==================== block 1
### The metal 4 layer, block 1

(3 px per um)
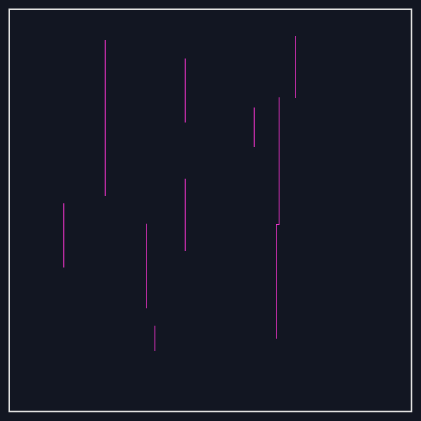

===== config.mk =====
export PLATFORM = sky130hd
export DESIGN_NAME = psx_device_port_buffered
export DESIGN_NICKNAME = d
export VERILOG_FILES = /design/src/rtl/psx_device_port_buffered.sv
export SDC_FILE = /design/constraint.sdc
export NUM_CORES = 1
export LEC_CHECK = 0
export CAP_MARGIN = 20
export CORE_MARGIN = 2
export CORE_UTILIZATION = 50
export CTS_CLUSTER_DIAMETER = 120
export DETAILED_ROUTE_END_ITERATION = 6
export PLACE_DENSITY = 0.76
export SLEW_MARGIN = 10
export SYNTH_ARGS = -nofsm -noshare
export SYNTH_HDL_FRONTEND = slang
export SYNTH_SLANG_ARGS = --single-unit

===== constraint.sdc =====
create_clock -name clk -period 4.1 [get_ports clk]
set_input_delay 0.82 -clock clk [delete_from_list [all_inputs] [get_ports clk]]
set_output_delay 0.82 -clock clk [all_outputs]
set_load 0.03 [all_outputs]

===== src/rtl/psx_device_port_buffered.sv =====
// psx_device_port_buffered: buffered device-side PSX/PS2 serial engine.
// Build option: PSX_DEVICE_PORT_BUFFERED_AUTO_ACK_EN (queued reply data arms ACK).
module psx_device_port_buffered #(
    parameter int CLOCK_MHZ    = 25,
    parameter int ACK_DELAY_US = 8,
    parameter int ACK_WIDTH_US = 3,
    parameter int CMD_DEPTH    = 8,
    parameter int REPLY_DEPTH  = 8,
    parameter int TIMER_W      =
        $clog2(CLOCK_MHZ*(ACK_DELAY_US+ACK_WIDTH_US)+1)
) (
    input  logic                           clk,
    input  logic                           PPB_packet_reset,
    input  logic                           PSX_clk,
    input  logic                           PSX_cmd,
    output logic                           PSX_dat_o,
    output logic                           PSX_ack_o,
    output logic [7:0]                     cmd_data,
    output logic                           cmd_valid,
    input  logic                           cmd_rd,
    input  logic [7:0]                     reply_data,
    input  logic                           reply_wr,
    output logic                           reply_full,
    output logic [$clog2(REPLY_DEPTH):0]   reply_level,
    input  logic                           ack_enable,
    output logic [7:0]                     byte_count,
    output logic                           cmd_overflow,
    output logic                           reply_underrun
);

    localparam int CAW = $clog2(CMD_DEPTH);
    localparam int RAW = $clog2(REPLY_DEPTH);
    localparam int DLY = CLOCK_MHZ * ACK_DELAY_US;
    localparam int TOT = CLOCK_MHZ * (ACK_DELAY_US + ACK_WIDTH_US);

    typedef enum logic [1:0] {
        S_IDLE,
        S_DELAY,
        S_PULSE
    } ack_state_t;

    // bus synchronisers and edge detection
    logic r_clk_s1, r_clk_s2, r_clk_s3;
    logic r_cmd_s1, r_cmd_s2;
    logic w_rise, w_fall;

    // receive shifter
    logic [2:0] r_rx_cnt;
    logic [7:0] r_rx_sh;
    logic [7:0] r_rx_byte;
    logic       r_rx_done;
    logic [7:0] w_rx_next;

    // command FIFO
    logic [7:0] r_cmd_mem [CMD_DEPTH];
    logic [CAW:0] r_cmd_wp, r_cmd_rp;
    logic [CAW:0] w_cmd_cnt;
    logic w_cmd_empty, w_cmd_full;
    logic w_cmd_pop, w_cmd_push;

    // reply FIFO
    logic [7:0] r_rep_mem [REPLY_DEPTH];
    logic [RAW:0] r_rep_wp, r_rep_rp;
    logic [RAW:0] w_rep_cnt;
    logic w_rep_empty, w_rep_full;
    logic w_rep_pop, w_rep_push;

    // transmit shifter
    logic [2:0] r_tx_cnt;
    logic [7:0] r_tx_sh;
    logic       r_dat;
    logic       w_tx_load;
    logic [7:0] w_tx_byte;

    // status
    logic [7:0] r_byte_cnt;
    logic       r_ovf, r_und;

    // ACK machine
    ack_state_t       r_state, w_state_nx;
    logic [TIMER_W-1:0] r_timer, w_timer_nx;
    logic             r_armed, w_armed_nx;
    logic             r_ack, w_ack_nx;
    logic             w_arm_now, w_arm_exp;

    // two-flop synchronisers plus one edge-history flop; idle value is 1
    always_ff @(posedge clk or posedge PPB_packet_reset) begin
        if (PPB_packet_reset) begin
            r_clk_s1 <= 1'b1;
            r_clk_s2 <= 1'b1;
            r_clk_s3 <= 1'b1;
            r_cmd_s1 <= 1'b1;
            r_cmd_s2 <= 1'b1;
        end else begin
            r_clk_s1 <= PSX_clk;
            r_clk_s2 <= r_clk_s1;
            r_clk_s3 <= r_clk_s2;
            r_cmd_s1 <= PSX_cmd;
            r_cmd_s2 <= r_cmd_s1;
        end
    end

    assign w_rise = r_clk_s2 & ~r_clk_s3;
    assign w_fall = ~r_clk_s2 & r_clk_s3;

    assign w_rx_next = {r_cmd_s2, r_rx_sh[7:1]};

    // assemble LSB-first bytes on rising edges; flag the 8th bit
    always_ff @(posedge clk or posedge PPB_packet_reset) begin
        if (PPB_packet_reset) begin
            r_rx_cnt  <= 3'd0;
            r_rx_sh   <= 8'h00;
            r_rx_byte <= 8'h00;
            r_rx_done <= 1'b0;
        end else begin
            r_rx_done <= 1'b0;
            if (w_rise) begin
                r_rx_sh  <= w_rx_next;
                r_rx_cnt <= r_rx_cnt + 3'd1;
                if (r_rx_cnt == 3'd7) begin
                    r_rx_done <= 1'b1;
                    r_rx_byte <= w_rx_next;
                end
            end
        end
    end

    assign w_cmd_cnt   = r_cmd_wp - r_cmd_rp;
    assign w_cmd_empty = (r_cmd_wp == r_cmd_rp);
    assign w_cmd_full  = (w_cmd_cnt == (CAW+1)'(CMD_DEPTH));
    assign w_cmd_pop   = cmd_rd & ~w_cmd_empty;
    // a pop in the same cycle frees the slot for a push into a full FIFO
    assign w_cmd_push  = r_rx_done & (~w_cmd_full | w_cmd_pop);

    // command FIFO storage
    always_ff @(posedge clk) begin
        if (w_cmd_push)
            r_cmd_mem[r_cmd_wp[CAW-1:0]] <= r_rx_byte;
    end

    // command FIFO pointers and overflow flag
    always_ff @(posedge clk or posedge PPB_packet_reset) begin
        if (PPB_packet_reset) begin
            r_cmd_wp <= '0;
            r_cmd_rp <= '0;
            r_ovf    <= 1'b0;
        end else begin
            if (w_cmd_push)
                r_cmd_wp <= r_cmd_wp + 1'b1;
            if (w_cmd_pop)
                r_cmd_rp <= r_cmd_rp + 1'b1;
            if (r_rx_done & ~w_cmd_push)
                r_ovf <= 1'b1;
        end
    end

    assign cmd_valid = ~w_cmd_empty;
    assign cmd_data  = w_cmd_empty ? 8'h00
                                   : r_cmd_mem[r_cmd_rp[CAW-1:0]];

    // completed bytes in this packet, saturating
    always_ff @(posedge clk or posedge PPB_packet_reset) begin
        if (PPB_packet_reset)
            r_byte_cnt <= 8'd0;
        else if (r_rx_done && r_byte_cnt != 8'hFF)
            r_byte_cnt <= r_byte_cnt + 8'd1;
    end

    assign w_rep_cnt   = r_rep_wp - r_rep_rp;
    assign w_rep_empty = (r_rep_wp == r_rep_rp);
    assign w_rep_full  = (w_rep_cnt == (RAW+1)'(REPLY_DEPTH));
    assign w_tx_load   = w_fall & (r_tx_cnt == 3'd0);
    assign w_rep_pop   = w_tx_load & ~w_rep_empty;
    assign w_rep_push  = reply_wr & ~w_rep_full;

    // reply FIFO storage
    always_ff @(posedge clk) begin
        if (w_rep_push)
            r_rep_mem[r_rep_wp[RAW-1:0]] <= reply_data;
    end

    // reply FIFO pointers
    always_ff @(posedge clk or posedge PPB_packet_reset) begin
        if (PPB_packet_reset) begin
            r_rep_wp <= '0;
            r_rep_rp <= '0;
        end else begin
            if (w_rep_push)
                r_rep_wp <= r_rep_wp + 1'b1;
            if (w_rep_pop)
                r_rep_rp <= r_rep_rp + 1'b1;
        end
    end

    assign reply_full  = w_rep_full;
    assign reply_level = w_rep_cnt;

    // an empty FIFO at byte start sends all ones
    assign w_tx_byte = w_rep_empty ? 8'hFF
                                   : r_rep_mem[r_rep_rp[RAW-1:0]];

    // drive reply bits LSB first on falling edges
    always_ff @(posedge clk or posedge PPB_packet_reset) begin
        if (PPB_packet_reset) begin
            r_tx_cnt <= 3'd0;
            r_tx_sh  <= 8'hFF;
            r_dat    <= 1'b1;
            r_und    <= 1'b0;
        end else if (w_fall) begin
            r_tx_cnt <= r_tx_cnt + 3'd1;
            if (r_tx_cnt == 3'd0) begin
                r_dat   <= w_tx_byte[0];
                r_tx_sh <= {1'b1, w_tx_byte[7:1]};
                if (w_rep_empty)
                    r_und <= 1'b1;
            end else begin
                r_dat   <= r_tx_sh[0];
                r_tx_sh <= {1'b1, r_tx_sh[7:1]};
            end
        end
    end

    assign w_arm_now = r_armed | ack_enable;
`ifdef PSX_DEVICE_PORT_BUFFERED_AUTO_ACK_EN
    assign w_arm_exp = w_arm_now | (w_rep_cnt != '0);
`else
    assign w_arm_exp = w_arm_now;
`endif

    // ACK state register
    always_ff @(posedge clk or posedge PPB_packet_reset) begin
        if (PPB_packet_reset) begin
            r_state <= S_IDLE;
            r_timer <= '0;
            r_armed <= 1'b0;
            r_ack   <= 1'b1;
        end else begin
            r_state <= w_state_nx;
            r_timer <= w_timer_nx;
            r_armed <= w_armed_nx;
            r_ack   <= w_ack_nx;
        end
    end

    // ACK next state: byte completion overrides every other transition
    always_comb begin
        w_state_nx = r_state;
        w_timer_nx = r_timer;
        w_armed_nx = r_armed;
        w_ack_nx   = r_ack;
        if (r_rx_done) begin
            w_state_nx = S_DELAY;
            w_timer_nx = '0;
            w_armed_nx = 1'b0;
            w_ack_nx   = 1'b1;
        end else begin
            unique case (r_state)
                S_IDLE: begin
                    w_ack_nx = 1'b1;
                end
                S_DELAY: begin
                    w_timer_nx = r_timer + 1'b1;
                    w_armed_nx = w_arm_now;
                    if (r_timer == TIMER_W'(DLY)) begin
                        w_state_nx = S_PULSE;
                        w_armed_nx = w_arm_exp;
                        w_ack_nx   = ~w_arm_exp;
                    end
                end
                S_PULSE: begin
                    w_timer_nx = r_timer + 1'b1;
                    if (r_timer == TIMER_W'(TOT)) begin
                        w_state_nx = S_IDLE;
                        w_ack_nx   = 1'b1;
                    end
                end
                default: begin
                    w_state_nx = S_IDLE;
                    w_ack_nx   = 1'b1;
                end
            endcase
        end
    end

    assign PSX_dat_o      = r_dat;
    assign PSX_ack_o      = r_ack;
    assign byte_count     = r_byte_cnt;
    assign cmd_overflow   = r_ovf;
    assign reply_underrun = r_und;

endmodule


==================== block 2
<file path="src/rtl/conv_sequencer.sv">
// GPIO-driven sequencer for the convolution engine: loads line memories from
// processor pixel writes, launches the convolution and streams results back.
module conv_sequencer #(
    parameter int unsigned BIT_LEN    = 8,
    parameter int unsigned NB_ADDRESS = 10,
    parameter int unsigned NB_IMAGE   = 10,
    parameter int unsigned M_LEN      = 3,
    parameter int unsigned GPIO_D     = 32
) (
    input  logic                  CLK100MHZ,
    input  logic                  i_rst,
    input  logic [GPIO_D-1:0]     i_gpio,
    output logic [GPIO_D-1:0]     o_gpio,
    output logic [M_LEN-1:0]      o_we,
    output logic [NB_ADDRESS-1:0] o_wr_addr,
    output logic [BIT_LEN-1:0]    o_wr_data,
    output logic [NB_IMAGE-1:0]   o_img_len,
    output logic                  o_conv_start,
    input  logic                  i_conv_done,
    output logic [NB_ADDRESS-1:0] o_rd_addr,
    input  logic [BIT_LEN-1:0]    i_rd_data,
    output logic [3:0]            o_led
);

    localparam int unsigned OP_W   = 4;
    localparam int unsigned SEL_W  = 3;
    localparam int unsigned TGT_W  = (M_LEN > 1) ? $clog2(M_LEN) : 1;
    localparam int unsigned HIGH_W = GPIO_D - 16;

    localparam logic [OP_W-1:0]  OP_LOAD   = 4'h0;
    localparam logic [OP_W-1:0]  OP_CONFIG = 4'h5;
    localparam logic [OP_W-1:0]  OP_START  = 4'hA;
    localparam logic [SEL_W-1:0] SEL_MAX   = SEL_W'(M_LEN);

    typedef enum logic [3:0] {
        IDLE = 4'b0001,
        LOAD = 4'b0010,
        RUN  = 4'b0100,
        READ = 4'b1000
    } state_t;

    state_t state_q, state_d;

    logic [GPIO_D-1:0]     gpio_q;
    logic [OP_W-1:0]       op_prev_q;
    logic                  stb_prev_q;
    logic [TGT_W-1:0]      tgt_q;
    logic [M_LEN-1:0]      we_q;
    logic [NB_ADDRESS-1:0] wr_cnt_q;
    logic [BIT_LEN-1:0]    wr_data_q;
    logic [NB_IMAGE-1:0]   img_len_q;
    logic                  conv_start_q;
    logic [NB_ADDRESS-1:0] rd_addr_q;
    logic                  rd_pend_q;
    logic [BIT_LEN-1:0]    rd_data_q;
    logic                  rd_tgl_q;
    logic                  full_q;
    logic                  err_q;

    // Command field decode from the registered GPIO word
    logic [OP_W-1:0]     opcode;
    logic                stb;
    logic [SEL_W-1:0]    sel;
    logic [NB_IMAGE-1:0] payload;
    logic [BIT_LEN-1:0]  pixel;
    logic                op_event;
    logic                stb_event;
    logic                cfg;
    logic                sel_valid;
    logic                unused_bits;

    assign opcode      = gpio_q[3:0];
    assign stb         = gpio_q[4];
    assign sel         = gpio_q[7:5];
    assign payload     = gpio_q[8 +: NB_IMAGE];
    assign pixel       = gpio_q[8 +: BIT_LEN];
    assign unused_bits = ^gpio_q[GPIO_D-1:8+NB_IMAGE];

    // An opcode change in the same cycle swallows a strobe edge
    assign op_event  = (opcode != op_prev_q);
    assign stb_event = stb & ~stb_prev_q & ~op_event;
    assign cfg       = (opcode == OP_CONFIG);
    assign sel_valid = (sel != '0) && (sel <= SEL_MAX);

    logic enter_load, load_exit, retarget;
    logic wr_go, wr_commit, wr_last;
    logic start_go, start_err;
    logic done_go, rd_req, rd_commit, rd_last;

    assign wr_last = (wr_cnt_q == NB_ADDRESS'(img_len_q - NB_IMAGE'(1)));
    assign rd_last = (rd_addr_q == NB_ADDRESS'(img_len_q - NB_IMAGE'(1)));

    // State register
    always_ff @(posedge CLK100MHZ) begin
        if (i_rst) state_q <= IDLE;
        else       state_q <= state_d;
    end

    // Next-state logic; CONFIG overrides every state
    always_comb begin
        state_d = state_q;
        if (cfg) begin
            state_d = IDLE;
        end else begin
            case (state_q)
                IDLE: begin
                    if (start_go)        state_d = RUN;
                    else if (enter_load) state_d = LOAD;
                end
                LOAD: if (load_exit)              state_d = IDLE;
                RUN:  if (done_go)                state_d = READ;
                READ: if (rd_commit && rd_last)   state_d = IDLE;
                default:                          state_d = IDLE;
            endcase
        end
    end

    // Per-state control decode feeding the datapath registers
    always_comb begin
        enter_load = 1'b0;
        load_exit  = 1'b0;
        retarget   = 1'b0;
        wr_go      = 1'b0;
        wr_commit  = 1'b0;
        start_go   = 1'b0;
        start_err  = 1'b0;
        done_go    = 1'b0;
        rd_req     = 1'b0;
        rd_commit  = 1'b0;
        if (!cfg) begin
            case (state_q)
                IDLE: begin
                    enter_load = (opcode == OP_LOAD) && sel_valid;
                    if (op_event && (opcode == OP_START)) begin
                        start_go  = (img_len_q >= NB_IMAGE'(M_LEN));
                        start_err = (img_len_q <  NB_IMAGE'(M_LEN));
                    end
                end
                LOAD: begin
                    load_exit = (sel == '0);
                    retarget  = sel_valid && (sel != (SEL_W'(tgt_q) + SEL_W'(1)));
                    wr_go     = stb_event && !load_exit && !retarget;
                    wr_commit = (we_q != '0);
                end
                RUN: done_go = i_conv_done;
                READ: begin
                    rd_req    = stb_event && !rd_pend_q;
                    rd_commit = rd_pend_q;
                end
                default: ;
            endcase
        end
    end

    // Datapath registers
    always_ff @(posedge CLK100MHZ) begin
        if (i_rst) begin
            gpio_q       <= '0;
            op_prev_q    <= '0;
            stb_prev_q   <= 1'b0;
            tgt_q        <= '0;
            we_q         <= '0;
            wr_cnt_q     <= '0;
            wr_data_q    <= '0;
            img_len_q    <= '0;
            conv_start_q <= 1'b0;
            rd_addr_q    <= '0;
            rd_pend_q    <= 1'b0;
            rd_data_q    <= '0;
            rd_tgl_q     <= 1'b0;
            full_q       <= 1'b0;
            err_q        <= 1'b0;
        end else begin
            gpio_q       <= i_gpio;
            op_prev_q    <= opcode;
            stb_prev_q   <= stb;
            we_q         <= '0;
            conv_start_q <= start_go;
            if (cfg) begin
                img_len_q <= payload;
                wr_cnt_q  <= '0;
                rd_addr_q <= '0;
                rd_pend_q <= 1'b0;
                full_q    <= 1'b0;
                err_q     <= 1'b0;
            end else begin
                if (start_err) err_q <= 1'b1;
                if (enter_load || retarget) begin
                    tgt_q    <= TGT_W'(sel - SEL_W'(1));
                    wr_cnt_q <= '0;
                end
                if (retarget) begin
                    full_q <= 1'b0;
                end else if (wr_commit) begin
                    if (wr_last) begin
                        wr_cnt_q <= '0;
                        full_q   <= 1'b1;
                    end else begin
                        wr_cnt_q <= wr_cnt_q + NB_ADDRESS'(1);
                    end
                end
                if (wr_go) begin
                    we_q      <= M_LEN'(1) << tgt_q;
                    wr_data_q <= pixel;
                end
                if (done_go) rd_addr_q <= '0;
                if (rd_req)  rd_pend_q <= 1'b1;
                if (rd_commit) begin
                    rd_pend_q <= 1'b0;
                    rd_data_q <= i_rd_data;
                    rd_tgl_q  <= ~rd_tgl_q;
                    rd_addr_q <= rd_addr_q + NB_ADDRESS'(1);
                end
            end
        end
    end

    assign o_led        = state_q;
    assign o_we         = we_q;
    assign o_wr_addr    = wr_cnt_q;
    assign o_wr_data    = wr_data_q;
    assign o_img_len    = img_len_q;
    assign o_conv_start = conv_start_q;
    assign o_rd_addr    = rd_addr_q;
    assign o_gpio       = {HIGH_W'(0), rd_data_q, 1'b0, err_q, full_q, rd_tgl_q, o_led};

endmodule

</file>
<file path="config.mk">
export PLATFORM = sky130hd
export DESIGN_NAME = conv_sequencer
export DESIGN_NICKNAME = d
export VERILOG_FILES = /design/src/rtl/conv_sequencer.sv
export SDC_FILE = /design/constraint.sdc
export NUM_CORES = 1
export LEC_CHECK = 0
export CORE_MARGIN = 4
export CORE_UTILIZATION = 48
export DETAILED_ROUTE_END_ITERATION = 8
export PLACE_DENSITY = 0.85
export SLEW_MARGIN = 10
export SYNTH_ARGS = -nofsm -noshare
export SYNTH_HDL_FRONTEND = slang
export SYNTH_SLANG_ARGS = --single-unit
</file>
<file path="constraint.sdc">
create_clock -name CLK100MHZ -period 3.3 [get_ports CLK100MHZ]
set_clock_uncertainty 0.1 [all_clocks]
set_input_delay 0.99 -clock CLK100MHZ [delete_from_list [all_inputs] [get_ports CLK100MHZ]]
set_output_delay 0.99 -clock CLK100MHZ [all_outputs]
set_load 0.1 [all_outputs]
</file>
==================== block 3
**src/rtl/serial_adder_ctrl_pkg.sv**
```systemverilog
// Shared constants for the bit-serial adder sequencer: FSM state codes and
// the bit-counter width derivation.
package serial_adder_ctrl_pkg;

    localparam logic [1:0] ST_IDLE = 2'd0;
    localparam logic [1:0] ST_RUN  = 2'd1;
    localparam logic [1:0] ST_DONE = 2'd2;

    // Counter must stay at least one bit wide so WIDTH = 1 still elaborates.
    function automatic int cnt_width(input int width);
        return (width <= 1) ? 1 : $clog2(width);
    endfunction

endpackage

```
**src/rtl/serial_adder_ctrl_fulladder.sv**
```systemverilog
// Single-bit full adder; the only arithmetic element of the serial datapath.
module serial_adder_ctrl_fulladder (
    input  logic a,
    input  logic b,
    input  logic cin,
    output logic sum,
    output logic cout
);

    assign sum  = a ^ b ^ cin;
    assign cout = (a & b) | (a & cin) | (b & cin);

endmodule

```
**src/rtl/serial_adder_ctrl.sv**
```systemverilog
// Bit-serial adder sequencer: one full adder reused over WIDTH clocks, LSB first,
// with a start/done handshake and registered, held results.
module serial_adder_ctrl
    import serial_adder_ctrl_pkg::*;
#(
    parameter int WIDTH = 8
) (
    input  logic             clock,
    input  logic             reset,
    input  logic             start,
    input  logic [WIDTH-1:0] inA,
    input  logic [WIDTH-1:0] inB,
    input  logic             inCarry,
    output logic             busy,
    output logic             done,
    output logic [WIDTH-1:0] sum,
    output logic             carry,
    output logic [1:0]       state
);

    localparam int CNT_W = cnt_width(WIDTH);
    localparam logic [CNT_W-1:0] LAST = CNT_W'(WIDTH - 1);

    // Handshake: start is a level request honoured only in IDLE; the operands
    // are captured on that edge. done is a single-cycle pulse and sum/carry
    // stay valid from that pulse until the next completion or reset.

    logic [WIDTH-1:0] opa;
    logic [WIDTH-1:0] opb;
    logic [WIDTH-1:0] acc;
    logic [WIDTH-1:0] acc_next;
    logic [CNT_W-1:0] count;
    logic             cflop;
    logic             fa_sum;
    logic             fa_carry;

    serial_adder_ctrl_fulladder fa (
        .a    (opa[0]),
        .b    (opb[0]),
        .cin  (cflop),
        .sum  (fa_sum),
        .cout (fa_carry)
    );

    // New bit enters at the MSB so after WIDTH shifts the LSB sits at bit 0.
    generate
        if (WIDTH == 1) begin : g_acc_w1
            assign acc_next = fa_sum;
        end else begin : g_acc_wn
            assign acc_next = {fa_sum, acc[WIDTH-1:1]};
        end
    endgenerate

    always_ff @(posedge clock) begin
        if (reset) begin
            state <= ST_IDLE;
            opa   <= '0;
            opb   <= '0;
            acc   <= '0;
            cflop <= 1'b0;
            count <= '0;
            sum   <= '0;
            carry <= 1'b0;
        end else begin
            case (state)
                ST_IDLE: begin
                    if (start) begin
                        opa   <= inA;
                        opb   <= inB;
                        cflop <= inCarry;
                        count <= '0;
                        state <= ST_RUN;
                    end
                end
                ST_RUN: begin
                    acc   <= acc_next;
                    opa   <= opa >> 1;
                    opb   <= opb >> 1;
                    cflop <= fa_carry;
                    count <= count + CNT_W'(1);
                    if (count == LAST) begin
                        sum   <= acc_next;
                        carry <= fa_carry;
                        state <= ST_DONE;
                    end
                end
                ST_DONE: state <= ST_IDLE;
                default: state <= ST_IDLE;
            endcase
        end
    end

    assign busy = (state == ST_RUN);
    assign done = (state == ST_DONE);

endmodule

```
**config.mk**
```make
export PLATFORM = sky130hd
export DESIGN_NAME = serial_adder_ctrl
export DESIGN_NICKNAME = d
export VERILOG_FILES = /design/src/rtl/serial_adder_ctrl_pkg.sv /design/src/rtl/serial_adder_ctrl_fulladder.sv /design/src/rtl/serial_adder_ctrl.sv
export SDC_FILE = /design/constraint.sdc
export NUM_CORES = 1
export LEC_CHECK = 0
export CAP_MARGIN = 20
export CELL_PAD_IN_SITES_DETAIL_PLACEMENT = 1
export CELL_PAD_IN_SITES_GLOBAL_PLACEMENT = 2
export CORE_UTILIZATION = 28
export CTS_CLUSTER_DIAMETER = 80
export DETAILED_ROUTE_END_ITERATION = 12
export HOLD_SLACK_MARGIN = 0.1
export PLACE_DENSITY = 0.76
export SLEW_MARGIN = 15
export SYNTH_ARGS = -nofsm -noshare
export SYNTH_HDL_FRONTEND = slang
export SYNTH_SLANG_ARGS = --single-unit
export TNS_END_PERCENT = 5
```
**constraint.sdc**
```tcl
create_clock -name clock -period 1.5 [get_ports clock]
set_input_delay 0.3 -clock clock [delete_from_list [all_inputs] [get_ports clock]]
set_output_delay 0.3 -clock clock [all_outputs]
set_load 0.1 [all_outputs]
```
==================== block 4
$ cat src/rtl/lpc_host_seq_pkg.sv
// Shared definitions for the LPC host transaction sequencer: state encoding,
// default hold/timeout lengths and the per-state host control pin decode.
package lpc_host_seq_pkg;

    localparam int unsigned LPC_RESET_CYCLES   = 4;
    localparam int unsigned LPC_TIMEOUT_CYCLES = 64;
    localparam int unsigned LPC_WAKE_CYCLES    = 2;

    typedef enum logic [2:0] {
        StReset = 3'd0,
        StWake  = 3'd1,
        StIdle  = 3'd2,
        StFrame = 3'd3,
        StCycle = 3'd4,
        StResp  = 3'd5
    } seq_state_e;

    typedef struct packed {
        logic nrst;
        logic lframe;
        logic rd_status;
        logic wr_status;
    } host_ctrl_t;

    localparam host_ctrl_t HOST_CTRL_RESET = '{nrst: 1'b0, lframe: 1'b1,
                                               rd_status: 1'b0, wr_status: 1'b0};

    // Host control pin levels for a given sequencer state.
    function automatic host_ctrl_t host_ctrl(seq_state_e st, logic write);
        host_ctrl_t c;
        c = '{nrst: 1'b1, lframe: 1'b1, rd_status: 1'b0, wr_status: 1'b0};
        case (st)
            StReset: c.nrst = 1'b0;
            StFrame: c.lframe = 1'b0;
            StCycle: begin
                c.rd_status = ~write;
                c.wr_status = write;
            end
            default: ;
        endcase
        return c;
    endfunction

endpackage

$ cat src/rtl/lpc_seq_timer.sv
// Loadable down-counter with a zero flag; shared by the reset hold, the wake
// hold and the cycle timeout of the sequencer.
module lpc_seq_timer #(
    parameter int unsigned WIDTH = 8
) (
    input  logic             clk,
    input  logic             load,
    input  logic [WIDTH-1:0] load_value,
    output logic             done
);

    logic [WIDTH-1:0] count_q;

    // Load wins; otherwise count down and park at zero.
    always_ff @(posedge clk) begin
        if (load) begin
            count_q <= load_value;
        end else if (count_q != '0) begin
            count_q <= count_q - 1'b1;
        end
    end

    assign done = (count_q == '0);

endmodule

$ cat src/rtl/lpc_host_seq.sv
// LPC host transaction sequencer. Accepts one byte-wide I/O or memory request
// at a time, frames it to the host FSM, and returns read data / error.
// Optional feature macro: LPC_HOST_SEQ_TIMEOUT_EN enables the S_CYCLE timeout
// abort (error response followed by a host reset).
module lpc_host_seq
    import lpc_host_seq_pkg::*;
#(
    parameter int unsigned RESET_CYCLES   = LPC_RESET_CYCLES,
    parameter int unsigned TIMEOUT_CYCLES = LPC_TIMEOUT_CYCLES
) (
    input  logic        clk_i,
    input  logic        rst_i,
    input  logic        req_valid_i,
    output logic        req_ready_o,
    input  logic        req_write_i,
    input  logic        req_mem_i,
    input  logic [15:0] req_addr_i,
    input  logic [7:0]  req_wdata_i,
    output logic        rsp_valid_o,
    input  logic        rsp_ready_i,
    output logic [7:0]  rsp_rdata_o,
    output logic        rsp_err_o,
    output logic [15:0] host_addr_o,
    output logic [7:0]  host_data_o,
    output logic        host_nrst_o,
    output logic        host_lframe_o,
    output logic        host_rd_status_o,
    output logic        host_wr_status_o,
    output logic        host_memory_cycle_o,
    input  logic [7:0]  host_data_i,
    input  logic        host_ready_i
);

    localparam int unsigned CNT_MAX = (RESET_CYCLES > TIMEOUT_CYCLES) ? RESET_CYCLES
                                                                      : TIMEOUT_CYCLES;
    localparam int unsigned CNT_W   = $clog2(CNT_MAX + 1);

    // Timer loads are "length - 1" so that the state lasts exactly "length" cycles.
    localparam logic [CNT_W-1:0] RESET_LOAD = CNT_W'(RESET_CYCLES - 1);
    localparam logic [CNT_W-1:0] WAKE_LOAD  = CNT_W'(LPC_WAKE_CYCLES - 1);
`ifdef LPC_HOST_SEQ_TIMEOUT_EN
    localparam logic [CNT_W-1:0] TIMEOUT_LOAD = CNT_W'(TIMEOUT_CYCLES - 1);
`endif

    seq_state_e       state_q, state_d;
    host_ctrl_t       ctrl_q;
    logic             req_ready_q;
    logic             rsp_valid_q;
    logic [7:0]       rdata_q, rdata_d;
    logic [15:0]      addr_q;
    logic [7:0]       wdata_q;
    logic             write_q;
    logic             mem_q;
    logic             latch_req;
    logic             tmr_load;
    logic [CNT_W-1:0] tmr_value;
    logic             tmr_done;
    logic             resp_err;

`ifdef LPC_HOST_SEQ_TIMEOUT_EN
    logic err_q, err_d;
    assign resp_err = err_q;
`else
    assign resp_err = 1'b0;
`endif

    lpc_seq_timer #(
        .WIDTH (CNT_W)
    ) u_timer (
        .clk        (clk_i),
        .load       (tmr_load),
        .load_value (tmr_value),
        .done       (tmr_done)
    );

    // Next-state, timer loads and response capture.
    always_comb begin
        state_d   = state_q;
        tmr_load  = 1'b0;
        tmr_value = '0;
        latch_req = 1'b0;
        rdata_d   = rdata_q;
`ifdef LPC_HOST_SEQ_TIMEOUT_EN
        err_d     = err_q;
`endif
        unique case (state_q)
            StReset: begin
                if (tmr_done) begin
                    state_d   = StWake;
                    tmr_load  = 1'b1;
                    tmr_value = WAKE_LOAD;
                end
            end
            StWake: begin
                if (tmr_done) state_d = StIdle;
            end
            StIdle: begin
                if (req_valid_i && req_ready_q) begin
                    state_d   = StFrame;
                    latch_req = 1'b1;
                end
            end
            StFrame: begin
                state_d = StCycle;
`ifdef LPC_HOST_SEQ_TIMEOUT_EN
                tmr_load  = 1'b1;
                tmr_value = TIMEOUT_LOAD;
`endif
            end
            StCycle: begin
                if (host_ready_i) begin
                    state_d = StResp;
                    rdata_d = write_q ? 8'h00 : host_data_i;
`ifdef LPC_HOST_SEQ_TIMEOUT_EN
                    err_d   = 1'b0;
                end else if (tmr_done) begin
                    state_d = StResp;
                    rdata_d = 8'h00;
                    err_d   = 1'b1;
`endif
                end
            end
            StResp: begin
                if (rsp_ready_i) begin
                    if (resp_err) begin
                        state_d   = StReset;
                        tmr_load  = 1'b1;
                        tmr_value = RESET_LOAD;
                    end else begin
                        state_d = StIdle;
                    end
                end
            end
            default: state_d = StReset;
        endcase
        // Reset restarts the hold count from the beginning.
        if (rst_i) begin
            tmr_load  = 1'b1;
            tmr_value = RESET_LOAD;
        end
    end

    // State register and registered outputs decoded from the next state.
    always_ff @(posedge clk_i) begin
        if (rst_i) begin
            state_q     <= StReset;
            ctrl_q      <= HOST_CTRL_RESET;
            req_ready_q <= 1'b0;
            rsp_valid_q <= 1'b0;
            rdata_q     <= 8'h00;
        end else begin
            state_q     <= state_d;
            ctrl_q      <= host_ctrl(state_d, write_q);
            req_ready_q <= (state_d == StIdle);
            rsp_valid_q <= (state_d == StResp);
            rdata_q     <= rdata_d;
        end
    end

    // Request capture on handshake; these drive the host address/data/type pins.
    always_ff @(posedge clk_i) begin
        if (rst_i) begin
            addr_q  <= 16'h0000;
            wdata_q <= 8'h00;
            write_q <= 1'b0;
            mem_q   <= 1'b0;
        end else if (latch_req) begin
            addr_q  <= req_addr_i;
            wdata_q <= req_wdata_i;
            write_q <= req_write_i;
            mem_q   <= req_mem_i;
        end
    end

`ifdef LPC_HOST_SEQ_TIMEOUT_EN
    // Error flag of the pending response.
    always_ff @(posedge clk_i) begin
        if (rst_i) err_q <= 1'b0;
        else       err_q <= err_d;
    end
`endif

    assign req_ready_o         = req_ready_q;
    assign rsp_valid_o         = rsp_valid_q;
    assign rsp_rdata_o         = rdata_q;
    assign rsp_err_o           = resp_err;
    assign host_addr_o         = addr_q;
    assign host_data_o         = wdata_q;
    assign host_memory_cycle_o = mem_q;
    assign host_nrst_o         = ctrl_q.nrst;
    assign host_lframe_o       = ctrl_q.lframe;
    assign host_rd_status_o    = ctrl_q.rd_status;
    assign host_wr_status_o    = ctrl_q.wr_status;

endmodule

$ cat config.mk
export PLATFORM = sky130hd
export DESIGN_NAME = lpc_host_seq
export DESIGN_NICKNAME = d
export VERILOG_FILES = /design/src/rtl/lpc_host_seq_pkg.sv /design/src/rtl/lpc_seq_timer.sv /design/src/rtl/lpc_host_seq.sv
export SDC_FILE = /design/constraint.sdc
export NUM_CORES = 1
export LEC_CHECK = 0
export CORE_MARGIN = 5
export CORE_UTILIZATION = 43
export DETAILED_ROUTE_END_ITERATION = 10
export HOLD_SLACK_MARGIN = 0.06
export PLACE_DENSITY = 0.8
export RECOVER_POWER = 100
export SETUP_SLACK_MARGIN = 0.5
export SLEW_MARGIN = 10
export SYNTH_ARGS = -nofsm -noshare
export SYNTH_HDL_FRONTEND = slang
export SYNTH_SLANG_ARGS = --single-unit
$ cat constraint.sdc
create_clock -name clk_i -period 2.3 [get_ports clk_i]
set_input_delay 0.23 -clock clk_i [delete_from_list [all_inputs] [get_ports clk_i]]
set_output_delay 0.23 -clock clk_i [all_outputs]
set_load 0.005 [all_outputs]
### Local utilization, block 3

(4 px per um) 8 x 8 tiles, from white (low) to dark blue (high), 0 to 100% covered.
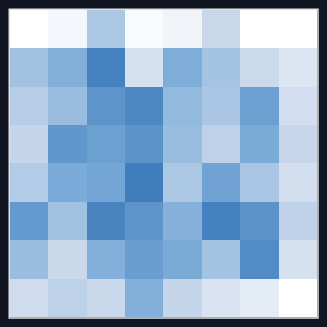
6.2% of the tiles are nearly empty. The mean over all tiles is 36%. The fullest tile reaches 69%. The emptiest ninth of the die: top right. The densest ninth of the die: middle.
core area: 5240 um^2
fin util: 42.5%

==> job_summary.md, block 3 <==
## Synthesis and layout report

| Metric | Value |
|---|---|
| Outcome | `finished clean` |
| Setup TNS | `0 ns` |
| Peak VDD IR | `364 uV` |
| Asr flop ratio synth | `0%` |
| Pwr top | `registers` |
| Inverters | `2` |
| # Taps | `around 70` |
| Buf+Inv Stages, Crit Path | `2` |
| DRC Markers | `0` |
| Synth warn | `0` |
| Port buffer count | `32` |
| Max H-tree Level | `2` |
| Sequential share of power | `51.4%` |
| Diode count | `0` |
| Routing usage on met3 | `between 2 and 3%` |
| Final Skew | `around 0.016 ns` |
| CTS buffer count | `5` |
| R2r worst-path depth | `5` |
| Flip-flops | `38` |
| Top non-seq family | `AND-OR/OR-AND gates` |
| Die height | `a little under 80 um` |
| Worst Setup End Kind | `primary output` |
| Xor/xnor share | `0%` |
| Cells after Synth | `between 150 and 200` |
| Combinational share of cell area | `approximately 32%` |
| Max Clk Rate | `approximately 700 MHz` |
| Hold_sp | `acc[5]` |
| Distinct lib cells used | `26` |
| Syn nets | `192` |
| Fill cells | `603` |
| CP cell instances | `buf_4 -> nor2b_4 -> buf_12` |
| Vias per std cell | `~4.6` |
| Int Pwr | `approximately 1600 uW` |
| Pwr Density | `approximately 950 nW/um^2` |
| Gr busiest metal | `met2` |
| Most used logic cell in the final layout | `dfxtp_1` |
| Fin. Hold Viols | `0` |
| Adder share | `under 10%` |
| Placed Cells | `264` |
==> block 3: registers in the layout (all words and copies together), names as in the netlist <==
| name | flops |
|---|---|
| acc | 7 |
| carry | 1 |
| cflop | 1 |
| count | 3 |
| opa | 8 |
| opb | 8 |
| state | 2 |
| sum | 8 |
==> block 3: synthesized netlist by cell type (2+ instances only) <==
cell	count	area, um^2
a211oi_1	15	113
a21oi_1	16	80.1
a22oi_1	4	30.0
buf_2	3	15.0
buf_4	4	30.0
buf_6	2	22.5
clkbuf_1	2	7.51
dfxtp_1	38	761
ha_1	2	25.0
mux2i_1	16	160
nand2_1	32	120
nor2_1	21	78.8
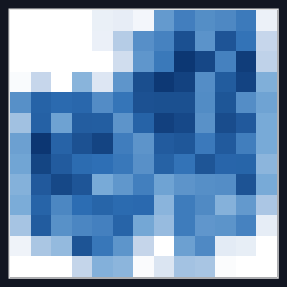
*Local utilization, block 1*
(2 px per um) 13 x 13 tiles, from white (low) to dark blue (high), 0 to 100% covered.
The fullest tile reaches 98%. The emptiest ninth of the die: top left. 13% of the tiles are nearly empty. The mean over all tiles is 53%. 30% of the tiles are over 75% full.
fp_density: 50.8%
core area: 16500 um^2

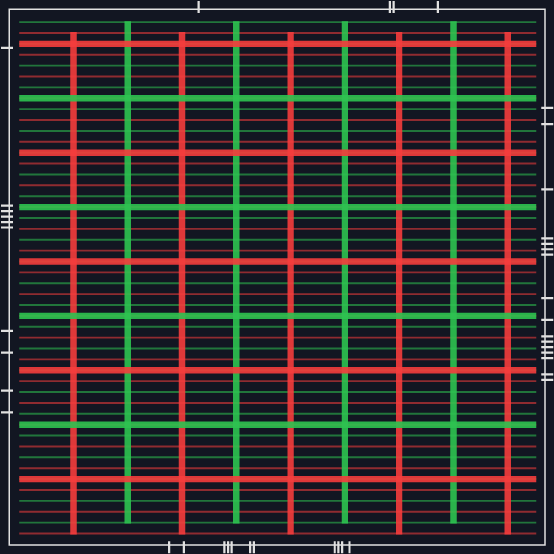
*PDN straps and rails, block 1*
(4 px per um) Pins as bars on the die edge.
Key: green = VDD; red = VSS
The core has 47 rows. 9 straps on met4. 48 met1 rails follow the rows. 9 straps on met5. 41 signal pins sit on the boundary.
Peak VDD IR: 380 uV
die height: 134 um
die width: 134 um

Notes on 'The metal 4 layer' of block 1 above:
5 nets have wire on it. The longest straight run is 51.7 um. The layer carries 268 um of wire.
total wire length: 14500 um
vias post-DR: 4510

==> job_summary.md, block 1 <==
## Synthesis and layout report

| Metric | Value |
|---|---|
| Stage-log warning count | `30` |
| Syn nets | `between 500 and 600` |
| Met1 usage | `a little over a fifth` |
| Initial antenna violation count | `0` |
| Hold Buf Count CTS | `0` |
| Inverters | `24` |
| Placement Setup Slack | `0.473 ns` |
| Syn-to-layout area delta | `16.4%` |
| WL met2 | `about 7500 um` |
| # Taps | `roughly 220` |
| CP max-delay cell | `clkdlybuf4s50_1` |
| R2r worst-path depth | `8` |
| Setup ws final | `0.211 ns` |
| Sink Count | `around 200` |
| Total grt overflow | `0` |
| Diode count | `0` |
| #MultiIn Comb | `around 300` |
| Ys cells | `roughly 540` |
| M1 WL | `~6000 um` |
| Outcome | `finished clean` |
| I/O pin total | `roughly 40` |
| Yosys stat chip area | `between 8000 and 9000 um^2` |
| Vias per std cell | `~5.4` |
| Clock Latency Late Sink | `just under 0.5 ns` |
| RSZ-0062 raised after global routing | `no` |
| Asr flop ratio synth | `a little over a third` |
| Hold WC Path Type | `reg -> reg` |
| Critical path class | `reg -> out` |
| Slew Limit Fails | `0` |
| Least-Margin Pin Slew | `0.903 ns` |
| Non-clk buf share | `~5.6%` |
| Setup crit end | `cmd_data[6]` |
| Fin. Hold Viols | `0` |
| Fill cells | `1211` |
| Pwr top | `registers` |
| CTS Buffer Depth | `3` |
| Critical path origin | `r_cmd_rp[2]` |
| Sequential share of power | `a little over two fifths` |
| Max-area cell class | `flip-flops and latches` |
| Flip-flops | `around 200` |
| Sequential share of cell area | `about three fifths` |
| Crit start category | `register` |
| Distinct lib cells used | `roughly 50` |
| Buffers, non-clock | `around 58` |
| Gr busiest metal | `met2` |
| Switching pwr | `2480 uW` |
| Post-CTS setup buffer count | `0` |
| Max Clk Rate | `between 200 and 300 MHz` |
| Slew HR | `39.7%` |
| CP peak stage delay | `approximately 0.61 ns` |
| Flops after synth | `between 200 and 250` |
| Number of max-cap violations | `0` |
| Pleak | `0.00366 uW` |
| Post-CTS Resized | `2` |
| CTS buffer count | `21` |
| Row cnt | `47` |
| Final Skew | `0.00631 ns` |
| Fin crit share | `~95%` |
| Combinational share of cell area | `25.6%` |
| Register area share after synthesis | `between 60% and 70%` |
## block 1: kinds of logic after synthesis
family / synth area share [%]
xor gates and xnor gates: 3.55
AOI/OAI and AO/OA: 3.89
buffers and inverters: 2.19
DFF: 68.0
adders and majority gates: 3.22
muxes: 11.5
and+or+nand+nor: 7.57
## block 1: registers in the layout, indices dropped and copies added (netlist names), 2 cells and up
name and count:
byte_count 8, r_cmd_mem 64, r_cmd_rp 4, r_cmd_wp 4, r_rep_mem 64, r_rep_rp 4
r_rep_wp 4, r_rx_byte 8, r_rx_cnt 3, r_rx_sh 7, r_state 2, r_timer 9
r_tx_cnt 3, r_tx_sh 7
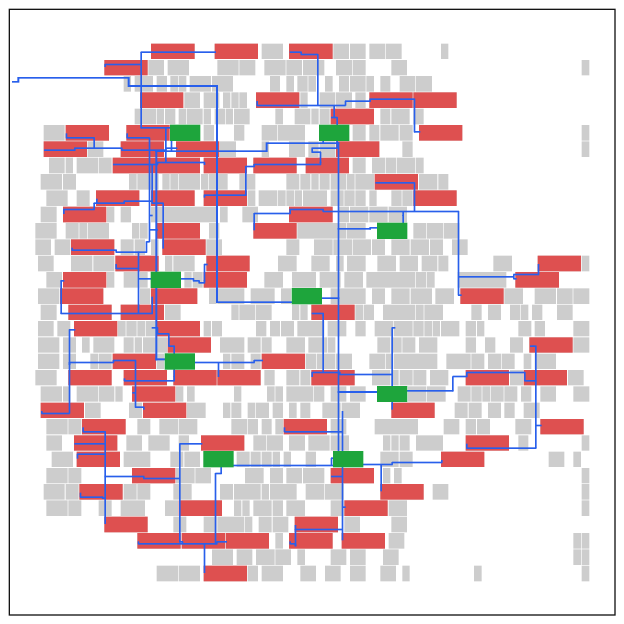
*Clock network drawn from the DEF, block 2*
(6 px per um)
Key: green = clock-net drivers [count 9]; blue = clock wires [length 1000 um]; red = flip-flops [count 83]
There are 10 routed clock nets.
Clock Latency Late Sink: 0.36 ns
Clock Power: 746 uW
Clock Power Share: 34.2%

==> job_summary.md, block 2 <==
## Synthesis and layout report

| Metric | Value |
|---|---|
| Flip-flops | `~83` |
| Logic power comb | `around 380 uW` |
| Share of cells above drive strength 1 | `18.1%` |
| Worst path depth | `9` |
| Pleak | `around 0.002 uW` |
| Top non-seq family | `simple AND/OR/NAND/NOR gates` |
| Ys cells | `~470` |
| Flip-flops with a built-in enable | `0` |
| Storage cell area | `roughly 1700 um^2` |
| GRT Overall Usage | `around a fifth` |
| Die height | `a little over 100 um` |
| Most used logic cell in the final layout | `dfxtp_1` |
| Vias per std cell | `about 5.5` |
| DPL Wire Length | `between 7000 and 8000 um` |
| Crit path time final | `3.06 ns` |
| Finished Layout Cells | `between 600 and 700` |
| Post-CTS Resized | `0` |
| Placement Setup Slack | `~0.24 ns` |
| Routing usage on met2 | `between 30 and 40%` |
| Largest net degree at the start of global routing | `roughly 58` |
| Diode count | `0` |
| Buf+Inv Stages, Crit Path | `1` |
| Max-area cell class | `multi-input combinational cells` |
| Die Size | `about 10000 um^2` |
| Synth Flop Type | `dfxtp_1` |
| Comb pwr share | `between 15 and 20%` |
| Port buffer count | `89` |
| Slew HR | `between 50 and 60%` |
| Layout Nets | `approximately 600` |
| Met1 usage | `between 20% and 30%` |
| Mux cell area share | `under 10%` |
| Setup ws final | `0.237 ns` |
| Setup crit end | `o_wr_addr[3]` |
| Commonest cells post-synth | `dfxtp_1 (83), nand2_1 (48), a21oi_1 (36)` |
| RSZ-0062 raised after global routing | `no` |
| Post-route cell area | `about 5000 um^2` |
| Root Buffer | `clkbuf_8` |
| Vias in the first global route | `approximately 3.4k` |
| M1 WL | `slightly above 4000 um` |
| Distinct lib cells used | `about 64` |
| CTS buffer count | `9` |
| CP cell instances | `inv_1 -> ha_1 -> or3b_1 -> or2_4 -> o311ai_2 -> nor4b_2 -> a211oi_4 -> a21oi_1 -> a31oi_1` |
| Non-clk buf share | `between 10% and 20%` |
| Capture point of the worst reg-to-reg path | `o_wr_addr[3]` |
| Post-DR wirelength/cell | `15.4 um` |
| Slew Limit Fails | `0` |
| Sequential share of cell area | `about a third` |
| WL met2 | `4910 um` |
| Sequential logic power | `between 1000 and 1500 uW` |
| Outcome | `finished clean` |
| Crit start category | `register` |
| Int Pwr | `~1500 uW` |
| Yosys simple share | `between 20 and 25%` |
| Stage-log warning count | `42` |
[block 2: registers in the layout (all words and copies together) (netlist names)]
name	cells
full_q	1
o_wr_data	8
op_prev_q	4
stb_prev_q	1
gpio_q	18
rd_data_q	8
rd_tgl_q	1
o_we	3
o_conv_start	1
tgt_q	2
o_img_len	10
rd_pend_q	1
o_rd_addr	10
o_led	4
o_wr_addr	10
err_q	1
[block 2: cell families after synthesis]
group                    Yosys count
XOR/XNOR                          34
buffers and inverters             60
flip-flops                        83
adder cells (fa/ha/maj)            7
AND/OR/NAND/NOR                  184
AND-OR/OR-AND                     85
multiplexers                      14
other                              1
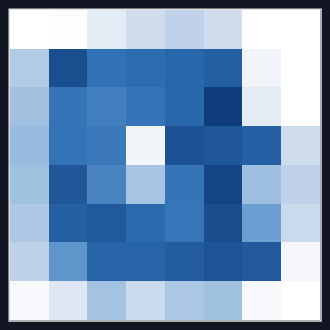
*Local utilization, block 4*
(4 px per um) 8 x 8 tiles, from white (low) to dark blue (high), 0 to 100% covered.
The fullest tile reaches 95%. The emptiest ninth of the die: top right. The mean over all tiles is 48%. 11% of the tiles are nearly empty.
core area: 4380 um^2
fin util: 66.6%
fp_density: 44.8%

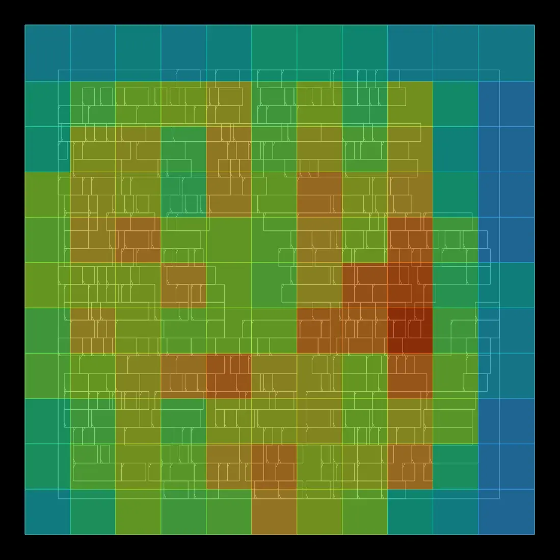
*Track usage over the die, block 4*
routing usage on met2: 25.8%
post-DR wirelength/cell: 13.8 um
gr busiest metal: met2
met1 usage: 19.4%

==> job_summary.md, block 4 <==
## Synthesis and layout report

| Metric | Value |
|---|---|
| Synthesized area | `1960 um^2` |
| R2r worst-path depth | `6` |
| DPL Wire Length | `roughly 3500 um` |
| Top Layout Cells | `nand2_1 (56), dfxtp_1 (43), dlygate4sd3_1 (39), clkdlybuf4s50_1 (38), a21oi_1 (37)` |
| Setup TNS | `0 ns` |
| # Taps | `52` |
| Fill cells | `about 370` |
| Flops after synth | `about 50` |
| Combinational share of cell area | `between 20 and 30%` |
| Synth warn | `0` |
| Clock Latency Late Sink | `roughly 0.30 ns` |
| Sequential share of cell area | `36.7%` |
| Synth area leader | `dfxtp_1` |
| Synth Flop Type | `dfxtp_1` |
| Outcome | `finished clean` |
| Logic power comb | `a little over 400 uW` |
| ClkCell Share | `approximately 3.2%` |
| Non-clk buf share | `between 20 and 30%` |
| Finished Layout Cells | `approximately 360` |
| Fin crit share | `90.6%` |
| Pleak | `between 0.001 and 0.0015 uW` |
| Sequential logic power | `roughly 1000 uW` |
| #MultiIn Comb | `157` |
| Max H-tree Level | `2` |
| Slew HR | `59.4%` |
| DRT antenna net count | `0` |
| I/O pin total | `slightly below 80` |
| Clock Power | `about 520 uW` |
| Area leader share | `between 40% and 50%` |
| Post-CTS Resized | `2` |
| RSZ-0062 raised after global routing | `yes` |
| First-pass GRT wire length | `7870 um` |
| DRC Markers | `0` |
| Net Sw Frac | `between 20% and 30%` |
| Post-DP Area | `2780 um^2` |
| Placement Setup Slack | `approximately 0.36 ns` |
| Inverters | `4` |
| Critical path class | `reg -> reg` |
| Storage cell area | `between 1000 and 1500 um^2` |
| Syn_area_per_cell | `8.76 um^2` |
| Int Pwr | `between 1000 and 1500 uW` |
| GRT Overall Usage | `16.2%` |
| Register area share after synthesis | `a little over half` |
| Final Skew | `a little over 0.005 ns` |
| Cells after Synth | `between 200 and 250` |
| Post-route cell area | `2920 um^2` |
| Pwr top | `registers` |
| Synth top cell by count | `nand2_1` |
| Yosys stat chip area | `between 1500 and 2000 um^2` |
| Capture point of the worst reg-to-reg path | `u_timer.count_q[4]` |
| Commonest cells post-synth | `nand2_1 (56), dfxtp_1 (43), a21oi_1 (37)` |
| Initial DRC count | `92` |
| Min-Delay Endpoint | `host_addr_o[9]` |
==> block 4: kinds of logic (layout without fill, tap and decap cells) <==
family                     Yosys count  in the layout  synth area share [%]
muxes                                1              1                 0.510
DFF                                 50             50                  54.6
buffers and inverters               17             99                  3.89
other                                1              1                 0.191
AOI/OAI and AO/OA                   44             44                  12.0
adders and majority gates            2              2                  1.27
and+or+nand+nor                    103            103                  24.9
xor gates and xnor gates             6              6                  2.68
==> block 4: per-layer routing <==
metal,wire length (um),part of all wire (%)
met5,0,0
met4,54,1.1
met2,2360,48
met1,2070,42
met3,433,8.8

==================== block 5
**src/rtl/fp_div_seq.sv**
```systemverilog
// fp_div_seq: sequential IEEE-754 single-precision divider.
// Radix-2 restoring division, one quotient bit per cycle, then a single
// rounding cycle. Subnormal inputs are flushed to zero; results never
// produce subnormals (underflow goes to signed zero).
// Optional macro FP_DIV_EARLY_EXIT_EN: special-case operands (NaN, inf,
// zero) leave after classification instead of running the full iteration.
module fp_div_seq (
    input  logic        clk,
    input  logic        rst,
    input  logic        start,
    input  logic [31:0] fp_X,
    input  logic [31:0] fp_Y,
    input  logic [2:0]  r_mode,
    output logic        busy,
    output logic        done,
    output logic [31:0] fp_Z,
    output logic        ovrf,
    output logic        udrf,
    output logic        zer,
    output logic        inf,
    output logic        nan,
    output logic        dz
);

    typedef enum logic [1:0] {
        IDLE  = 2'd0,
        DIV   = 2'd1,
        ROUND = 2'd2,
        DONE  = 2'd3
    } state_t;

    // Flag vector order: {ovrf, udrf, zer, inf, nan, dz}
    localparam logic [5:0] F_OVRF = 6'b100000;
    localparam logic [5:0] F_UDRF = 6'b010000;
    localparam logic [5:0] F_ZER  = 6'b001000;
    localparam logic [5:0] F_INF  = 6'b000100;
    localparam logic [5:0] F_NAN  = 6'b000010;
    localparam logic [5:0] F_DZ   = 6'b000001;

    localparam logic [4:0] LAST_ITER = 5'd25;

    state_t             state_q, state_d;
    logic [4:0]         cnt_q, cnt_d;
    logic [31:0]        x_q, x_d;
    logic [31:0]        y_q, y_d;
    logic [2:0]         rm_q, rm_d;
    logic [25:0]        rem_q, rem_d;
    logic [24:0]        quo_q, quo_d;
    logic signed [9:0]  exp_q, exp_d;
    logic [31:0]        res_q, res_d;
    logic [5:0]         flg_q, flg_d;
    logic               busy_q, busy_d;
    logic               done_q, done_d;
    logic [31:0]        z_q, z_d;
    logic [5:0]         flo_q, flo_d;

    // Operand preparation from the live inputs, used only on the accept edge
    logic [23:0]        mx_in, my_in;
    logic               lt_in;
    logic [25:0]        rem_init;
    logic signed [9:0]  exp_init;

    // Alignment: a dividend significand below the divisor's is doubled so the
    // first quotient bit is always 1; the exponent absorbs the shift.
    always_comb begin
        mx_in    = {1'b1, fp_X[22:0]};
        my_in    = {1'b1, fp_Y[22:0]};
        lt_in    = (mx_in < my_in);
        rem_init = lt_in ? {1'b0, mx_in, 1'b0} : {2'b00, mx_in};
        exp_init = $signed({2'b00, fp_X[30:23]}) - $signed({2'b00, fp_Y[30:23]})
                 + 10'sd127 - $signed({9'd0, lt_in});
    end

    // Classification of the latched operands
    logic        sign_z;
    logic        x_zero, x_inf, x_nan, y_zero, y_inf, y_nan;
    logic        is_special;
    logic [31:0] spec_z;
    logic [5:0]  spec_f;

    // Special-case resolution; subnormals (exponent 0) count as zero
    always_comb begin
        sign_z = x_q[31] ^ y_q[31];
        x_zero = (x_q[30:23] == 8'h00);
        x_inf  = (x_q[30:23] == 8'hFF) && (x_q[22:0] == '0);
        x_nan  = (x_q[30:23] == 8'hFF) && (x_q[22:0] != '0);
        y_zero = (y_q[30:23] == 8'h00);
        y_inf  = (y_q[30:23] == 8'hFF) && (y_q[22:0] == '0);
        y_nan  = (y_q[30:23] == 8'hFF) && (y_q[22:0] != '0);

        is_special = 1'b1;
        spec_z     = '0;
        spec_f     = '0;
        if (x_nan || y_nan || (x_zero && y_zero) || (x_inf && y_inf)) begin
            spec_z = 32'h7FC0_0000;
            spec_f = F_NAN;
        end else if (x_inf) begin
            spec_z = {sign_z, 8'hFF, 23'd0};
            spec_f = F_INF;
        end else if (y_zero) begin
            spec_z = {sign_z, 8'hFF, 23'd0};
            spec_f = F_INF | F_DZ;
        end else if (x_zero || y_inf) begin
            spec_z = {sign_z, 31'd0};
            spec_f = F_ZER;
        end else begin
            is_special = 1'b0;
        end
    end

    // One restoring-division step
    logic [23:0] my;
    logic        q_bit;
    logic [25:0] rem_sub;

    // Trial subtract of the divisor; remainder shifts left for the next bit
    always_comb begin
        my      = {1'b1, y_q[22:0]};
        q_bit   = (rem_q >= {2'b00, my});
        rem_sub = q_bit ? (rem_q - {2'b00, my}) : rem_q;
    end

    // Rounding of the finished quotient
    logic               guard, rbit, sticky, inexact, rnd_inc, carry;
    logic [22:0]        frac_r;
    logic signed [9:0]  exp_r;
    logic [31:0]        norm_z;
    logic [5:0]         norm_f;
    logic [31:0]        final_z;
    logic [5:0]         final_f;

    // quo_q keeps the 25 bits after the leading 1 (which has shifted out):
    // fraction[22:0], guard, round. Sticky is the final remainder.
    always_comb begin
        guard   = quo_q[1];
        rbit    = quo_q[0];
        sticky  = |rem_q;
        inexact = guard | rbit | sticky;
        case (rm_q)
            3'b001:  rnd_inc = 1'b0;
            3'b010:  rnd_inc = sign_z & inexact;
            3'b011:  rnd_inc = ~sign_z & inexact;
            3'b100:  rnd_inc = guard;
            default: rnd_inc = guard & (rbit | sticky | quo_q[2]);
        endcase
        carry  = rnd_inc & (&quo_q[24:2]);
        frac_r = quo_q[24:2] + {22'd0, rnd_inc};
        exp_r  = exp_q + $signed({9'd0, carry});

        if (exp_r >= 10'sd255) begin
            norm_z = {sign_z, 8'hFF, 23'd0};
            norm_f = F_OVRF | F_INF;
        end else if (exp_r <= 10'sd0) begin
            norm_z = {sign_z, 31'd0};
            norm_f = F_UDRF | F_ZER;
        end else begin
            norm_z = {sign_z, exp_r[7:0], frac_r};
            norm_f = '0;
        end

        final_z = is_special ? spec_z : norm_z;
        final_f = is_special ? spec_f : norm_f;
    end

    // Next-state and datapath control
    always_comb begin
        state_d = state_q;
        cnt_d   = cnt_q;
        x_d     = x_q;
        y_d     = y_q;
        rm_d    = rm_q;
        rem_d   = rem_q;
        quo_d   = quo_q;
        exp_d   = exp_q;
        res_d   = res_q;
        flg_d   = flg_q;
        busy_d  = busy_q;
        done_d  = 1'b0;
        z_d     = z_q;
        flo_d   = flo_q;

        case (state_q)
            IDLE: begin
                if (start) begin
                    state_d = DIV;
                    cnt_d   = '0;
                    x_d     = fp_X;
                    y_d     = fp_Y;
                    rm_d    = r_mode;
                    rem_d   = rem_init;
                    quo_d   = '0;
                    exp_d   = exp_init;
                    busy_d  = 1'b1;
                end
            end
            DIV: begin
                rem_d = rem_sub << 1;
                quo_d = {quo_q[23:0], q_bit};
                cnt_d = cnt_q + 5'd1;
                if (cnt_q == LAST_ITER) begin
                    state_d = ROUND;
                    cnt_d   = '0;
                end
`ifdef FP_DIV_EARLY_EXIT_EN
                // Classification needs the latched operands, so special
                // cases are recognised in the first cycle after accept.
                if (cnt_q == '0 && is_special) begin
                    state_d = DONE;
                    cnt_d   = '0;
                    res_d   = spec_z;
                    flg_d   = spec_f;
                end
`endif
            end
            ROUND: begin
                res_d   = final_z;
                flg_d   = final_f;
                state_d = DONE;
            end
            DONE: begin
                // Result and done are registered on leaving DONE
                state_d = IDLE;
                busy_d  = 1'b0;
                done_d  = 1'b1;
                z_d     = res_q;
                flo_d   = flg_q;
            end
            default: state_d = IDLE;
        endcase
    end

    // State register with synchronous reset
    always_ff @(posedge clk) begin
        if (rst) begin
            state_q <= IDLE;
            cnt_q   <= '0;
            x_q     <= '0;
            y_q     <= '0;
            rm_q    <= '0;
            rem_q   <= '0;
            quo_q   <= '0;
            exp_q   <= '0;
            res_q   <= '0;
            flg_q   <= '0;
            busy_q  <= 1'b0;
            done_q  <= 1'b0;
            z_q     <= '0;
            flo_q   <= '0;
        end else begin
            state_q <= state_d;
            cnt_q   <= cnt_d;
            x_q     <= x_d;
            y_q     <= y_d;
            rm_q    <= rm_d;
            rem_q   <= rem_d;
            quo_q   <= quo_d;
            exp_q   <= exp_d;
            res_q   <= res_d;
            flg_q   <= flg_d;
            busy_q  <= busy_d;
            done_q  <= done_d;
            z_q     <= z_d;
            flo_q   <= flo_d;
        end
    end

    assign busy = busy_q;
    assign done = done_q;
    assign fp_Z = z_q;
    assign {ovrf, udrf, zer, inf, nan, dz} = flo_q;

endmodule

```
**config.mk**
```make
export PLATFORM = sky130hd
export DESIGN_NAME = fp_div_seq
export DESIGN_NICKNAME = d
export VERILOG_FILES = /design/src/rtl/fp_div_seq.sv
export SDC_FILE = /design/constraint.sdc
export NUM_CORES = 1
export LEC_CHECK = 0
export CORE_MARGIN = 10
export CORE_UTILIZATION = 55
export CTS_CLUSTER_DIAMETER = 80
export CTS_CLUSTER_SIZE = 8
export DETAILED_ROUTE_END_ITERATION = 6
export PLACE_DENSITY = 0.77
export SLEW_MARGIN = 20
export SYNTH_ARGS = -nofsm -noshare
export SYNTH_HDL_FRONTEND = slang
export SYNTH_SLANG_ARGS = --single-unit
```
**constraint.sdc**
```tcl
create_clock -name clk -period 7.65 [get_ports clk]
set_input_delay 2.295 -clock clk [delete_from_list [all_inputs] [get_ports clk]]
set_output_delay 2.295 -clock clk [all_outputs]
set_load 0.005 [all_outputs]
```
==================== block 6
<file path="src/rtl/uart_frame_packer_if.sv">
// uart_frame_packer_if: handshake and data bundle between the UART byte
// engines, the FPU and uart_frame_packer.
// FRAME_BYTES and RESULT_BYTES must match the packer instance's
// OPERAND_BYTES*NUM_OPERANDS and RESULT_BYTES.
// master: the surrounding system (RX engine, FPU, TX engine).
// slave:  the packer.
interface uart_frame_packer_if #(
  parameter int FRAME_BYTES  = 8,
  parameter int RESULT_BYTES = 4
);
  logic [7:0]                rx_byte;
  logic                      rx_valid;
  logic [FRAME_BYTES*8-1:0]  ops;
  logic                      ops_valid;
  logic                      ops_ready;
  logic [RESULT_BYTES*8-1:0] res;
  logic                      res_valid;
  logic                      res_ready;
  logic [7:0]                tx_byte;
  logic                      tx_valid;
  logic                      tx_ready;
  logic                      overrun;
  logic                      busy;

  modport master (
    output rx_byte, rx_valid, ops_ready, res, res_valid, tx_ready,
    input  ops, ops_valid, res_ready, tx_byte, tx_valid, overrun, busy
  );

  modport slave (
    input  rx_byte, rx_valid, ops_ready, res, res_valid, tx_ready,
    output ops, ops_valid, res_ready, tx_byte, tx_valid, overrun, busy
  );
endinterface

</file>
<file path="src/rtl/uart_frame_packer.sv">
// uart_frame_packer: collects a fixed-length frame of UART RX bytes into
// NUM_OPERANDS operands, hands them to the FPU, waits for the result and
// serialises the result back out to the UART TX engine.
// Optional feature macro: UART_FRAME_TIMEOUT_EN -- when defined, a partial
// frame is discarded after TIMEOUT_CYCLES idle cycles; when undefined a
// partial frame waits indefinitely and no counter is built.
module uart_frame_packer #(
  parameter int OPERAND_BYTES  = 4,
  parameter int NUM_OPERANDS   = 2,
  parameter int RESULT_BYTES   = 4,
  parameter int MSB_FIRST      = 1,
  parameter int TIMEOUT_CYCLES = 1_000_000
) (
  input logic                sys_clk,
  input logic                rst,
  uart_frame_packer_if.slave bus
);

  localparam int FRAME_BYTES = OPERAND_BYTES * NUM_OPERANDS;
  localparam int FRAME_W     = FRAME_BYTES * 8;
  localparam int RES_W       = RESULT_BYTES * 8;
  localparam int CNT_W       = $clog2(FRAME_BYTES + 1);
  localparam int TX_CNT_W    = $clog2(RESULT_BYTES + 1);

  localparam logic [1:0] ST_COLLECT  = 2'd0;
  localparam logic [1:0] ST_ISSUE    = 2'd1;
  localparam logic [1:0] ST_WAIT_RES = 2'd2;
  localparam logic [1:0] ST_SEND     = 2'd3;

  logic [1:0]          state_reg;
  logic [CNT_W-1:0]    byte_cnt_reg;
  logic [FRAME_W-1:0]  shift_reg;
  logic [FRAME_W-1:0]  frame_next;
  logic [FRAME_W-1:0]  ops_reg;
  logic                ops_valid_reg;
  logic                res_ready_reg;
  logic [RES_W-1:0]    tx_shift_reg;
  logic [TX_CNT_W-1:0] tx_cnt_reg;
  logic                tx_valid_reg;
  logic                overrun_reg;
  logic                last_byte;
  logic                timeout_hit;

  // Frame assembly: the shift register with the incoming byte merged in,
  // in wire order.
  if (MSB_FIRST != 0) begin : g_rx_msb
    assign frame_next = (shift_reg << 8) | FRAME_W'(bus.rx_byte);
  end else begin : g_rx_lsb
    for (genvar gi = 0; gi < FRAME_BYTES; gi++) begin : g_slot
      assign frame_next[gi*8 +: 8] = (byte_cnt_reg == CNT_W'(gi)) ? bus.rx_byte
                                                                  : shift_reg[gi*8 +: 8];
    end
  end

  assign last_byte = (byte_cnt_reg == CNT_W'(FRAME_BYTES - 1));

`ifdef UART_FRAME_TIMEOUT_EN
  localparam int TO_W = $clog2(TIMEOUT_CYCLES + 1);
  logic [TO_W-1:0] to_cnt_reg;
  logic            to_run;

  assign to_run      = (state_reg == ST_COLLECT) && !bus.rx_valid && (byte_cnt_reg != '0);
  assign timeout_hit = to_run && (to_cnt_reg == TO_W'(TIMEOUT_CYCLES - 1));

  // Inter-byte idle counter; held at zero outside a partial frame so it
  // starts fresh on every byte and on every return to COLLECT.
  always_ff @(posedge sys_clk or posedge rst) begin
    if (rst) begin
      to_cnt_reg <= '0;
    end else if (to_run && !timeout_hit) begin
      to_cnt_reg <= to_cnt_reg + TO_W'(1);
    end else begin
      to_cnt_reg <= '0;
    end
  end
`else
  // Without the timeout a partial frame never expires; the parameter only
  // has to be legal.
  assign timeout_hit = 1'b0 && (TIMEOUT_CYCLES < 0);
`endif

  // Main control: frame collection, FPU handshakes, result serialisation
  // and the sticky overrun flag.
  always_ff @(posedge sys_clk or posedge rst) begin
    if (rst) begin
      state_reg     <= ST_COLLECT;
      byte_cnt_reg  <= '0;
      shift_reg     <= '0;
      ops_reg       <= '0;
      ops_valid_reg <= 1'b0;
      res_ready_reg <= 1'b0;
      tx_shift_reg  <= '0;
      tx_cnt_reg    <= '0;
      tx_valid_reg  <= 1'b0;
      overrun_reg   <= 1'b0;
    end else begin
      // A byte arriving while a transaction is in flight cannot be stored.
      if (bus.rx_valid && (state_reg != ST_COLLECT)) begin
        overrun_reg <= 1'b1;
      end

      case (state_reg)
        ST_COLLECT: begin
          if (bus.rx_valid) begin
            shift_reg <= frame_next;
            if (last_byte) begin
              byte_cnt_reg  <= '0;
              ops_reg       <= frame_next;
              ops_valid_reg <= 1'b1;
              state_reg     <= ST_ISSUE;
            end else begin
              byte_cnt_reg <= byte_cnt_reg + CNT_W'(1);
            end
          end else if (timeout_hit) begin
            byte_cnt_reg <= '0;
          end
        end
        ST_ISSUE: begin
          // ops_valid is high throughout this state.
          if (bus.ops_ready) begin
            ops_valid_reg <= 1'b0;
            res_ready_reg <= 1'b1;
            state_reg     <= ST_WAIT_RES;
          end
        end
        ST_WAIT_RES: begin
          if (bus.res_valid) begin
            tx_shift_reg  <= bus.res;
            tx_cnt_reg    <= '0;
            tx_valid_reg  <= 1'b1;
            res_ready_reg <= 1'b0;
            state_reg     <= ST_SEND;
          end
        end
        ST_SEND: begin
          // tx_valid is high throughout this state; shifting out also
          // leaves tx_byte at zero once the word is done.
          if (bus.tx_ready) begin
            tx_shift_reg <= (MSB_FIRST != 0) ? (tx_shift_reg << 8) : (tx_shift_reg >> 8);
            if (tx_cnt_reg == TX_CNT_W'(RESULT_BYTES - 1)) begin
              tx_cnt_reg   <= '0;
              tx_valid_reg <= 1'b0;
              state_reg    <= ST_COLLECT;
            end else begin
              tx_cnt_reg <= tx_cnt_reg + TX_CNT_W'(1);
            end
          end
        end
        default: state_reg <= ST_COLLECT;
      endcase
    end
  end

  // The byte on the wire is always the head of the TX shift register.
  if (MSB_FIRST != 0) begin : g_tx_msb
    assign bus.tx_byte = tx_shift_reg[RES_W-1 -: 8];
  end else begin : g_tx_lsb
    assign bus.tx_byte = tx_shift_reg[7:0];
  end

  assign bus.ops       = ops_reg;
  assign bus.ops_valid = ops_valid_reg;
  assign bus.res_ready = res_ready_reg;
  assign bus.tx_valid  = tx_valid_reg;
  assign bus.overrun   = overrun_reg;
  assign bus.busy      = (state_reg != ST_COLLECT);

endmodule
</file>
<file path="src/flat_wrapper.sv">
// flat-port wrapper written by rule: the top's interface ports become plain ports
module uart_frame_packer_flat 
#(
  parameter int OPERAND_BYTES  = 4,
  parameter int NUM_OPERANDS   = 2,
  parameter int RESULT_BYTES   = 4,
  parameter int MSB_FIRST      = 1,
  parameter int TIMEOUT_CYCLES = 1_000_000
)
  (sys_clk, rst, bus_rx_byte, bus_rx_valid, bus_ops_ready, bus_res, bus_res_valid, bus_tx_ready, bus_ops, bus_ops_valid, bus_res_ready, bus_tx_byte, bus_tx_valid, bus_overrun, bus_busy);
  uart_frame_packer_if #(.RESULT_BYTES(RESULT_BYTES)) bus_i ();
  input logic sys_clk;
  input logic rst;
  input wire logic [$bits(bus_i.rx_byte)-1:0] bus_rx_byte;
  input wire logic [$bits(bus_i.rx_valid)-1:0] bus_rx_valid;
  input wire logic [$bits(bus_i.ops_ready)-1:0] bus_ops_ready;
  input wire logic [$bits(bus_i.res)-1:0] bus_res;
  input wire logic [$bits(bus_i.res_valid)-1:0] bus_res_valid;
  input wire logic [$bits(bus_i.tx_ready)-1:0] bus_tx_ready;
  output wire logic [$bits(bus_i.ops)-1:0] bus_ops;
  output wire logic [$bits(bus_i.ops_valid)-1:0] bus_ops_valid;
  output wire logic [$bits(bus_i.res_ready)-1:0] bus_res_ready;
  output wire logic [$bits(bus_i.tx_byte)-1:0] bus_tx_byte;
  output wire logic [$bits(bus_i.tx_valid)-1:0] bus_tx_valid;
  output wire logic [$bits(bus_i.overrun)-1:0] bus_overrun;
  output wire logic [$bits(bus_i.busy)-1:0] bus_busy;
  assign bus_i.rx_byte = bus_rx_byte;
  assign bus_i.rx_valid = bus_rx_valid;
  assign bus_i.ops_ready = bus_ops_ready;
  assign bus_i.res = bus_res;
  assign bus_i.res_valid = bus_res_valid;
  assign bus_i.tx_ready = bus_tx_ready;
  assign bus_ops = bus_i.ops;
  assign bus_ops_valid = bus_i.ops_valid;
  assign bus_res_ready = bus_i.res_ready;
  assign bus_tx_byte = bus_i.tx_byte;
  assign bus_tx_valid = bus_i.tx_valid;
  assign bus_overrun = bus_i.overrun;
  assign bus_busy = bus_i.busy;
  uart_frame_packer #(.OPERAND_BYTES(OPERAND_BYTES), .NUM_OPERANDS(NUM_OPERANDS), .RESULT_BYTES(RESULT_BYTES), .MSB_FIRST(MSB_FIRST), .TIMEOUT_CYCLES(TIMEOUT_CYCLES)) u_core (.sys_clk(sys_clk), .rst(rst), .bus(bus_i));
endmodule
</file>
<file path="config.mk">
export PLATFORM = sky130hd
export DESIGN_NAME = uart_frame_packer_flat
export DESIGN_NICKNAME = d
export VERILOG_FILES = /design/src/rtl/uart_frame_packer_if.sv /design/src/rtl/uart_frame_packer.sv /design/src/flat_wrapper.sv
export SDC_FILE = /design/constraint.sdc
export NUM_CORES = 1
export LEC_CHECK = 0
export CAP_MARGIN = 20
export CORE_MARGIN = 2
export CORE_UTILIZATION = 30
export DETAILED_ROUTE_END_ITERATION = 16
export GPL_TIMING_DRIVEN = 0
export HOLD_SLACK_MARGIN = 0.08
export PLACE_DENSITY = 0.53
export SYNTH_ARGS = -nofsm -noshare
export SYNTH_HDL_FRONTEND = slang
export SYNTH_SLANG_ARGS = --single-unit
</file>
<file path="constraint.sdc">
create_clock -name sys_clk -period 6.35 [get_ports sys_clk]
set_clock_uncertainty 0.15 [all_clocks]
set_input_delay 0.9525 -clock sys_clk [delete_from_list [all_inputs] [get_ports sys_clk]]
set_output_delay 0.9525 -clock sys_clk [all_outputs]
set_load 0.02 [all_outputs]
</file>
==================== block 7
### src/rtl/branch_predict_unit.sv
// Branch resolution and 2-bit saturating-counter direction predictor with registered redirect.
// Optional statistics counters are compiled in when BPU_STATS_EN is defined.
module branch_predict_unit #(
  parameter int IDX_BITS = 4
) (
  input  logic        clk,
  input  logic        rst_n,
  input  logic [31:0] fetch_pc,
  output logic        pred_taken,
  input  logic        ex_valid,
  input  logic [2:0]  ex_funct3,
  input  logic [31:0] ex_pc,
  input  logic [31:0] ex_target,
  input  logic        ex_pred_taken,
  input  logic        br_eq,
  input  logic        br_lt,
  input  logic        br_ltu,
  output logic        redirect_valid,
  output logic [31:0] redirect_pc,
  output logic        illegal_branch
`ifdef BPU_STATS_EN
  ,
  output logic [31:0] stat_branches,
  output logic [31:0] stat_mispredicts
`endif
);

  localparam int NUM_ENTRIES = 1 << IDX_BITS;

  logic [IDX_BITS-1:0] fetch_idx;
  logic [IDX_BITS-1:0] ex_idx;
  logic                legal;
  logic                actual_taken;
  logic                upd_en;
  logic                mispredict;
  logic [31:0]         next_pc;

  logic [1:0]  cnt_q [NUM_ENTRIES];
  logic [1:0]  cnt_d [NUM_ENTRIES];

  logic        redirect_valid_q, redirect_valid_d;
  logic [31:0] redirect_pc_q, redirect_pc_d;
  logic        illegal_branch_q, illegal_branch_d;

  // Only the index bits of the fetch PC select a counter.
  logic unused_fetch_bits;
  assign unused_fetch_bits = ^{fetch_pc[31:IDX_BITS+2], fetch_pc[1:0]};

  assign fetch_idx  = fetch_pc[IDX_BITS+1:2];
  assign ex_idx     = ex_pc[IDX_BITS+1:2];
  assign pred_taken = cnt_q[fetch_idx][1];

  always_comb begin
    legal        = 1'b1;
    actual_taken = 1'b0;
    case (ex_funct3)
      3'b000: actual_taken = br_eq;
      3'b001: actual_taken = !br_eq;
      3'b100: actual_taken = br_lt;
      3'b101: actual_taken = !br_lt;
      3'b110: actual_taken = br_ltu;
      3'b111: actual_taken = !br_ltu;
      3'b010: legal = 1'b0;
      3'b011: legal = 1'b0;
      default: legal = 1'b0;
    endcase
  end

  assign upd_en     = ex_valid && legal;
  assign mispredict = upd_en && (actual_taken != ex_pred_taken);
  assign next_pc    = actual_taken ? ex_target : (ex_pc + 32'd4);

  generate
    for (genvar gi = 0; gi < NUM_ENTRIES; gi++) begin : g_entry
      logic [1:0] entry_d;
      always_comb begin
        entry_d = cnt_q[gi];
        if (upd_en && (ex_idx == IDX_BITS'(gi))) begin
          if (actual_taken) begin
            entry_d = (cnt_q[gi] == 2'b11) ? 2'b11 : cnt_q[gi] + 2'b01;
          end else begin
            entry_d = (cnt_q[gi] == 2'b00) ? 2'b00 : cnt_q[gi] - 2'b01;
          end
        end
      end
      assign cnt_d[gi] = entry_d;
    end
  endgenerate

  always_comb begin
    redirect_valid_d = mispredict;
    redirect_pc_d    = mispredict ? next_pc : redirect_pc_q;
    illegal_branch_d = ex_valid && !legal;
  end

  always_ff @(posedge clk) begin
    if (!rst_n) begin
      for (int i = 0; i < NUM_ENTRIES; i++) begin
        cnt_q[i] <= 2'b01;
      end
      redirect_valid_q <= 1'b0;
      redirect_pc_q    <= 32'd0;
      illegal_branch_q <= 1'b0;
    end else begin
      for (int i = 0; i < NUM_ENTRIES; i++) begin
        cnt_q[i] <= cnt_d[i];
      end
      redirect_valid_q <= redirect_valid_d;
      redirect_pc_q    <= redirect_pc_d;
      illegal_branch_q <= illegal_branch_d;
    end
  end

  assign redirect_valid = redirect_valid_q;
  assign redirect_pc    = redirect_pc_q;
  assign illegal_branch = illegal_branch_q;

`ifdef BPU_STATS_EN
  logic [31:0] stat_branches_q, stat_branches_d;
  logic [31:0] stat_mispredicts_q, stat_mispredicts_d;

  // Both counters stick at all-ones rather than wrapping.
  always_comb begin
    stat_branches_d    = stat_branches_q;
    stat_mispredicts_d = stat_mispredicts_q;
    if (upd_en && (stat_branches_q != 32'hFFFF_FFFF)) begin
      stat_branches_d = stat_branches_q + 32'd1;
    end
    if (mispredict && (stat_mispredicts_q != 32'hFFFF_FFFF)) begin
      stat_mispredicts_d = stat_mispredicts_q + 32'd1;
    end
  end

  always_ff @(posedge clk) begin
    if (!rst_n) begin
      stat_branches_q    <= 32'd0;
      stat_mispredicts_q <= 32'd0;
    end else begin
      stat_branches_q    <= stat_branches_d;
      stat_mispredicts_q <= stat_mispredicts_d;
    end
  end

  assign stat_branches    = stat_branches_q;
  assign stat_mispredicts = stat_mispredicts_q;
`endif

endmodule

### config.mk
export PLATFORM = sky130hd
export DESIGN_NAME = branch_predict_unit
export DESIGN_NICKNAME = d
export VERILOG_FILES = /design/src/rtl/branch_predict_unit.sv
export SDC_FILE = /design/constraint.sdc
export NUM_CORES = 1
export LEC_CHECK = 0
export ABC_AREA = 1
export CAP_MARGIN = 10
export CELL_PAD_IN_SITES_DETAIL_PLACEMENT = 0
export CELL_PAD_IN_SITES_GLOBAL_PLACEMENT = 2
export CORE_ASPECT_RATIO = 1.5
export CORE_UTILIZATION = 21
export DETAILED_ROUTE_END_ITERATION = 16
export PLACE_DENSITY_LB_ADDON = 0.1
export SKIP_CTS_REPAIR_TIMING = 1
export SYNTH_ARGS = -nofsm -noshare
export SYNTH_HDL_FRONTEND = slang
export SYNTH_SLANG_ARGS = --single-unit
### constraint.sdc
create_clock -name clk -period 1.4 [get_ports clk]
set_input_delay 0.28 -clock clk [delete_from_list [all_inputs] [get_ports clk]]
set_output_delay 0.28 -clock clk [all_outputs]
set_load 0.01 [all_outputs]
==================== block 8
==> config.mk <==
export PLATFORM = sky130hd
export DESIGN_NAME = imem_loader
export DESIGN_NICKNAME = d
export VERILOG_FILES = /design/src/rtl/imem_loader_pkg.sv /design/src/rtl/imem_loader_byte_packer.sv /design/src/rtl/imem_loader.sv
export SDC_FILE = /design/constraint.sdc
export NUM_CORES = 1
export LEC_CHECK = 0
export ABC_AREA = 1
export CORE_ASPECT_RATIO = 0.8
export CORE_MARGIN = 2
export CORE_UTILIZATION = 58
export CTS_CLUSTER_SIZE = 20
export DETAILED_ROUTE_END_ITERATION = 10
export GPL_TIMING_DRIVEN = 0
export HOLD_SLACK_MARGIN = 0.15
export MAX_ROUTING_LAYER = met4
export PLACE_DENSITY = 0.95
export SLEW_MARGIN = 20
export SYNTH_ARGS = -nofsm -noshare
export SYNTH_HDL_FRONTEND = slang
export SYNTH_SLANG_ARGS = --single-unit
==> constraint.sdc <==
create_clock -name clk_i -period 2.91 [get_ports clk_i]
set_input_delay 0.582 -clock clk_i [delete_from_list [all_inputs] [get_ports clk_i]]
set_output_delay 0.582 -clock clk_i [all_outputs]
set_load 0.02 [all_outputs]
==> src/rtl/imem_loader_pkg.sv <==
// Shared types and constants for the instruction-memory loader.
package imem_loader_pkg;

    typedef enum logic [2:0] {
        ST_IDLE   = 3'd0,
        ST_HDR_HI = 3'd1,
        ST_HDR_LO = 3'd2,
        ST_DATA   = 3'd3,
        ST_WRITE  = 3'd4,
        ST_DONE   = 3'd5,
        ST_ERR    = 3'd6
    } state_e;

    localparam int unsigned WORD_BYTES = 4;

    function automatic logic takes_bytes(input state_e s);
        return (s == ST_HDR_HI) || (s == ST_HDR_LO) || (s == ST_DATA);
    endfunction

    function automatic logic is_busy(input state_e s);
        return (s == ST_HDR_HI) || (s == ST_HDR_LO) || (s == ST_DATA) || (s == ST_WRITE);
    endfunction

endpackage

==> src/rtl/imem_loader_byte_packer.sv <==
// Big-endian 4-byte packer: first accepted byte ends up in word[31:24].
module byte_packer
    import imem_loader_pkg::*;
(
    input  logic        clk_i,
    input  logic        rst_ni,
    input  logic        clear_i,
    input  logic        shift_en_i,
    input  logic [7:0]  byte_i,
    output logic [31:0] word_o,
    output logic        full_o
);

    logic [31:0] word_q;
    logic [1:0]  cnt_q;

    // Shift register and byte counter
    always_ff @(posedge clk_i or negedge rst_ni) begin
        if (!rst_ni) begin
            word_q <= 32'd0;
            cnt_q  <= 2'd0;
        end else if (clear_i) begin
            word_q <= 32'd0;
            cnt_q  <= 2'd0;
        end else if (shift_en_i) begin
            word_q <= {word_q[23:0], byte_i};
            cnt_q  <= cnt_q + 2'd1;
        end
    end

    assign word_o = word_q;
    assign full_o = shift_en_i && (cnt_q == 2'(WORD_BYTES - 1));

endmodule

==> src/rtl/imem_loader.sv <==
// Framed byte-stream loader for instruction memory; holds the core in reset until loaded.
module imem_loader
    import imem_loader_pkg::*;
#(
    parameter int unsigned ADDR_WIDTH = 8
) (
    input  logic                  clk_i,
    input  logic                  rst_ni,
    input  logic                  start_i,
    input  logic [7:0]            byte_i,
    input  logic                  byte_valid_i,
    output logic                  byte_ready_o,
    output logic                  mem_we_o,
    output logic [ADDR_WIDTH-1:0] mem_addr_o,
    output logic [31:0]           mem_wdata_o,
    output logic                  core_rst_o,
    output logic                  busy_o,
    output logic                  done_o,
    output logic                  error_o
);

    localparam logic [31:0] CAP_WORDS = 32'd1 << ADDR_WIDTH;

    state_e                state_q, state_d;
    logic [15:0]           count_q, count_d;
    logic [ADDR_WIDTH-1:0] idx_q, idx_d;
    logic [ADDR_WIDTH-1:0] mem_addr_q;
    logic                  byte_ready_q, mem_we_q, core_rst_q, busy_q, done_q, error_q;
    logic                  accept_s, clear_s, shift_s, full_s, last_s;
    logic [15:0]           hdr_count_s;

    assign accept_s    = byte_valid_i && byte_ready_q;
    assign hdr_count_s = {count_q[15:8], byte_i};
    // 32-bit compare so a full-capacity load never wraps the index check
    assign last_s      = (32'(idx_q) == (32'(count_q) - 32'd1));

    byte_packer u_packer (
        .clk_i      (clk_i),
        .rst_ni     (rst_ni),
        .clear_i    (clear_s),
        .shift_en_i (shift_s),
        .byte_i     (byte_i),
        .word_o     (mem_wdata_o),
        .full_o     (full_s)
    );

    // Next-state and datapath control
    always_comb begin
        state_d = state_q;
        count_d = count_q;
        idx_d   = idx_q;
        clear_s = 1'b0;
        shift_s = 1'b0;
        case (state_q)
            ST_IDLE, ST_DONE, ST_ERR: begin
                if (start_i) begin
                    state_d = ST_HDR_HI;
                    count_d = 16'd0;
                    idx_d   = '0;
                    clear_s = 1'b1;
                end else begin
                    state_d = state_q;
                end
            end
            ST_HDR_HI: begin
                if (accept_s) begin
                    count_d[15:8] = byte_i;
                    state_d       = ST_HDR_LO;
                end else begin
                    state_d = state_q;
                end
            end
            ST_HDR_LO: begin
                if (accept_s) begin
                    count_d = hdr_count_s;
                    if (hdr_count_s == 16'd0) begin
                        state_d = ST_DONE;
                    end else if (32'(hdr_count_s) > CAP_WORDS) begin
                        state_d = ST_ERR;
                    end else begin
                        state_d = ST_DATA;
                    end
                end else begin
                    state_d = state_q;
                end
            end
            ST_DATA: begin
                shift_s = accept_s;
                if (full_s) begin
                    state_d = ST_WRITE;
                end else begin
                    state_d = state_q;
                end
            end
            ST_WRITE: begin
                if (last_s) begin
                    state_d = ST_DONE;
                end else begin
                    idx_d   = idx_q + 1'b1;
                    state_d = ST_DATA;
                end
            end
            default: state_d = ST_IDLE;
        endcase
    end

    // State, counters and registered outputs derived from the next state
    always_ff @(posedge clk_i or negedge rst_ni) begin
        if (!rst_ni) begin
            state_q      <= ST_IDLE;
            count_q      <= 16'd0;
            idx_q        <= '0;
            mem_addr_q   <= '0;
            byte_ready_q <= 1'b0;
            mem_we_q     <= 1'b0;
            core_rst_q   <= 1'b1;
            busy_q       <= 1'b0;
            done_q       <= 1'b0;
            error_q      <= 1'b0;
        end else begin
            state_q      <= state_d;
            count_q      <= count_d;
            idx_q        <= idx_d;
            byte_ready_q <= takes_bytes(state_d);
            mem_we_q     <= (state_d == ST_WRITE);
            core_rst_q   <= (state_d != ST_DONE);
            busy_q       <= is_busy(state_d);
            done_q       <= (state_d == ST_DONE);
            error_q      <= (state_d == ST_ERR);
            if (state_d == ST_WRITE) begin
                mem_addr_q <= idx_q;
            end
        end
    end

    assign byte_ready_o = byte_ready_q;
    assign mem_we_o     = mem_we_q;
    assign mem_addr_o   = mem_addr_q;
    assign core_rst_o   = core_rst_q;
    assign busy_o       = busy_q;
    assign done_o       = done_q;
    assign error_o      = error_q;

endmodule
### Local utilization, block 7

(1.5 px per um) 12 x 18 tiles, from white (low) to dark blue (high), 0 to 100% covered.
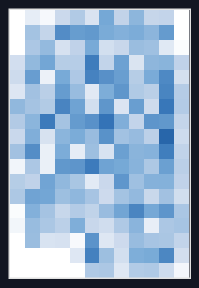
0.50% of the tiles are over 75% full. The emptiest ninth of the die: bottom left. 6.9% of the tiles are nearly empty. The fullest tile reaches 78%. The mean over all tiles is 35%.
core area: 20300 um^2
fp_density: 21.4%
fin util: 38.3%

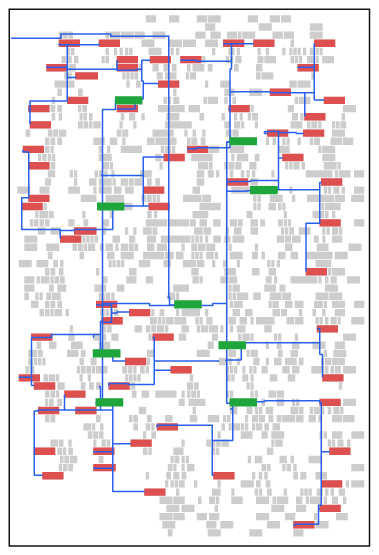
*Clock network drawn from the DEF, block 7*
(3 px per um)
Key: green = clock-net drivers [count 9]; red = flip-flops [count 66]; blue = clock wires [length 1350 um]
Position of the flops: all over the die.
Clock Latency Late Sink: 0.35 ns
Clock Power Share: 36.4%
Clock Power: 2210 uW
Final Skew: 0.00372 ns

==> job_summary.md, block 7 <==
## Synthesis and layout report

| Metric | Value |
|---|---|
| Post-route cell area | `around 7800 um^2` |
| Die width | `approximately 120 um` |
| Post-DP Area | `roughly 6500 um^2` |
| Sequential logic power | `2020 uW` |
| Failing checks | `setup timing` |
| Reg clk slew, reported paths | `~0.060 ns` |
| GRT Overall Usage | `~17%` |
| Critical path class | `reg -> out` |
| Logic power comb | `~1800 uW` |
| Routing usage on met3 | `2.21%` |
| Gr busiest metal | `met2` |
| Setup ws final | `-0.210 ns` |
| Total grt overflow | `0` |
| DRC Markers | `0` |
| Outcome | `finished, violations left` |
| CTS buffer count | `9` |
| Fill cells | `about 2.2k` |
| RSZ-0062 raised after global routing | `yes` |
| Area fraction in compound gates | `about 14%` |
| Top non-seq family | `simple AND/OR/NAND/NOR gates` |
| Endpoints failing setup | `6` |
| R2r worst-path depth | `5` |
| Sequential share of power | `approximately a third` |
| Synth Flop Type | `dfxtp_1` |
| Vias in the first global route | `5134` |
[block 7: area by class of cell]
cell class                      instances  share of cell area (%)
Timing Repair Buffer                  226                    30.8
Tap cell                              264                    4.24
Inverter                              107                    5.22
Antenna cell                            1                  0.0321
Clock buffer                           10                    3.07
Clock inverter                          6                   0.530
Sequential cell                        66                    17.0
Multi-Input combinational cell        556                    39.1
[block 7: through the flow]
| stage | cells | total power [uW] |
|---|---|---|
| after global routing | 1235 | 6420 |
| after detailed placement | 1204 | 3580 |
| after CTS | 1220 | 5850 |
| after global placement | 1204 | 3570 |
| final | 1236 | 6060 |
| after floorplan | 754 | 2700 |
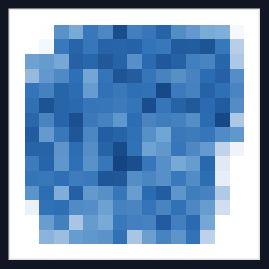
*Local utilization, block 5*
(1.5 px per um) 17 x 17 tiles, from white (low) to dark blue (high), 0 to 100% covered.
The mean over all tiles is 48%. 27% of the tiles are nearly empty. The fullest tile reaches 92%. 22% of the tiles are over 75% full. The densest ninth of the die: middle. The emptiest ninth of the die: bottom right.
fin util: 65.1%
core area: 21000 um^2
fp_density: 55.7%

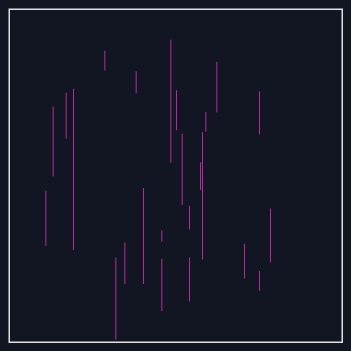
*The metal 4 layer, block 5*
(2 px per um)
15 nets have wire on it. The layer holds 2.1% of the routed length. The layer carries 660 um of wire. The longest straight run is 80.2 um.
vias post-DR: 10.7k
total wire length: 31500 um

==> job_summary.md, block 5 <==
## Synthesis and layout report

| Metric | Value |
|---|---|
| Outcome | `finished clean` |
| Clock Power Share | `23.3%` |
| Min-Delay Endpoint | `res_q[14]` |
| I/O pin total | `110` |
| CP arrival | `about 6.3 ns` |
| Setup TNS | `0 ns` |
| Top Layer Used | `met4` |
| Critical path class | `in -> reg` |
| Peak VDD IR | `around 230 uV` |
| Combinational share of cell area | `between 40% and 50%` |
| Flops after synth | `213` |
| Largest cells by area after synthesis | `dfxtp_1 (37%), ha_1 (7.6%), nand2_1 (7.3%)` |
| Met3 WL post-DR | `2150 um` |
| Setup crit end | `exp_q[7]` |
| Slew HR | `between 30% and 40%` |
| Share of cells above drive strength 1 | `under 10%` |
| Worst hold margin | `about 0.45 ns` |
| Logic power comb | `approximately 2300 uW` |
| Non-clk buf share | `approximately 8.6%` |
| Ys cells | `roughly 1.5k` |
| R2r worst-path depth | `16` |
| Clock Latency Late Sink | `roughly 0.55 ns` |
| Switching pwr | `2060 uW` |
| TritonCTS clock tree | `done` |
| CTS Buffer Depth | `3` |
| ClkCell Share | `roughly 5.8%` |
| Yosys stat chip area | `11700 um^2` |
| Synth Flop Type | `dfxtp_1` |
| Die Size | `around 27000 um^2` |
| Critical path origin | `fp_X[19]` |
| Hold_sp | `res_q[14]` |
| Footprint of the multi-input gates | `~6800 um^2` |
==> block 5: kinds of logic after synthesis <==
group	count (synthesis)	share of synthesized area [%]
flops	213	36.5
fa+ha+maj	75	8.21
simple gates	564	21.5
compound gates	342	19.0
buf+inv	168	5.73
mux	57	4.94
xor+xnor	54	4.05
==> block 5: sequential cells by signal (all words and copies together), names as in the netlist, 10 cells and up <==
signal,flops
fp_Z,32
x_q,32
res_q,32
quo_q,25
y_q,32
exp_q,10
rem_q,26
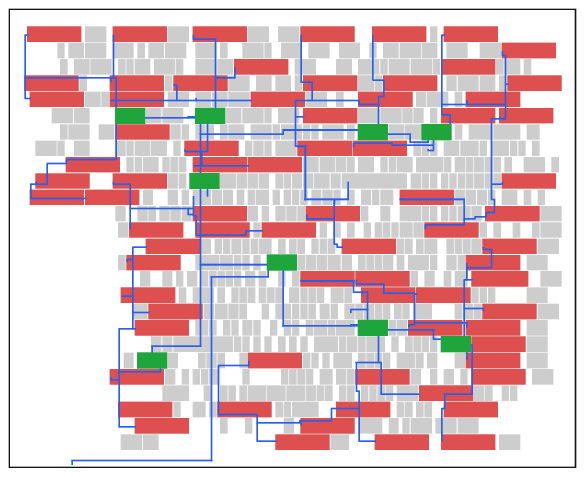
*Clock network drawn from the DEF, block 8*
(6 px per um)
Key: red = flip-flops [count 75]; blue = clock wires [length 887 um]; green = clock-net drivers [count 9]
There are 10 routed clock nets. Position of the flops: all over the die.
Clock Power Share: 17.3%
Clock Latency Late Sink: 0.36 ns
Final Skew: 0.0176 ns
Clock Power: 802 uW

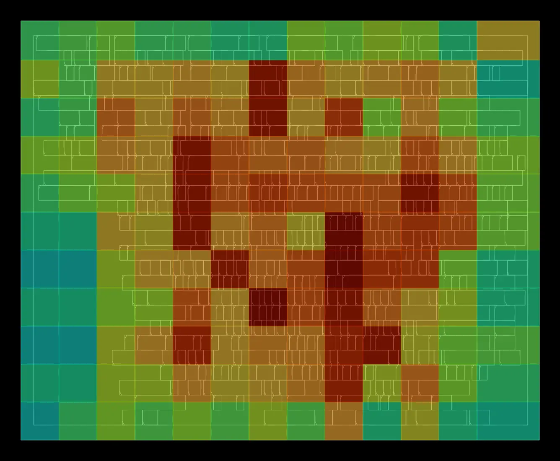
*Track usage over the die, block 8*
gr busiest metal: met2
fin util: 73.6%
GRT Overall Usage: 30.8%
routing usage on met2: 46.1%

==> job_summary.md, block 8 <==
## Synthesis and layout report

| Metric | Value |
|---|---|
| Logic power comb | `2360 uW` |
| Least-Margin Pin Slew | `between 0.6 and 0.7 ns` |
| Largest cells by area after synthesis | `dfrtp_1 (49%), nand2_1 (11%), inv_1 (8.0%)` |
| R2r worst-path depth | `15` |
| Yosys stat chip area | `3770 um^2` |
| First-pass GRT wire length | `16700 um` |
| Flip-flops with a built-in enable | `0` |
| # Taps | `84` |
| DRC Markers | `0` |
| Max-area cell class | `flip-flops and latches` |
| CP cell instances | `inv_1 -> ha_1 -> nand2_2 -> nor2_2 -> nand2_1 -> nand3_1 -> nand2_1 -> clkinv_1 -> nand2_1 -> nor2_2 -> nand3_2 -> nand2_2 -> buf_6 -> nand2_1 -> nand2_1` |
| Vias per std cell | `about 5.7` |
| Area fraction in compound gates | `12.3%` |
| Worst R2R Start | `count_q[0]` |
| Total grt overflow | `0` |
| Max H-tree Level | `3` |
| Initial DRC count | `roughly 470` |
| Buffers, non-clock | `roughly 70` |
| Xor/xnor share | `2.09%` |
| Total wire length | `~10000 um` |
| Core area | `roughly 6300 um^2` |
| Hold depth | `2` |
| Slew Limit Fails | `0` |
| Die Size | `roughly 7000 um^2` |
| Worst Setup End Kind | `register` |
| Sink Count | `75` |
| Diode count | `0` |
| Combinational share of cell area | `32.4%` |
| ClkCell Share | `under 10%` |
| Die width | `94.1 um` |
| Outcome | `finished clean` |
| Post-DR wirelength/cell | `around 16 um` |
| Met1 usage | `roughly 41%` |
| Pwr top | `combinational cells` |
| Initial antenna violation count | `0` |
| Yosys simple share | `24.8%` |
| Peak VDD IR | `between 400 and 500 uV` |
| Mux cell area share | `0%` |
| Number of max-cap violations | `0` |
| Non-clk buf share | `between 10 and 15%` |
| Flip-flops | `75` |
| Top non-seq family | `simple AND/OR/NAND/NOR gates` |
| Post-CTS Resized | `0` |
| Routing usage on met3 | `a little over 7%` |
| Fin. Hold Viols | `0` |
| RSZ-0062 raised after global routing | `no` |
| Post-CTS setup buffer count | `0` |
| Int Pwr | `about 2500 uW` |
| Area leader share | `approximately 49%` |
| Max Clk Rate | `roughly 460 MHz` |
| Capture point of the worst reg-to-reg path | `idx_q[6]` |
## block 8: per-stage QoR
stage / setup WS, ns / TNS [ns] / util (%) / hold slack [ns] / cells
final: 0.725 / 0 / 73.6 / 0.487 / 629
after global routing: 0.504 / 0 / 73.6 / 0.512 / 629
after CTS: 0.727 / 0 / 73.6 / 0.493 / 629
after detailed placement: 0.417 / 0 / 70.5 / 0.472 / 612
after global placement: -1.21 / -89.38 / 70.1 / 0.462 / 611
after floorplan: 1.07 / 0 / - / 0.286 / 470
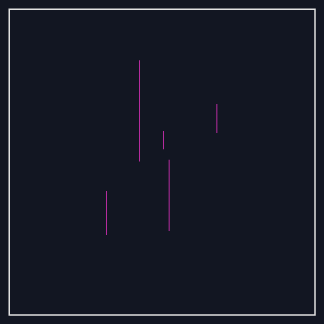
*The metal 4 layer, block 6*
(2 px per um)
The wires run mostly vertical. The layer carries 131 um of wire. The layer holds 0.89% of the routed length. The longest straight run is 50.3 um. 2 nets have wire on it.
total wire length: 14700 um
vias post-DR: 4023

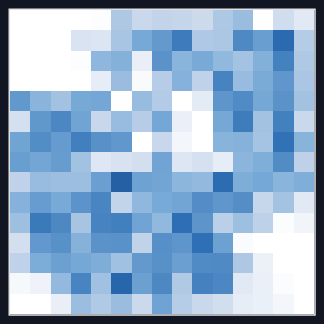
*Local utilization, block 6*
(2 px per um) 15 x 15 tiles, from white (low) to dark blue (high), 0 to 100% covered.
The densest ninth of the die: bottom middle. The emptiest ninth of the die: top left. The fullest tile reaches 81%. 14% of the tiles are nearly empty. The mean over all tiles is 36%. 1.8% of the tiles are over 75% full.
fp_density: 30.4%
core area: 21700 um^2
fin util: 40.4%

==> job_summary.md, block 6 <==
## Synthesis and layout report

| Metric | Value |
|---|---|
| Outcome | `finished clean` |
| Fill cells | `approximately 2.1k` |
| Min-Delay Endpoint | `u_core.bus.overrun` |
| Largest register FFs | `64` |
| Non-clk buf share | `16.3%` |
| Top Layout Cells | `dfrtp_1 (165), clkdlybuf4s50_1 (122), mux2_2 (117), nand2_1 (33)` |
| Clock Power | `~1000 uW` |
| Setup crit end | `bus_busy` |
| Hold depth | `1` |
| Register area share after synthesis | `between 60% and 70%` |
| Flip-flops with a built-in enable | `0` |
| Die Size | `~23000 um^2` |
| Flip-flops | `approximately 170` |
| Met1 usage | `around 17%` |
| CP max-delay cell | `clkdlybuf4s50_1` |
| Worst Path Required | `roughly 5.3 ns` |
| Stage-log warning count | `33` |
| Critical path's most frequent cell | `inv_1` |
| Hold Buf Count CTS | `0` |
| Sequential share of power | `between 40% and 50%` |
| RSZ-0062 raised after global routing | `no` |
| Fin crit share | `~47%` |
| DPL Wire Length | `between 10000 and 15000 um` |
| Largest cells by area after synthesis | `dfrtp_1 (63%), mux2_2 (20%), mux2i_1 (4.0%)` |
| Footprint of the multi-input gates | `around 2200 um^2` |
| Setup ws final | `around 3.3 ns` |
| Routing usage on met3 | `roughly 5.1%` |
| #MultiIn Comb | `around 250` |
| CP arrival | `~1.9 ns` |
| Synth area leader | `dfrtp_1` |
## block 6: stage by stage
stage | util (%) | setup TNS (ns)
final | 40.4 | 0
after global routing | 40.4 | 0
after global placement | 37.6 | -229.86
after detailed placement | 37.8 | 0
after floorplan | - | 0
after CTS | 40.4 | 0
## block 6: cell families after synthesis
logic type | count (synthesis) | synth area share [%]
flip-flops | 165 | 62.7
multiplexers | 148 | 24.8
AND/OR/NAND/NOR | 49 | 3.34
AND-OR/OR-AND | 46 | 4.31
buffers and inverters | 36 | 3.17
adder cells (fa/ha/maj) | 8 | 1.52
XOR/XNOR | 1 | 0.133

==> layout pictures side by side <==
PDN straps and rails.
(a)
(3 px per um) Pins as bars on the die edge.
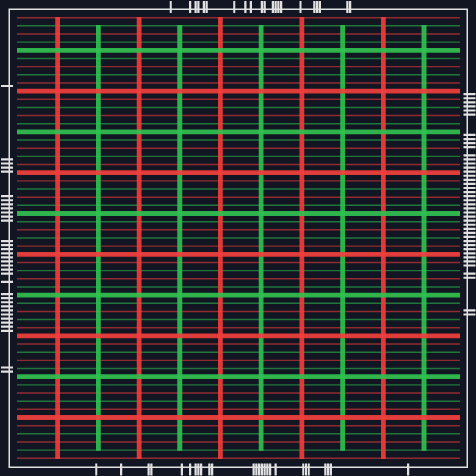
(b)
(3 px per um) Pins as bars on the die edge.
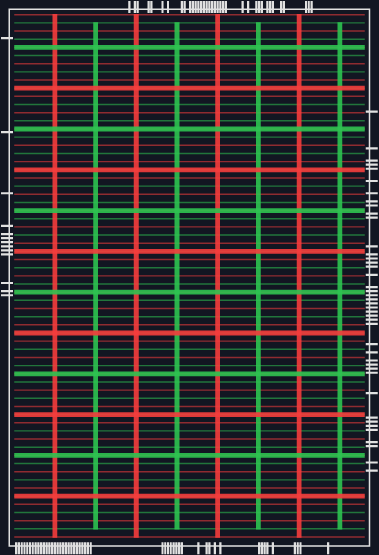
(c)
(4 px per um) Pins as bars on the die edge.
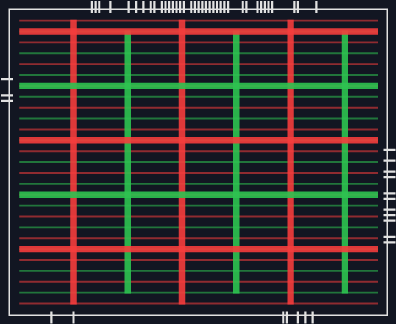
(d)
(3 px per um) Pins as bars on the die edge.
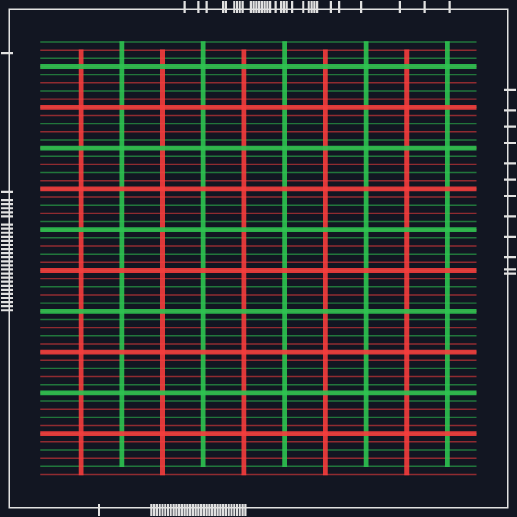
block 5: (d)
block 7: (b)
block 8: (c)
block 6: (a)

Key to (b):
Key: red = VSS; green = VDD
141 signal pins sit on the boundary. 65 met1 rails follow the rows.



==> notes/layouts.md <==
Pictures saved along the way, in no particular order.

The metal 4 layer.
image #1
(4 px per um)
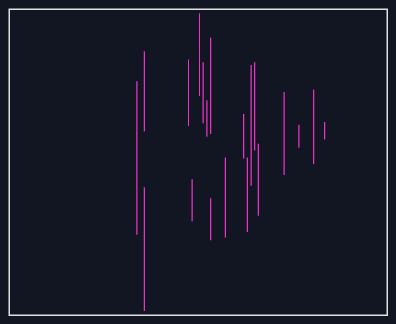
image #2
(2 px per um)
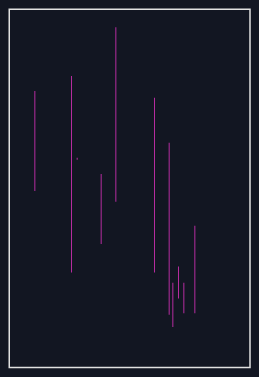
image #3
(4 px per um)
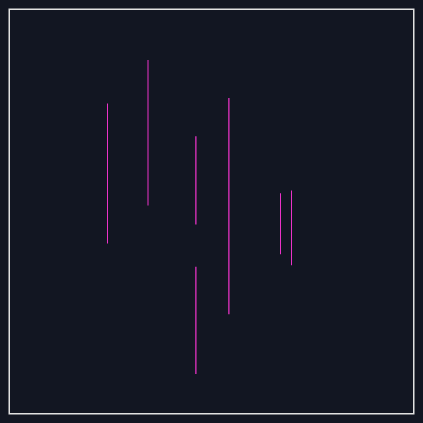
- image #1 = block 8
- image #2 = block 7
- image #3 = block 2


==> notes/layouts.md <==
Pictures saved along the way, in no particular order.

Clock network drawn from the DEF.
shot_01.png
(8 px per um)
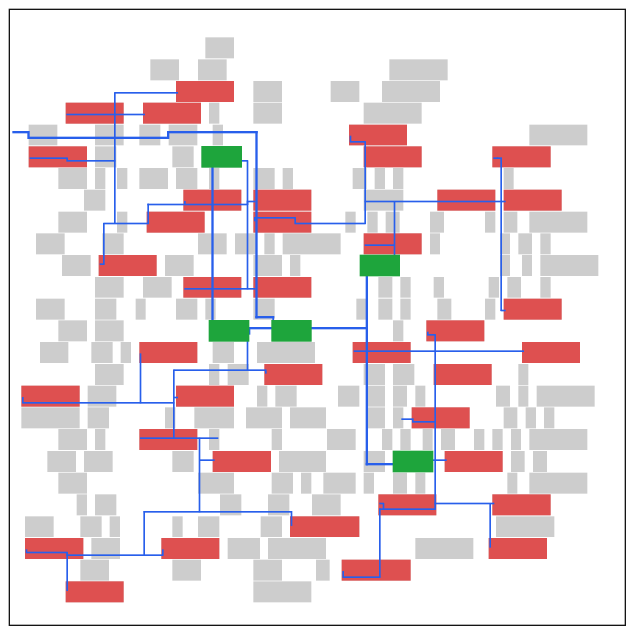
shot_02.png
(8 px per um)
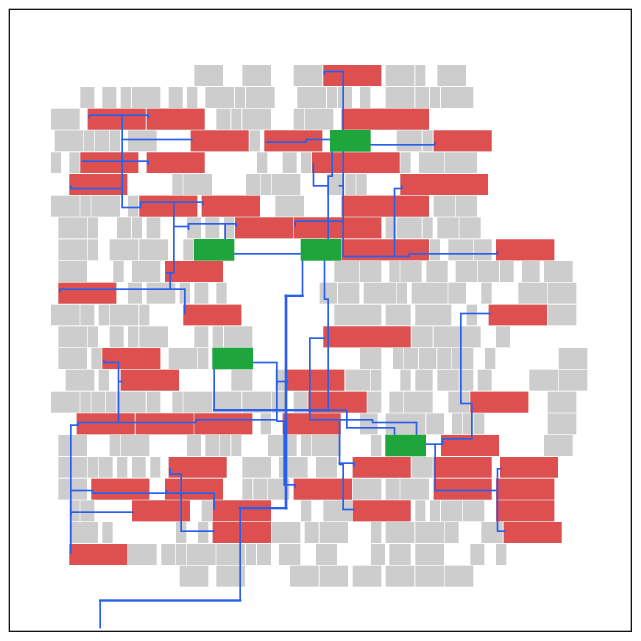
shot_03.png
(3 px per um)
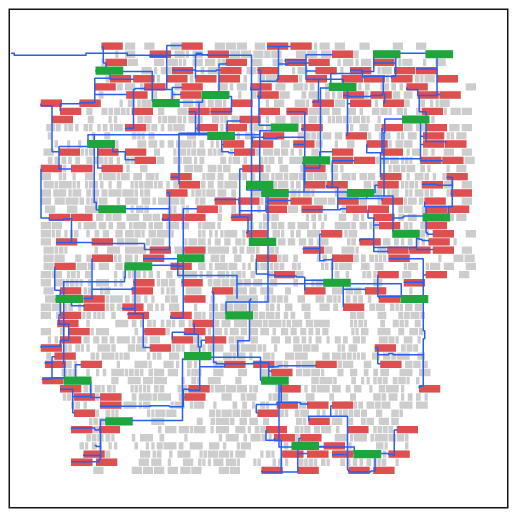
shot_04.png
(4 px per um)
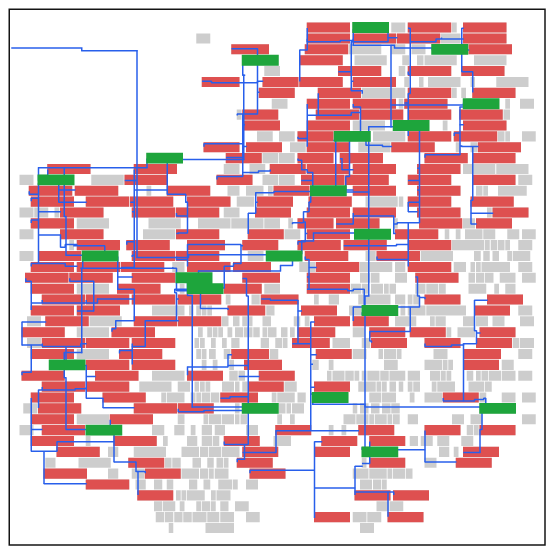
shot_05.png
(4 px per um)
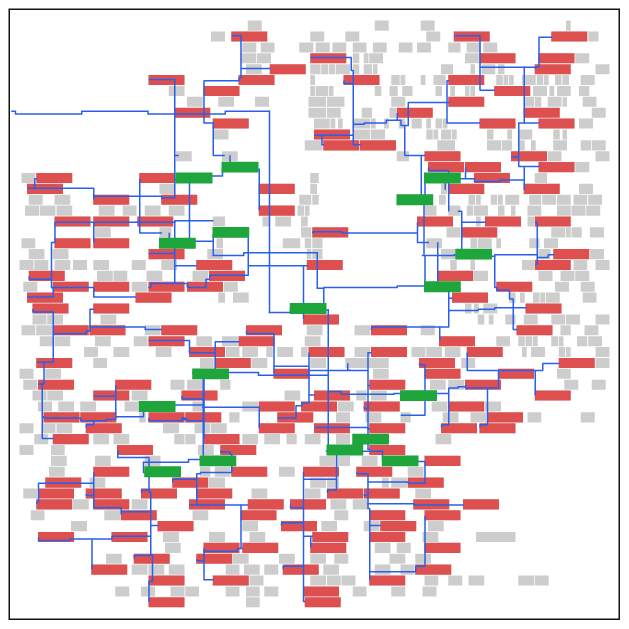
shot_02.png -> block 4
shot_05.png -> block 6
shot_03.png -> block 5
shot_04.png -> block 1
shot_01.png -> block 3

Key to shot_01.png:
Key: green = clock-net drivers [count 5]; red = flip-flops [count 38]; blue = clock wires [length 515 um]
There are 6 routed clock nets. Position of the flops: all over the die.

Power figures rest on the tool's default switching activity, not on a simulated workload.
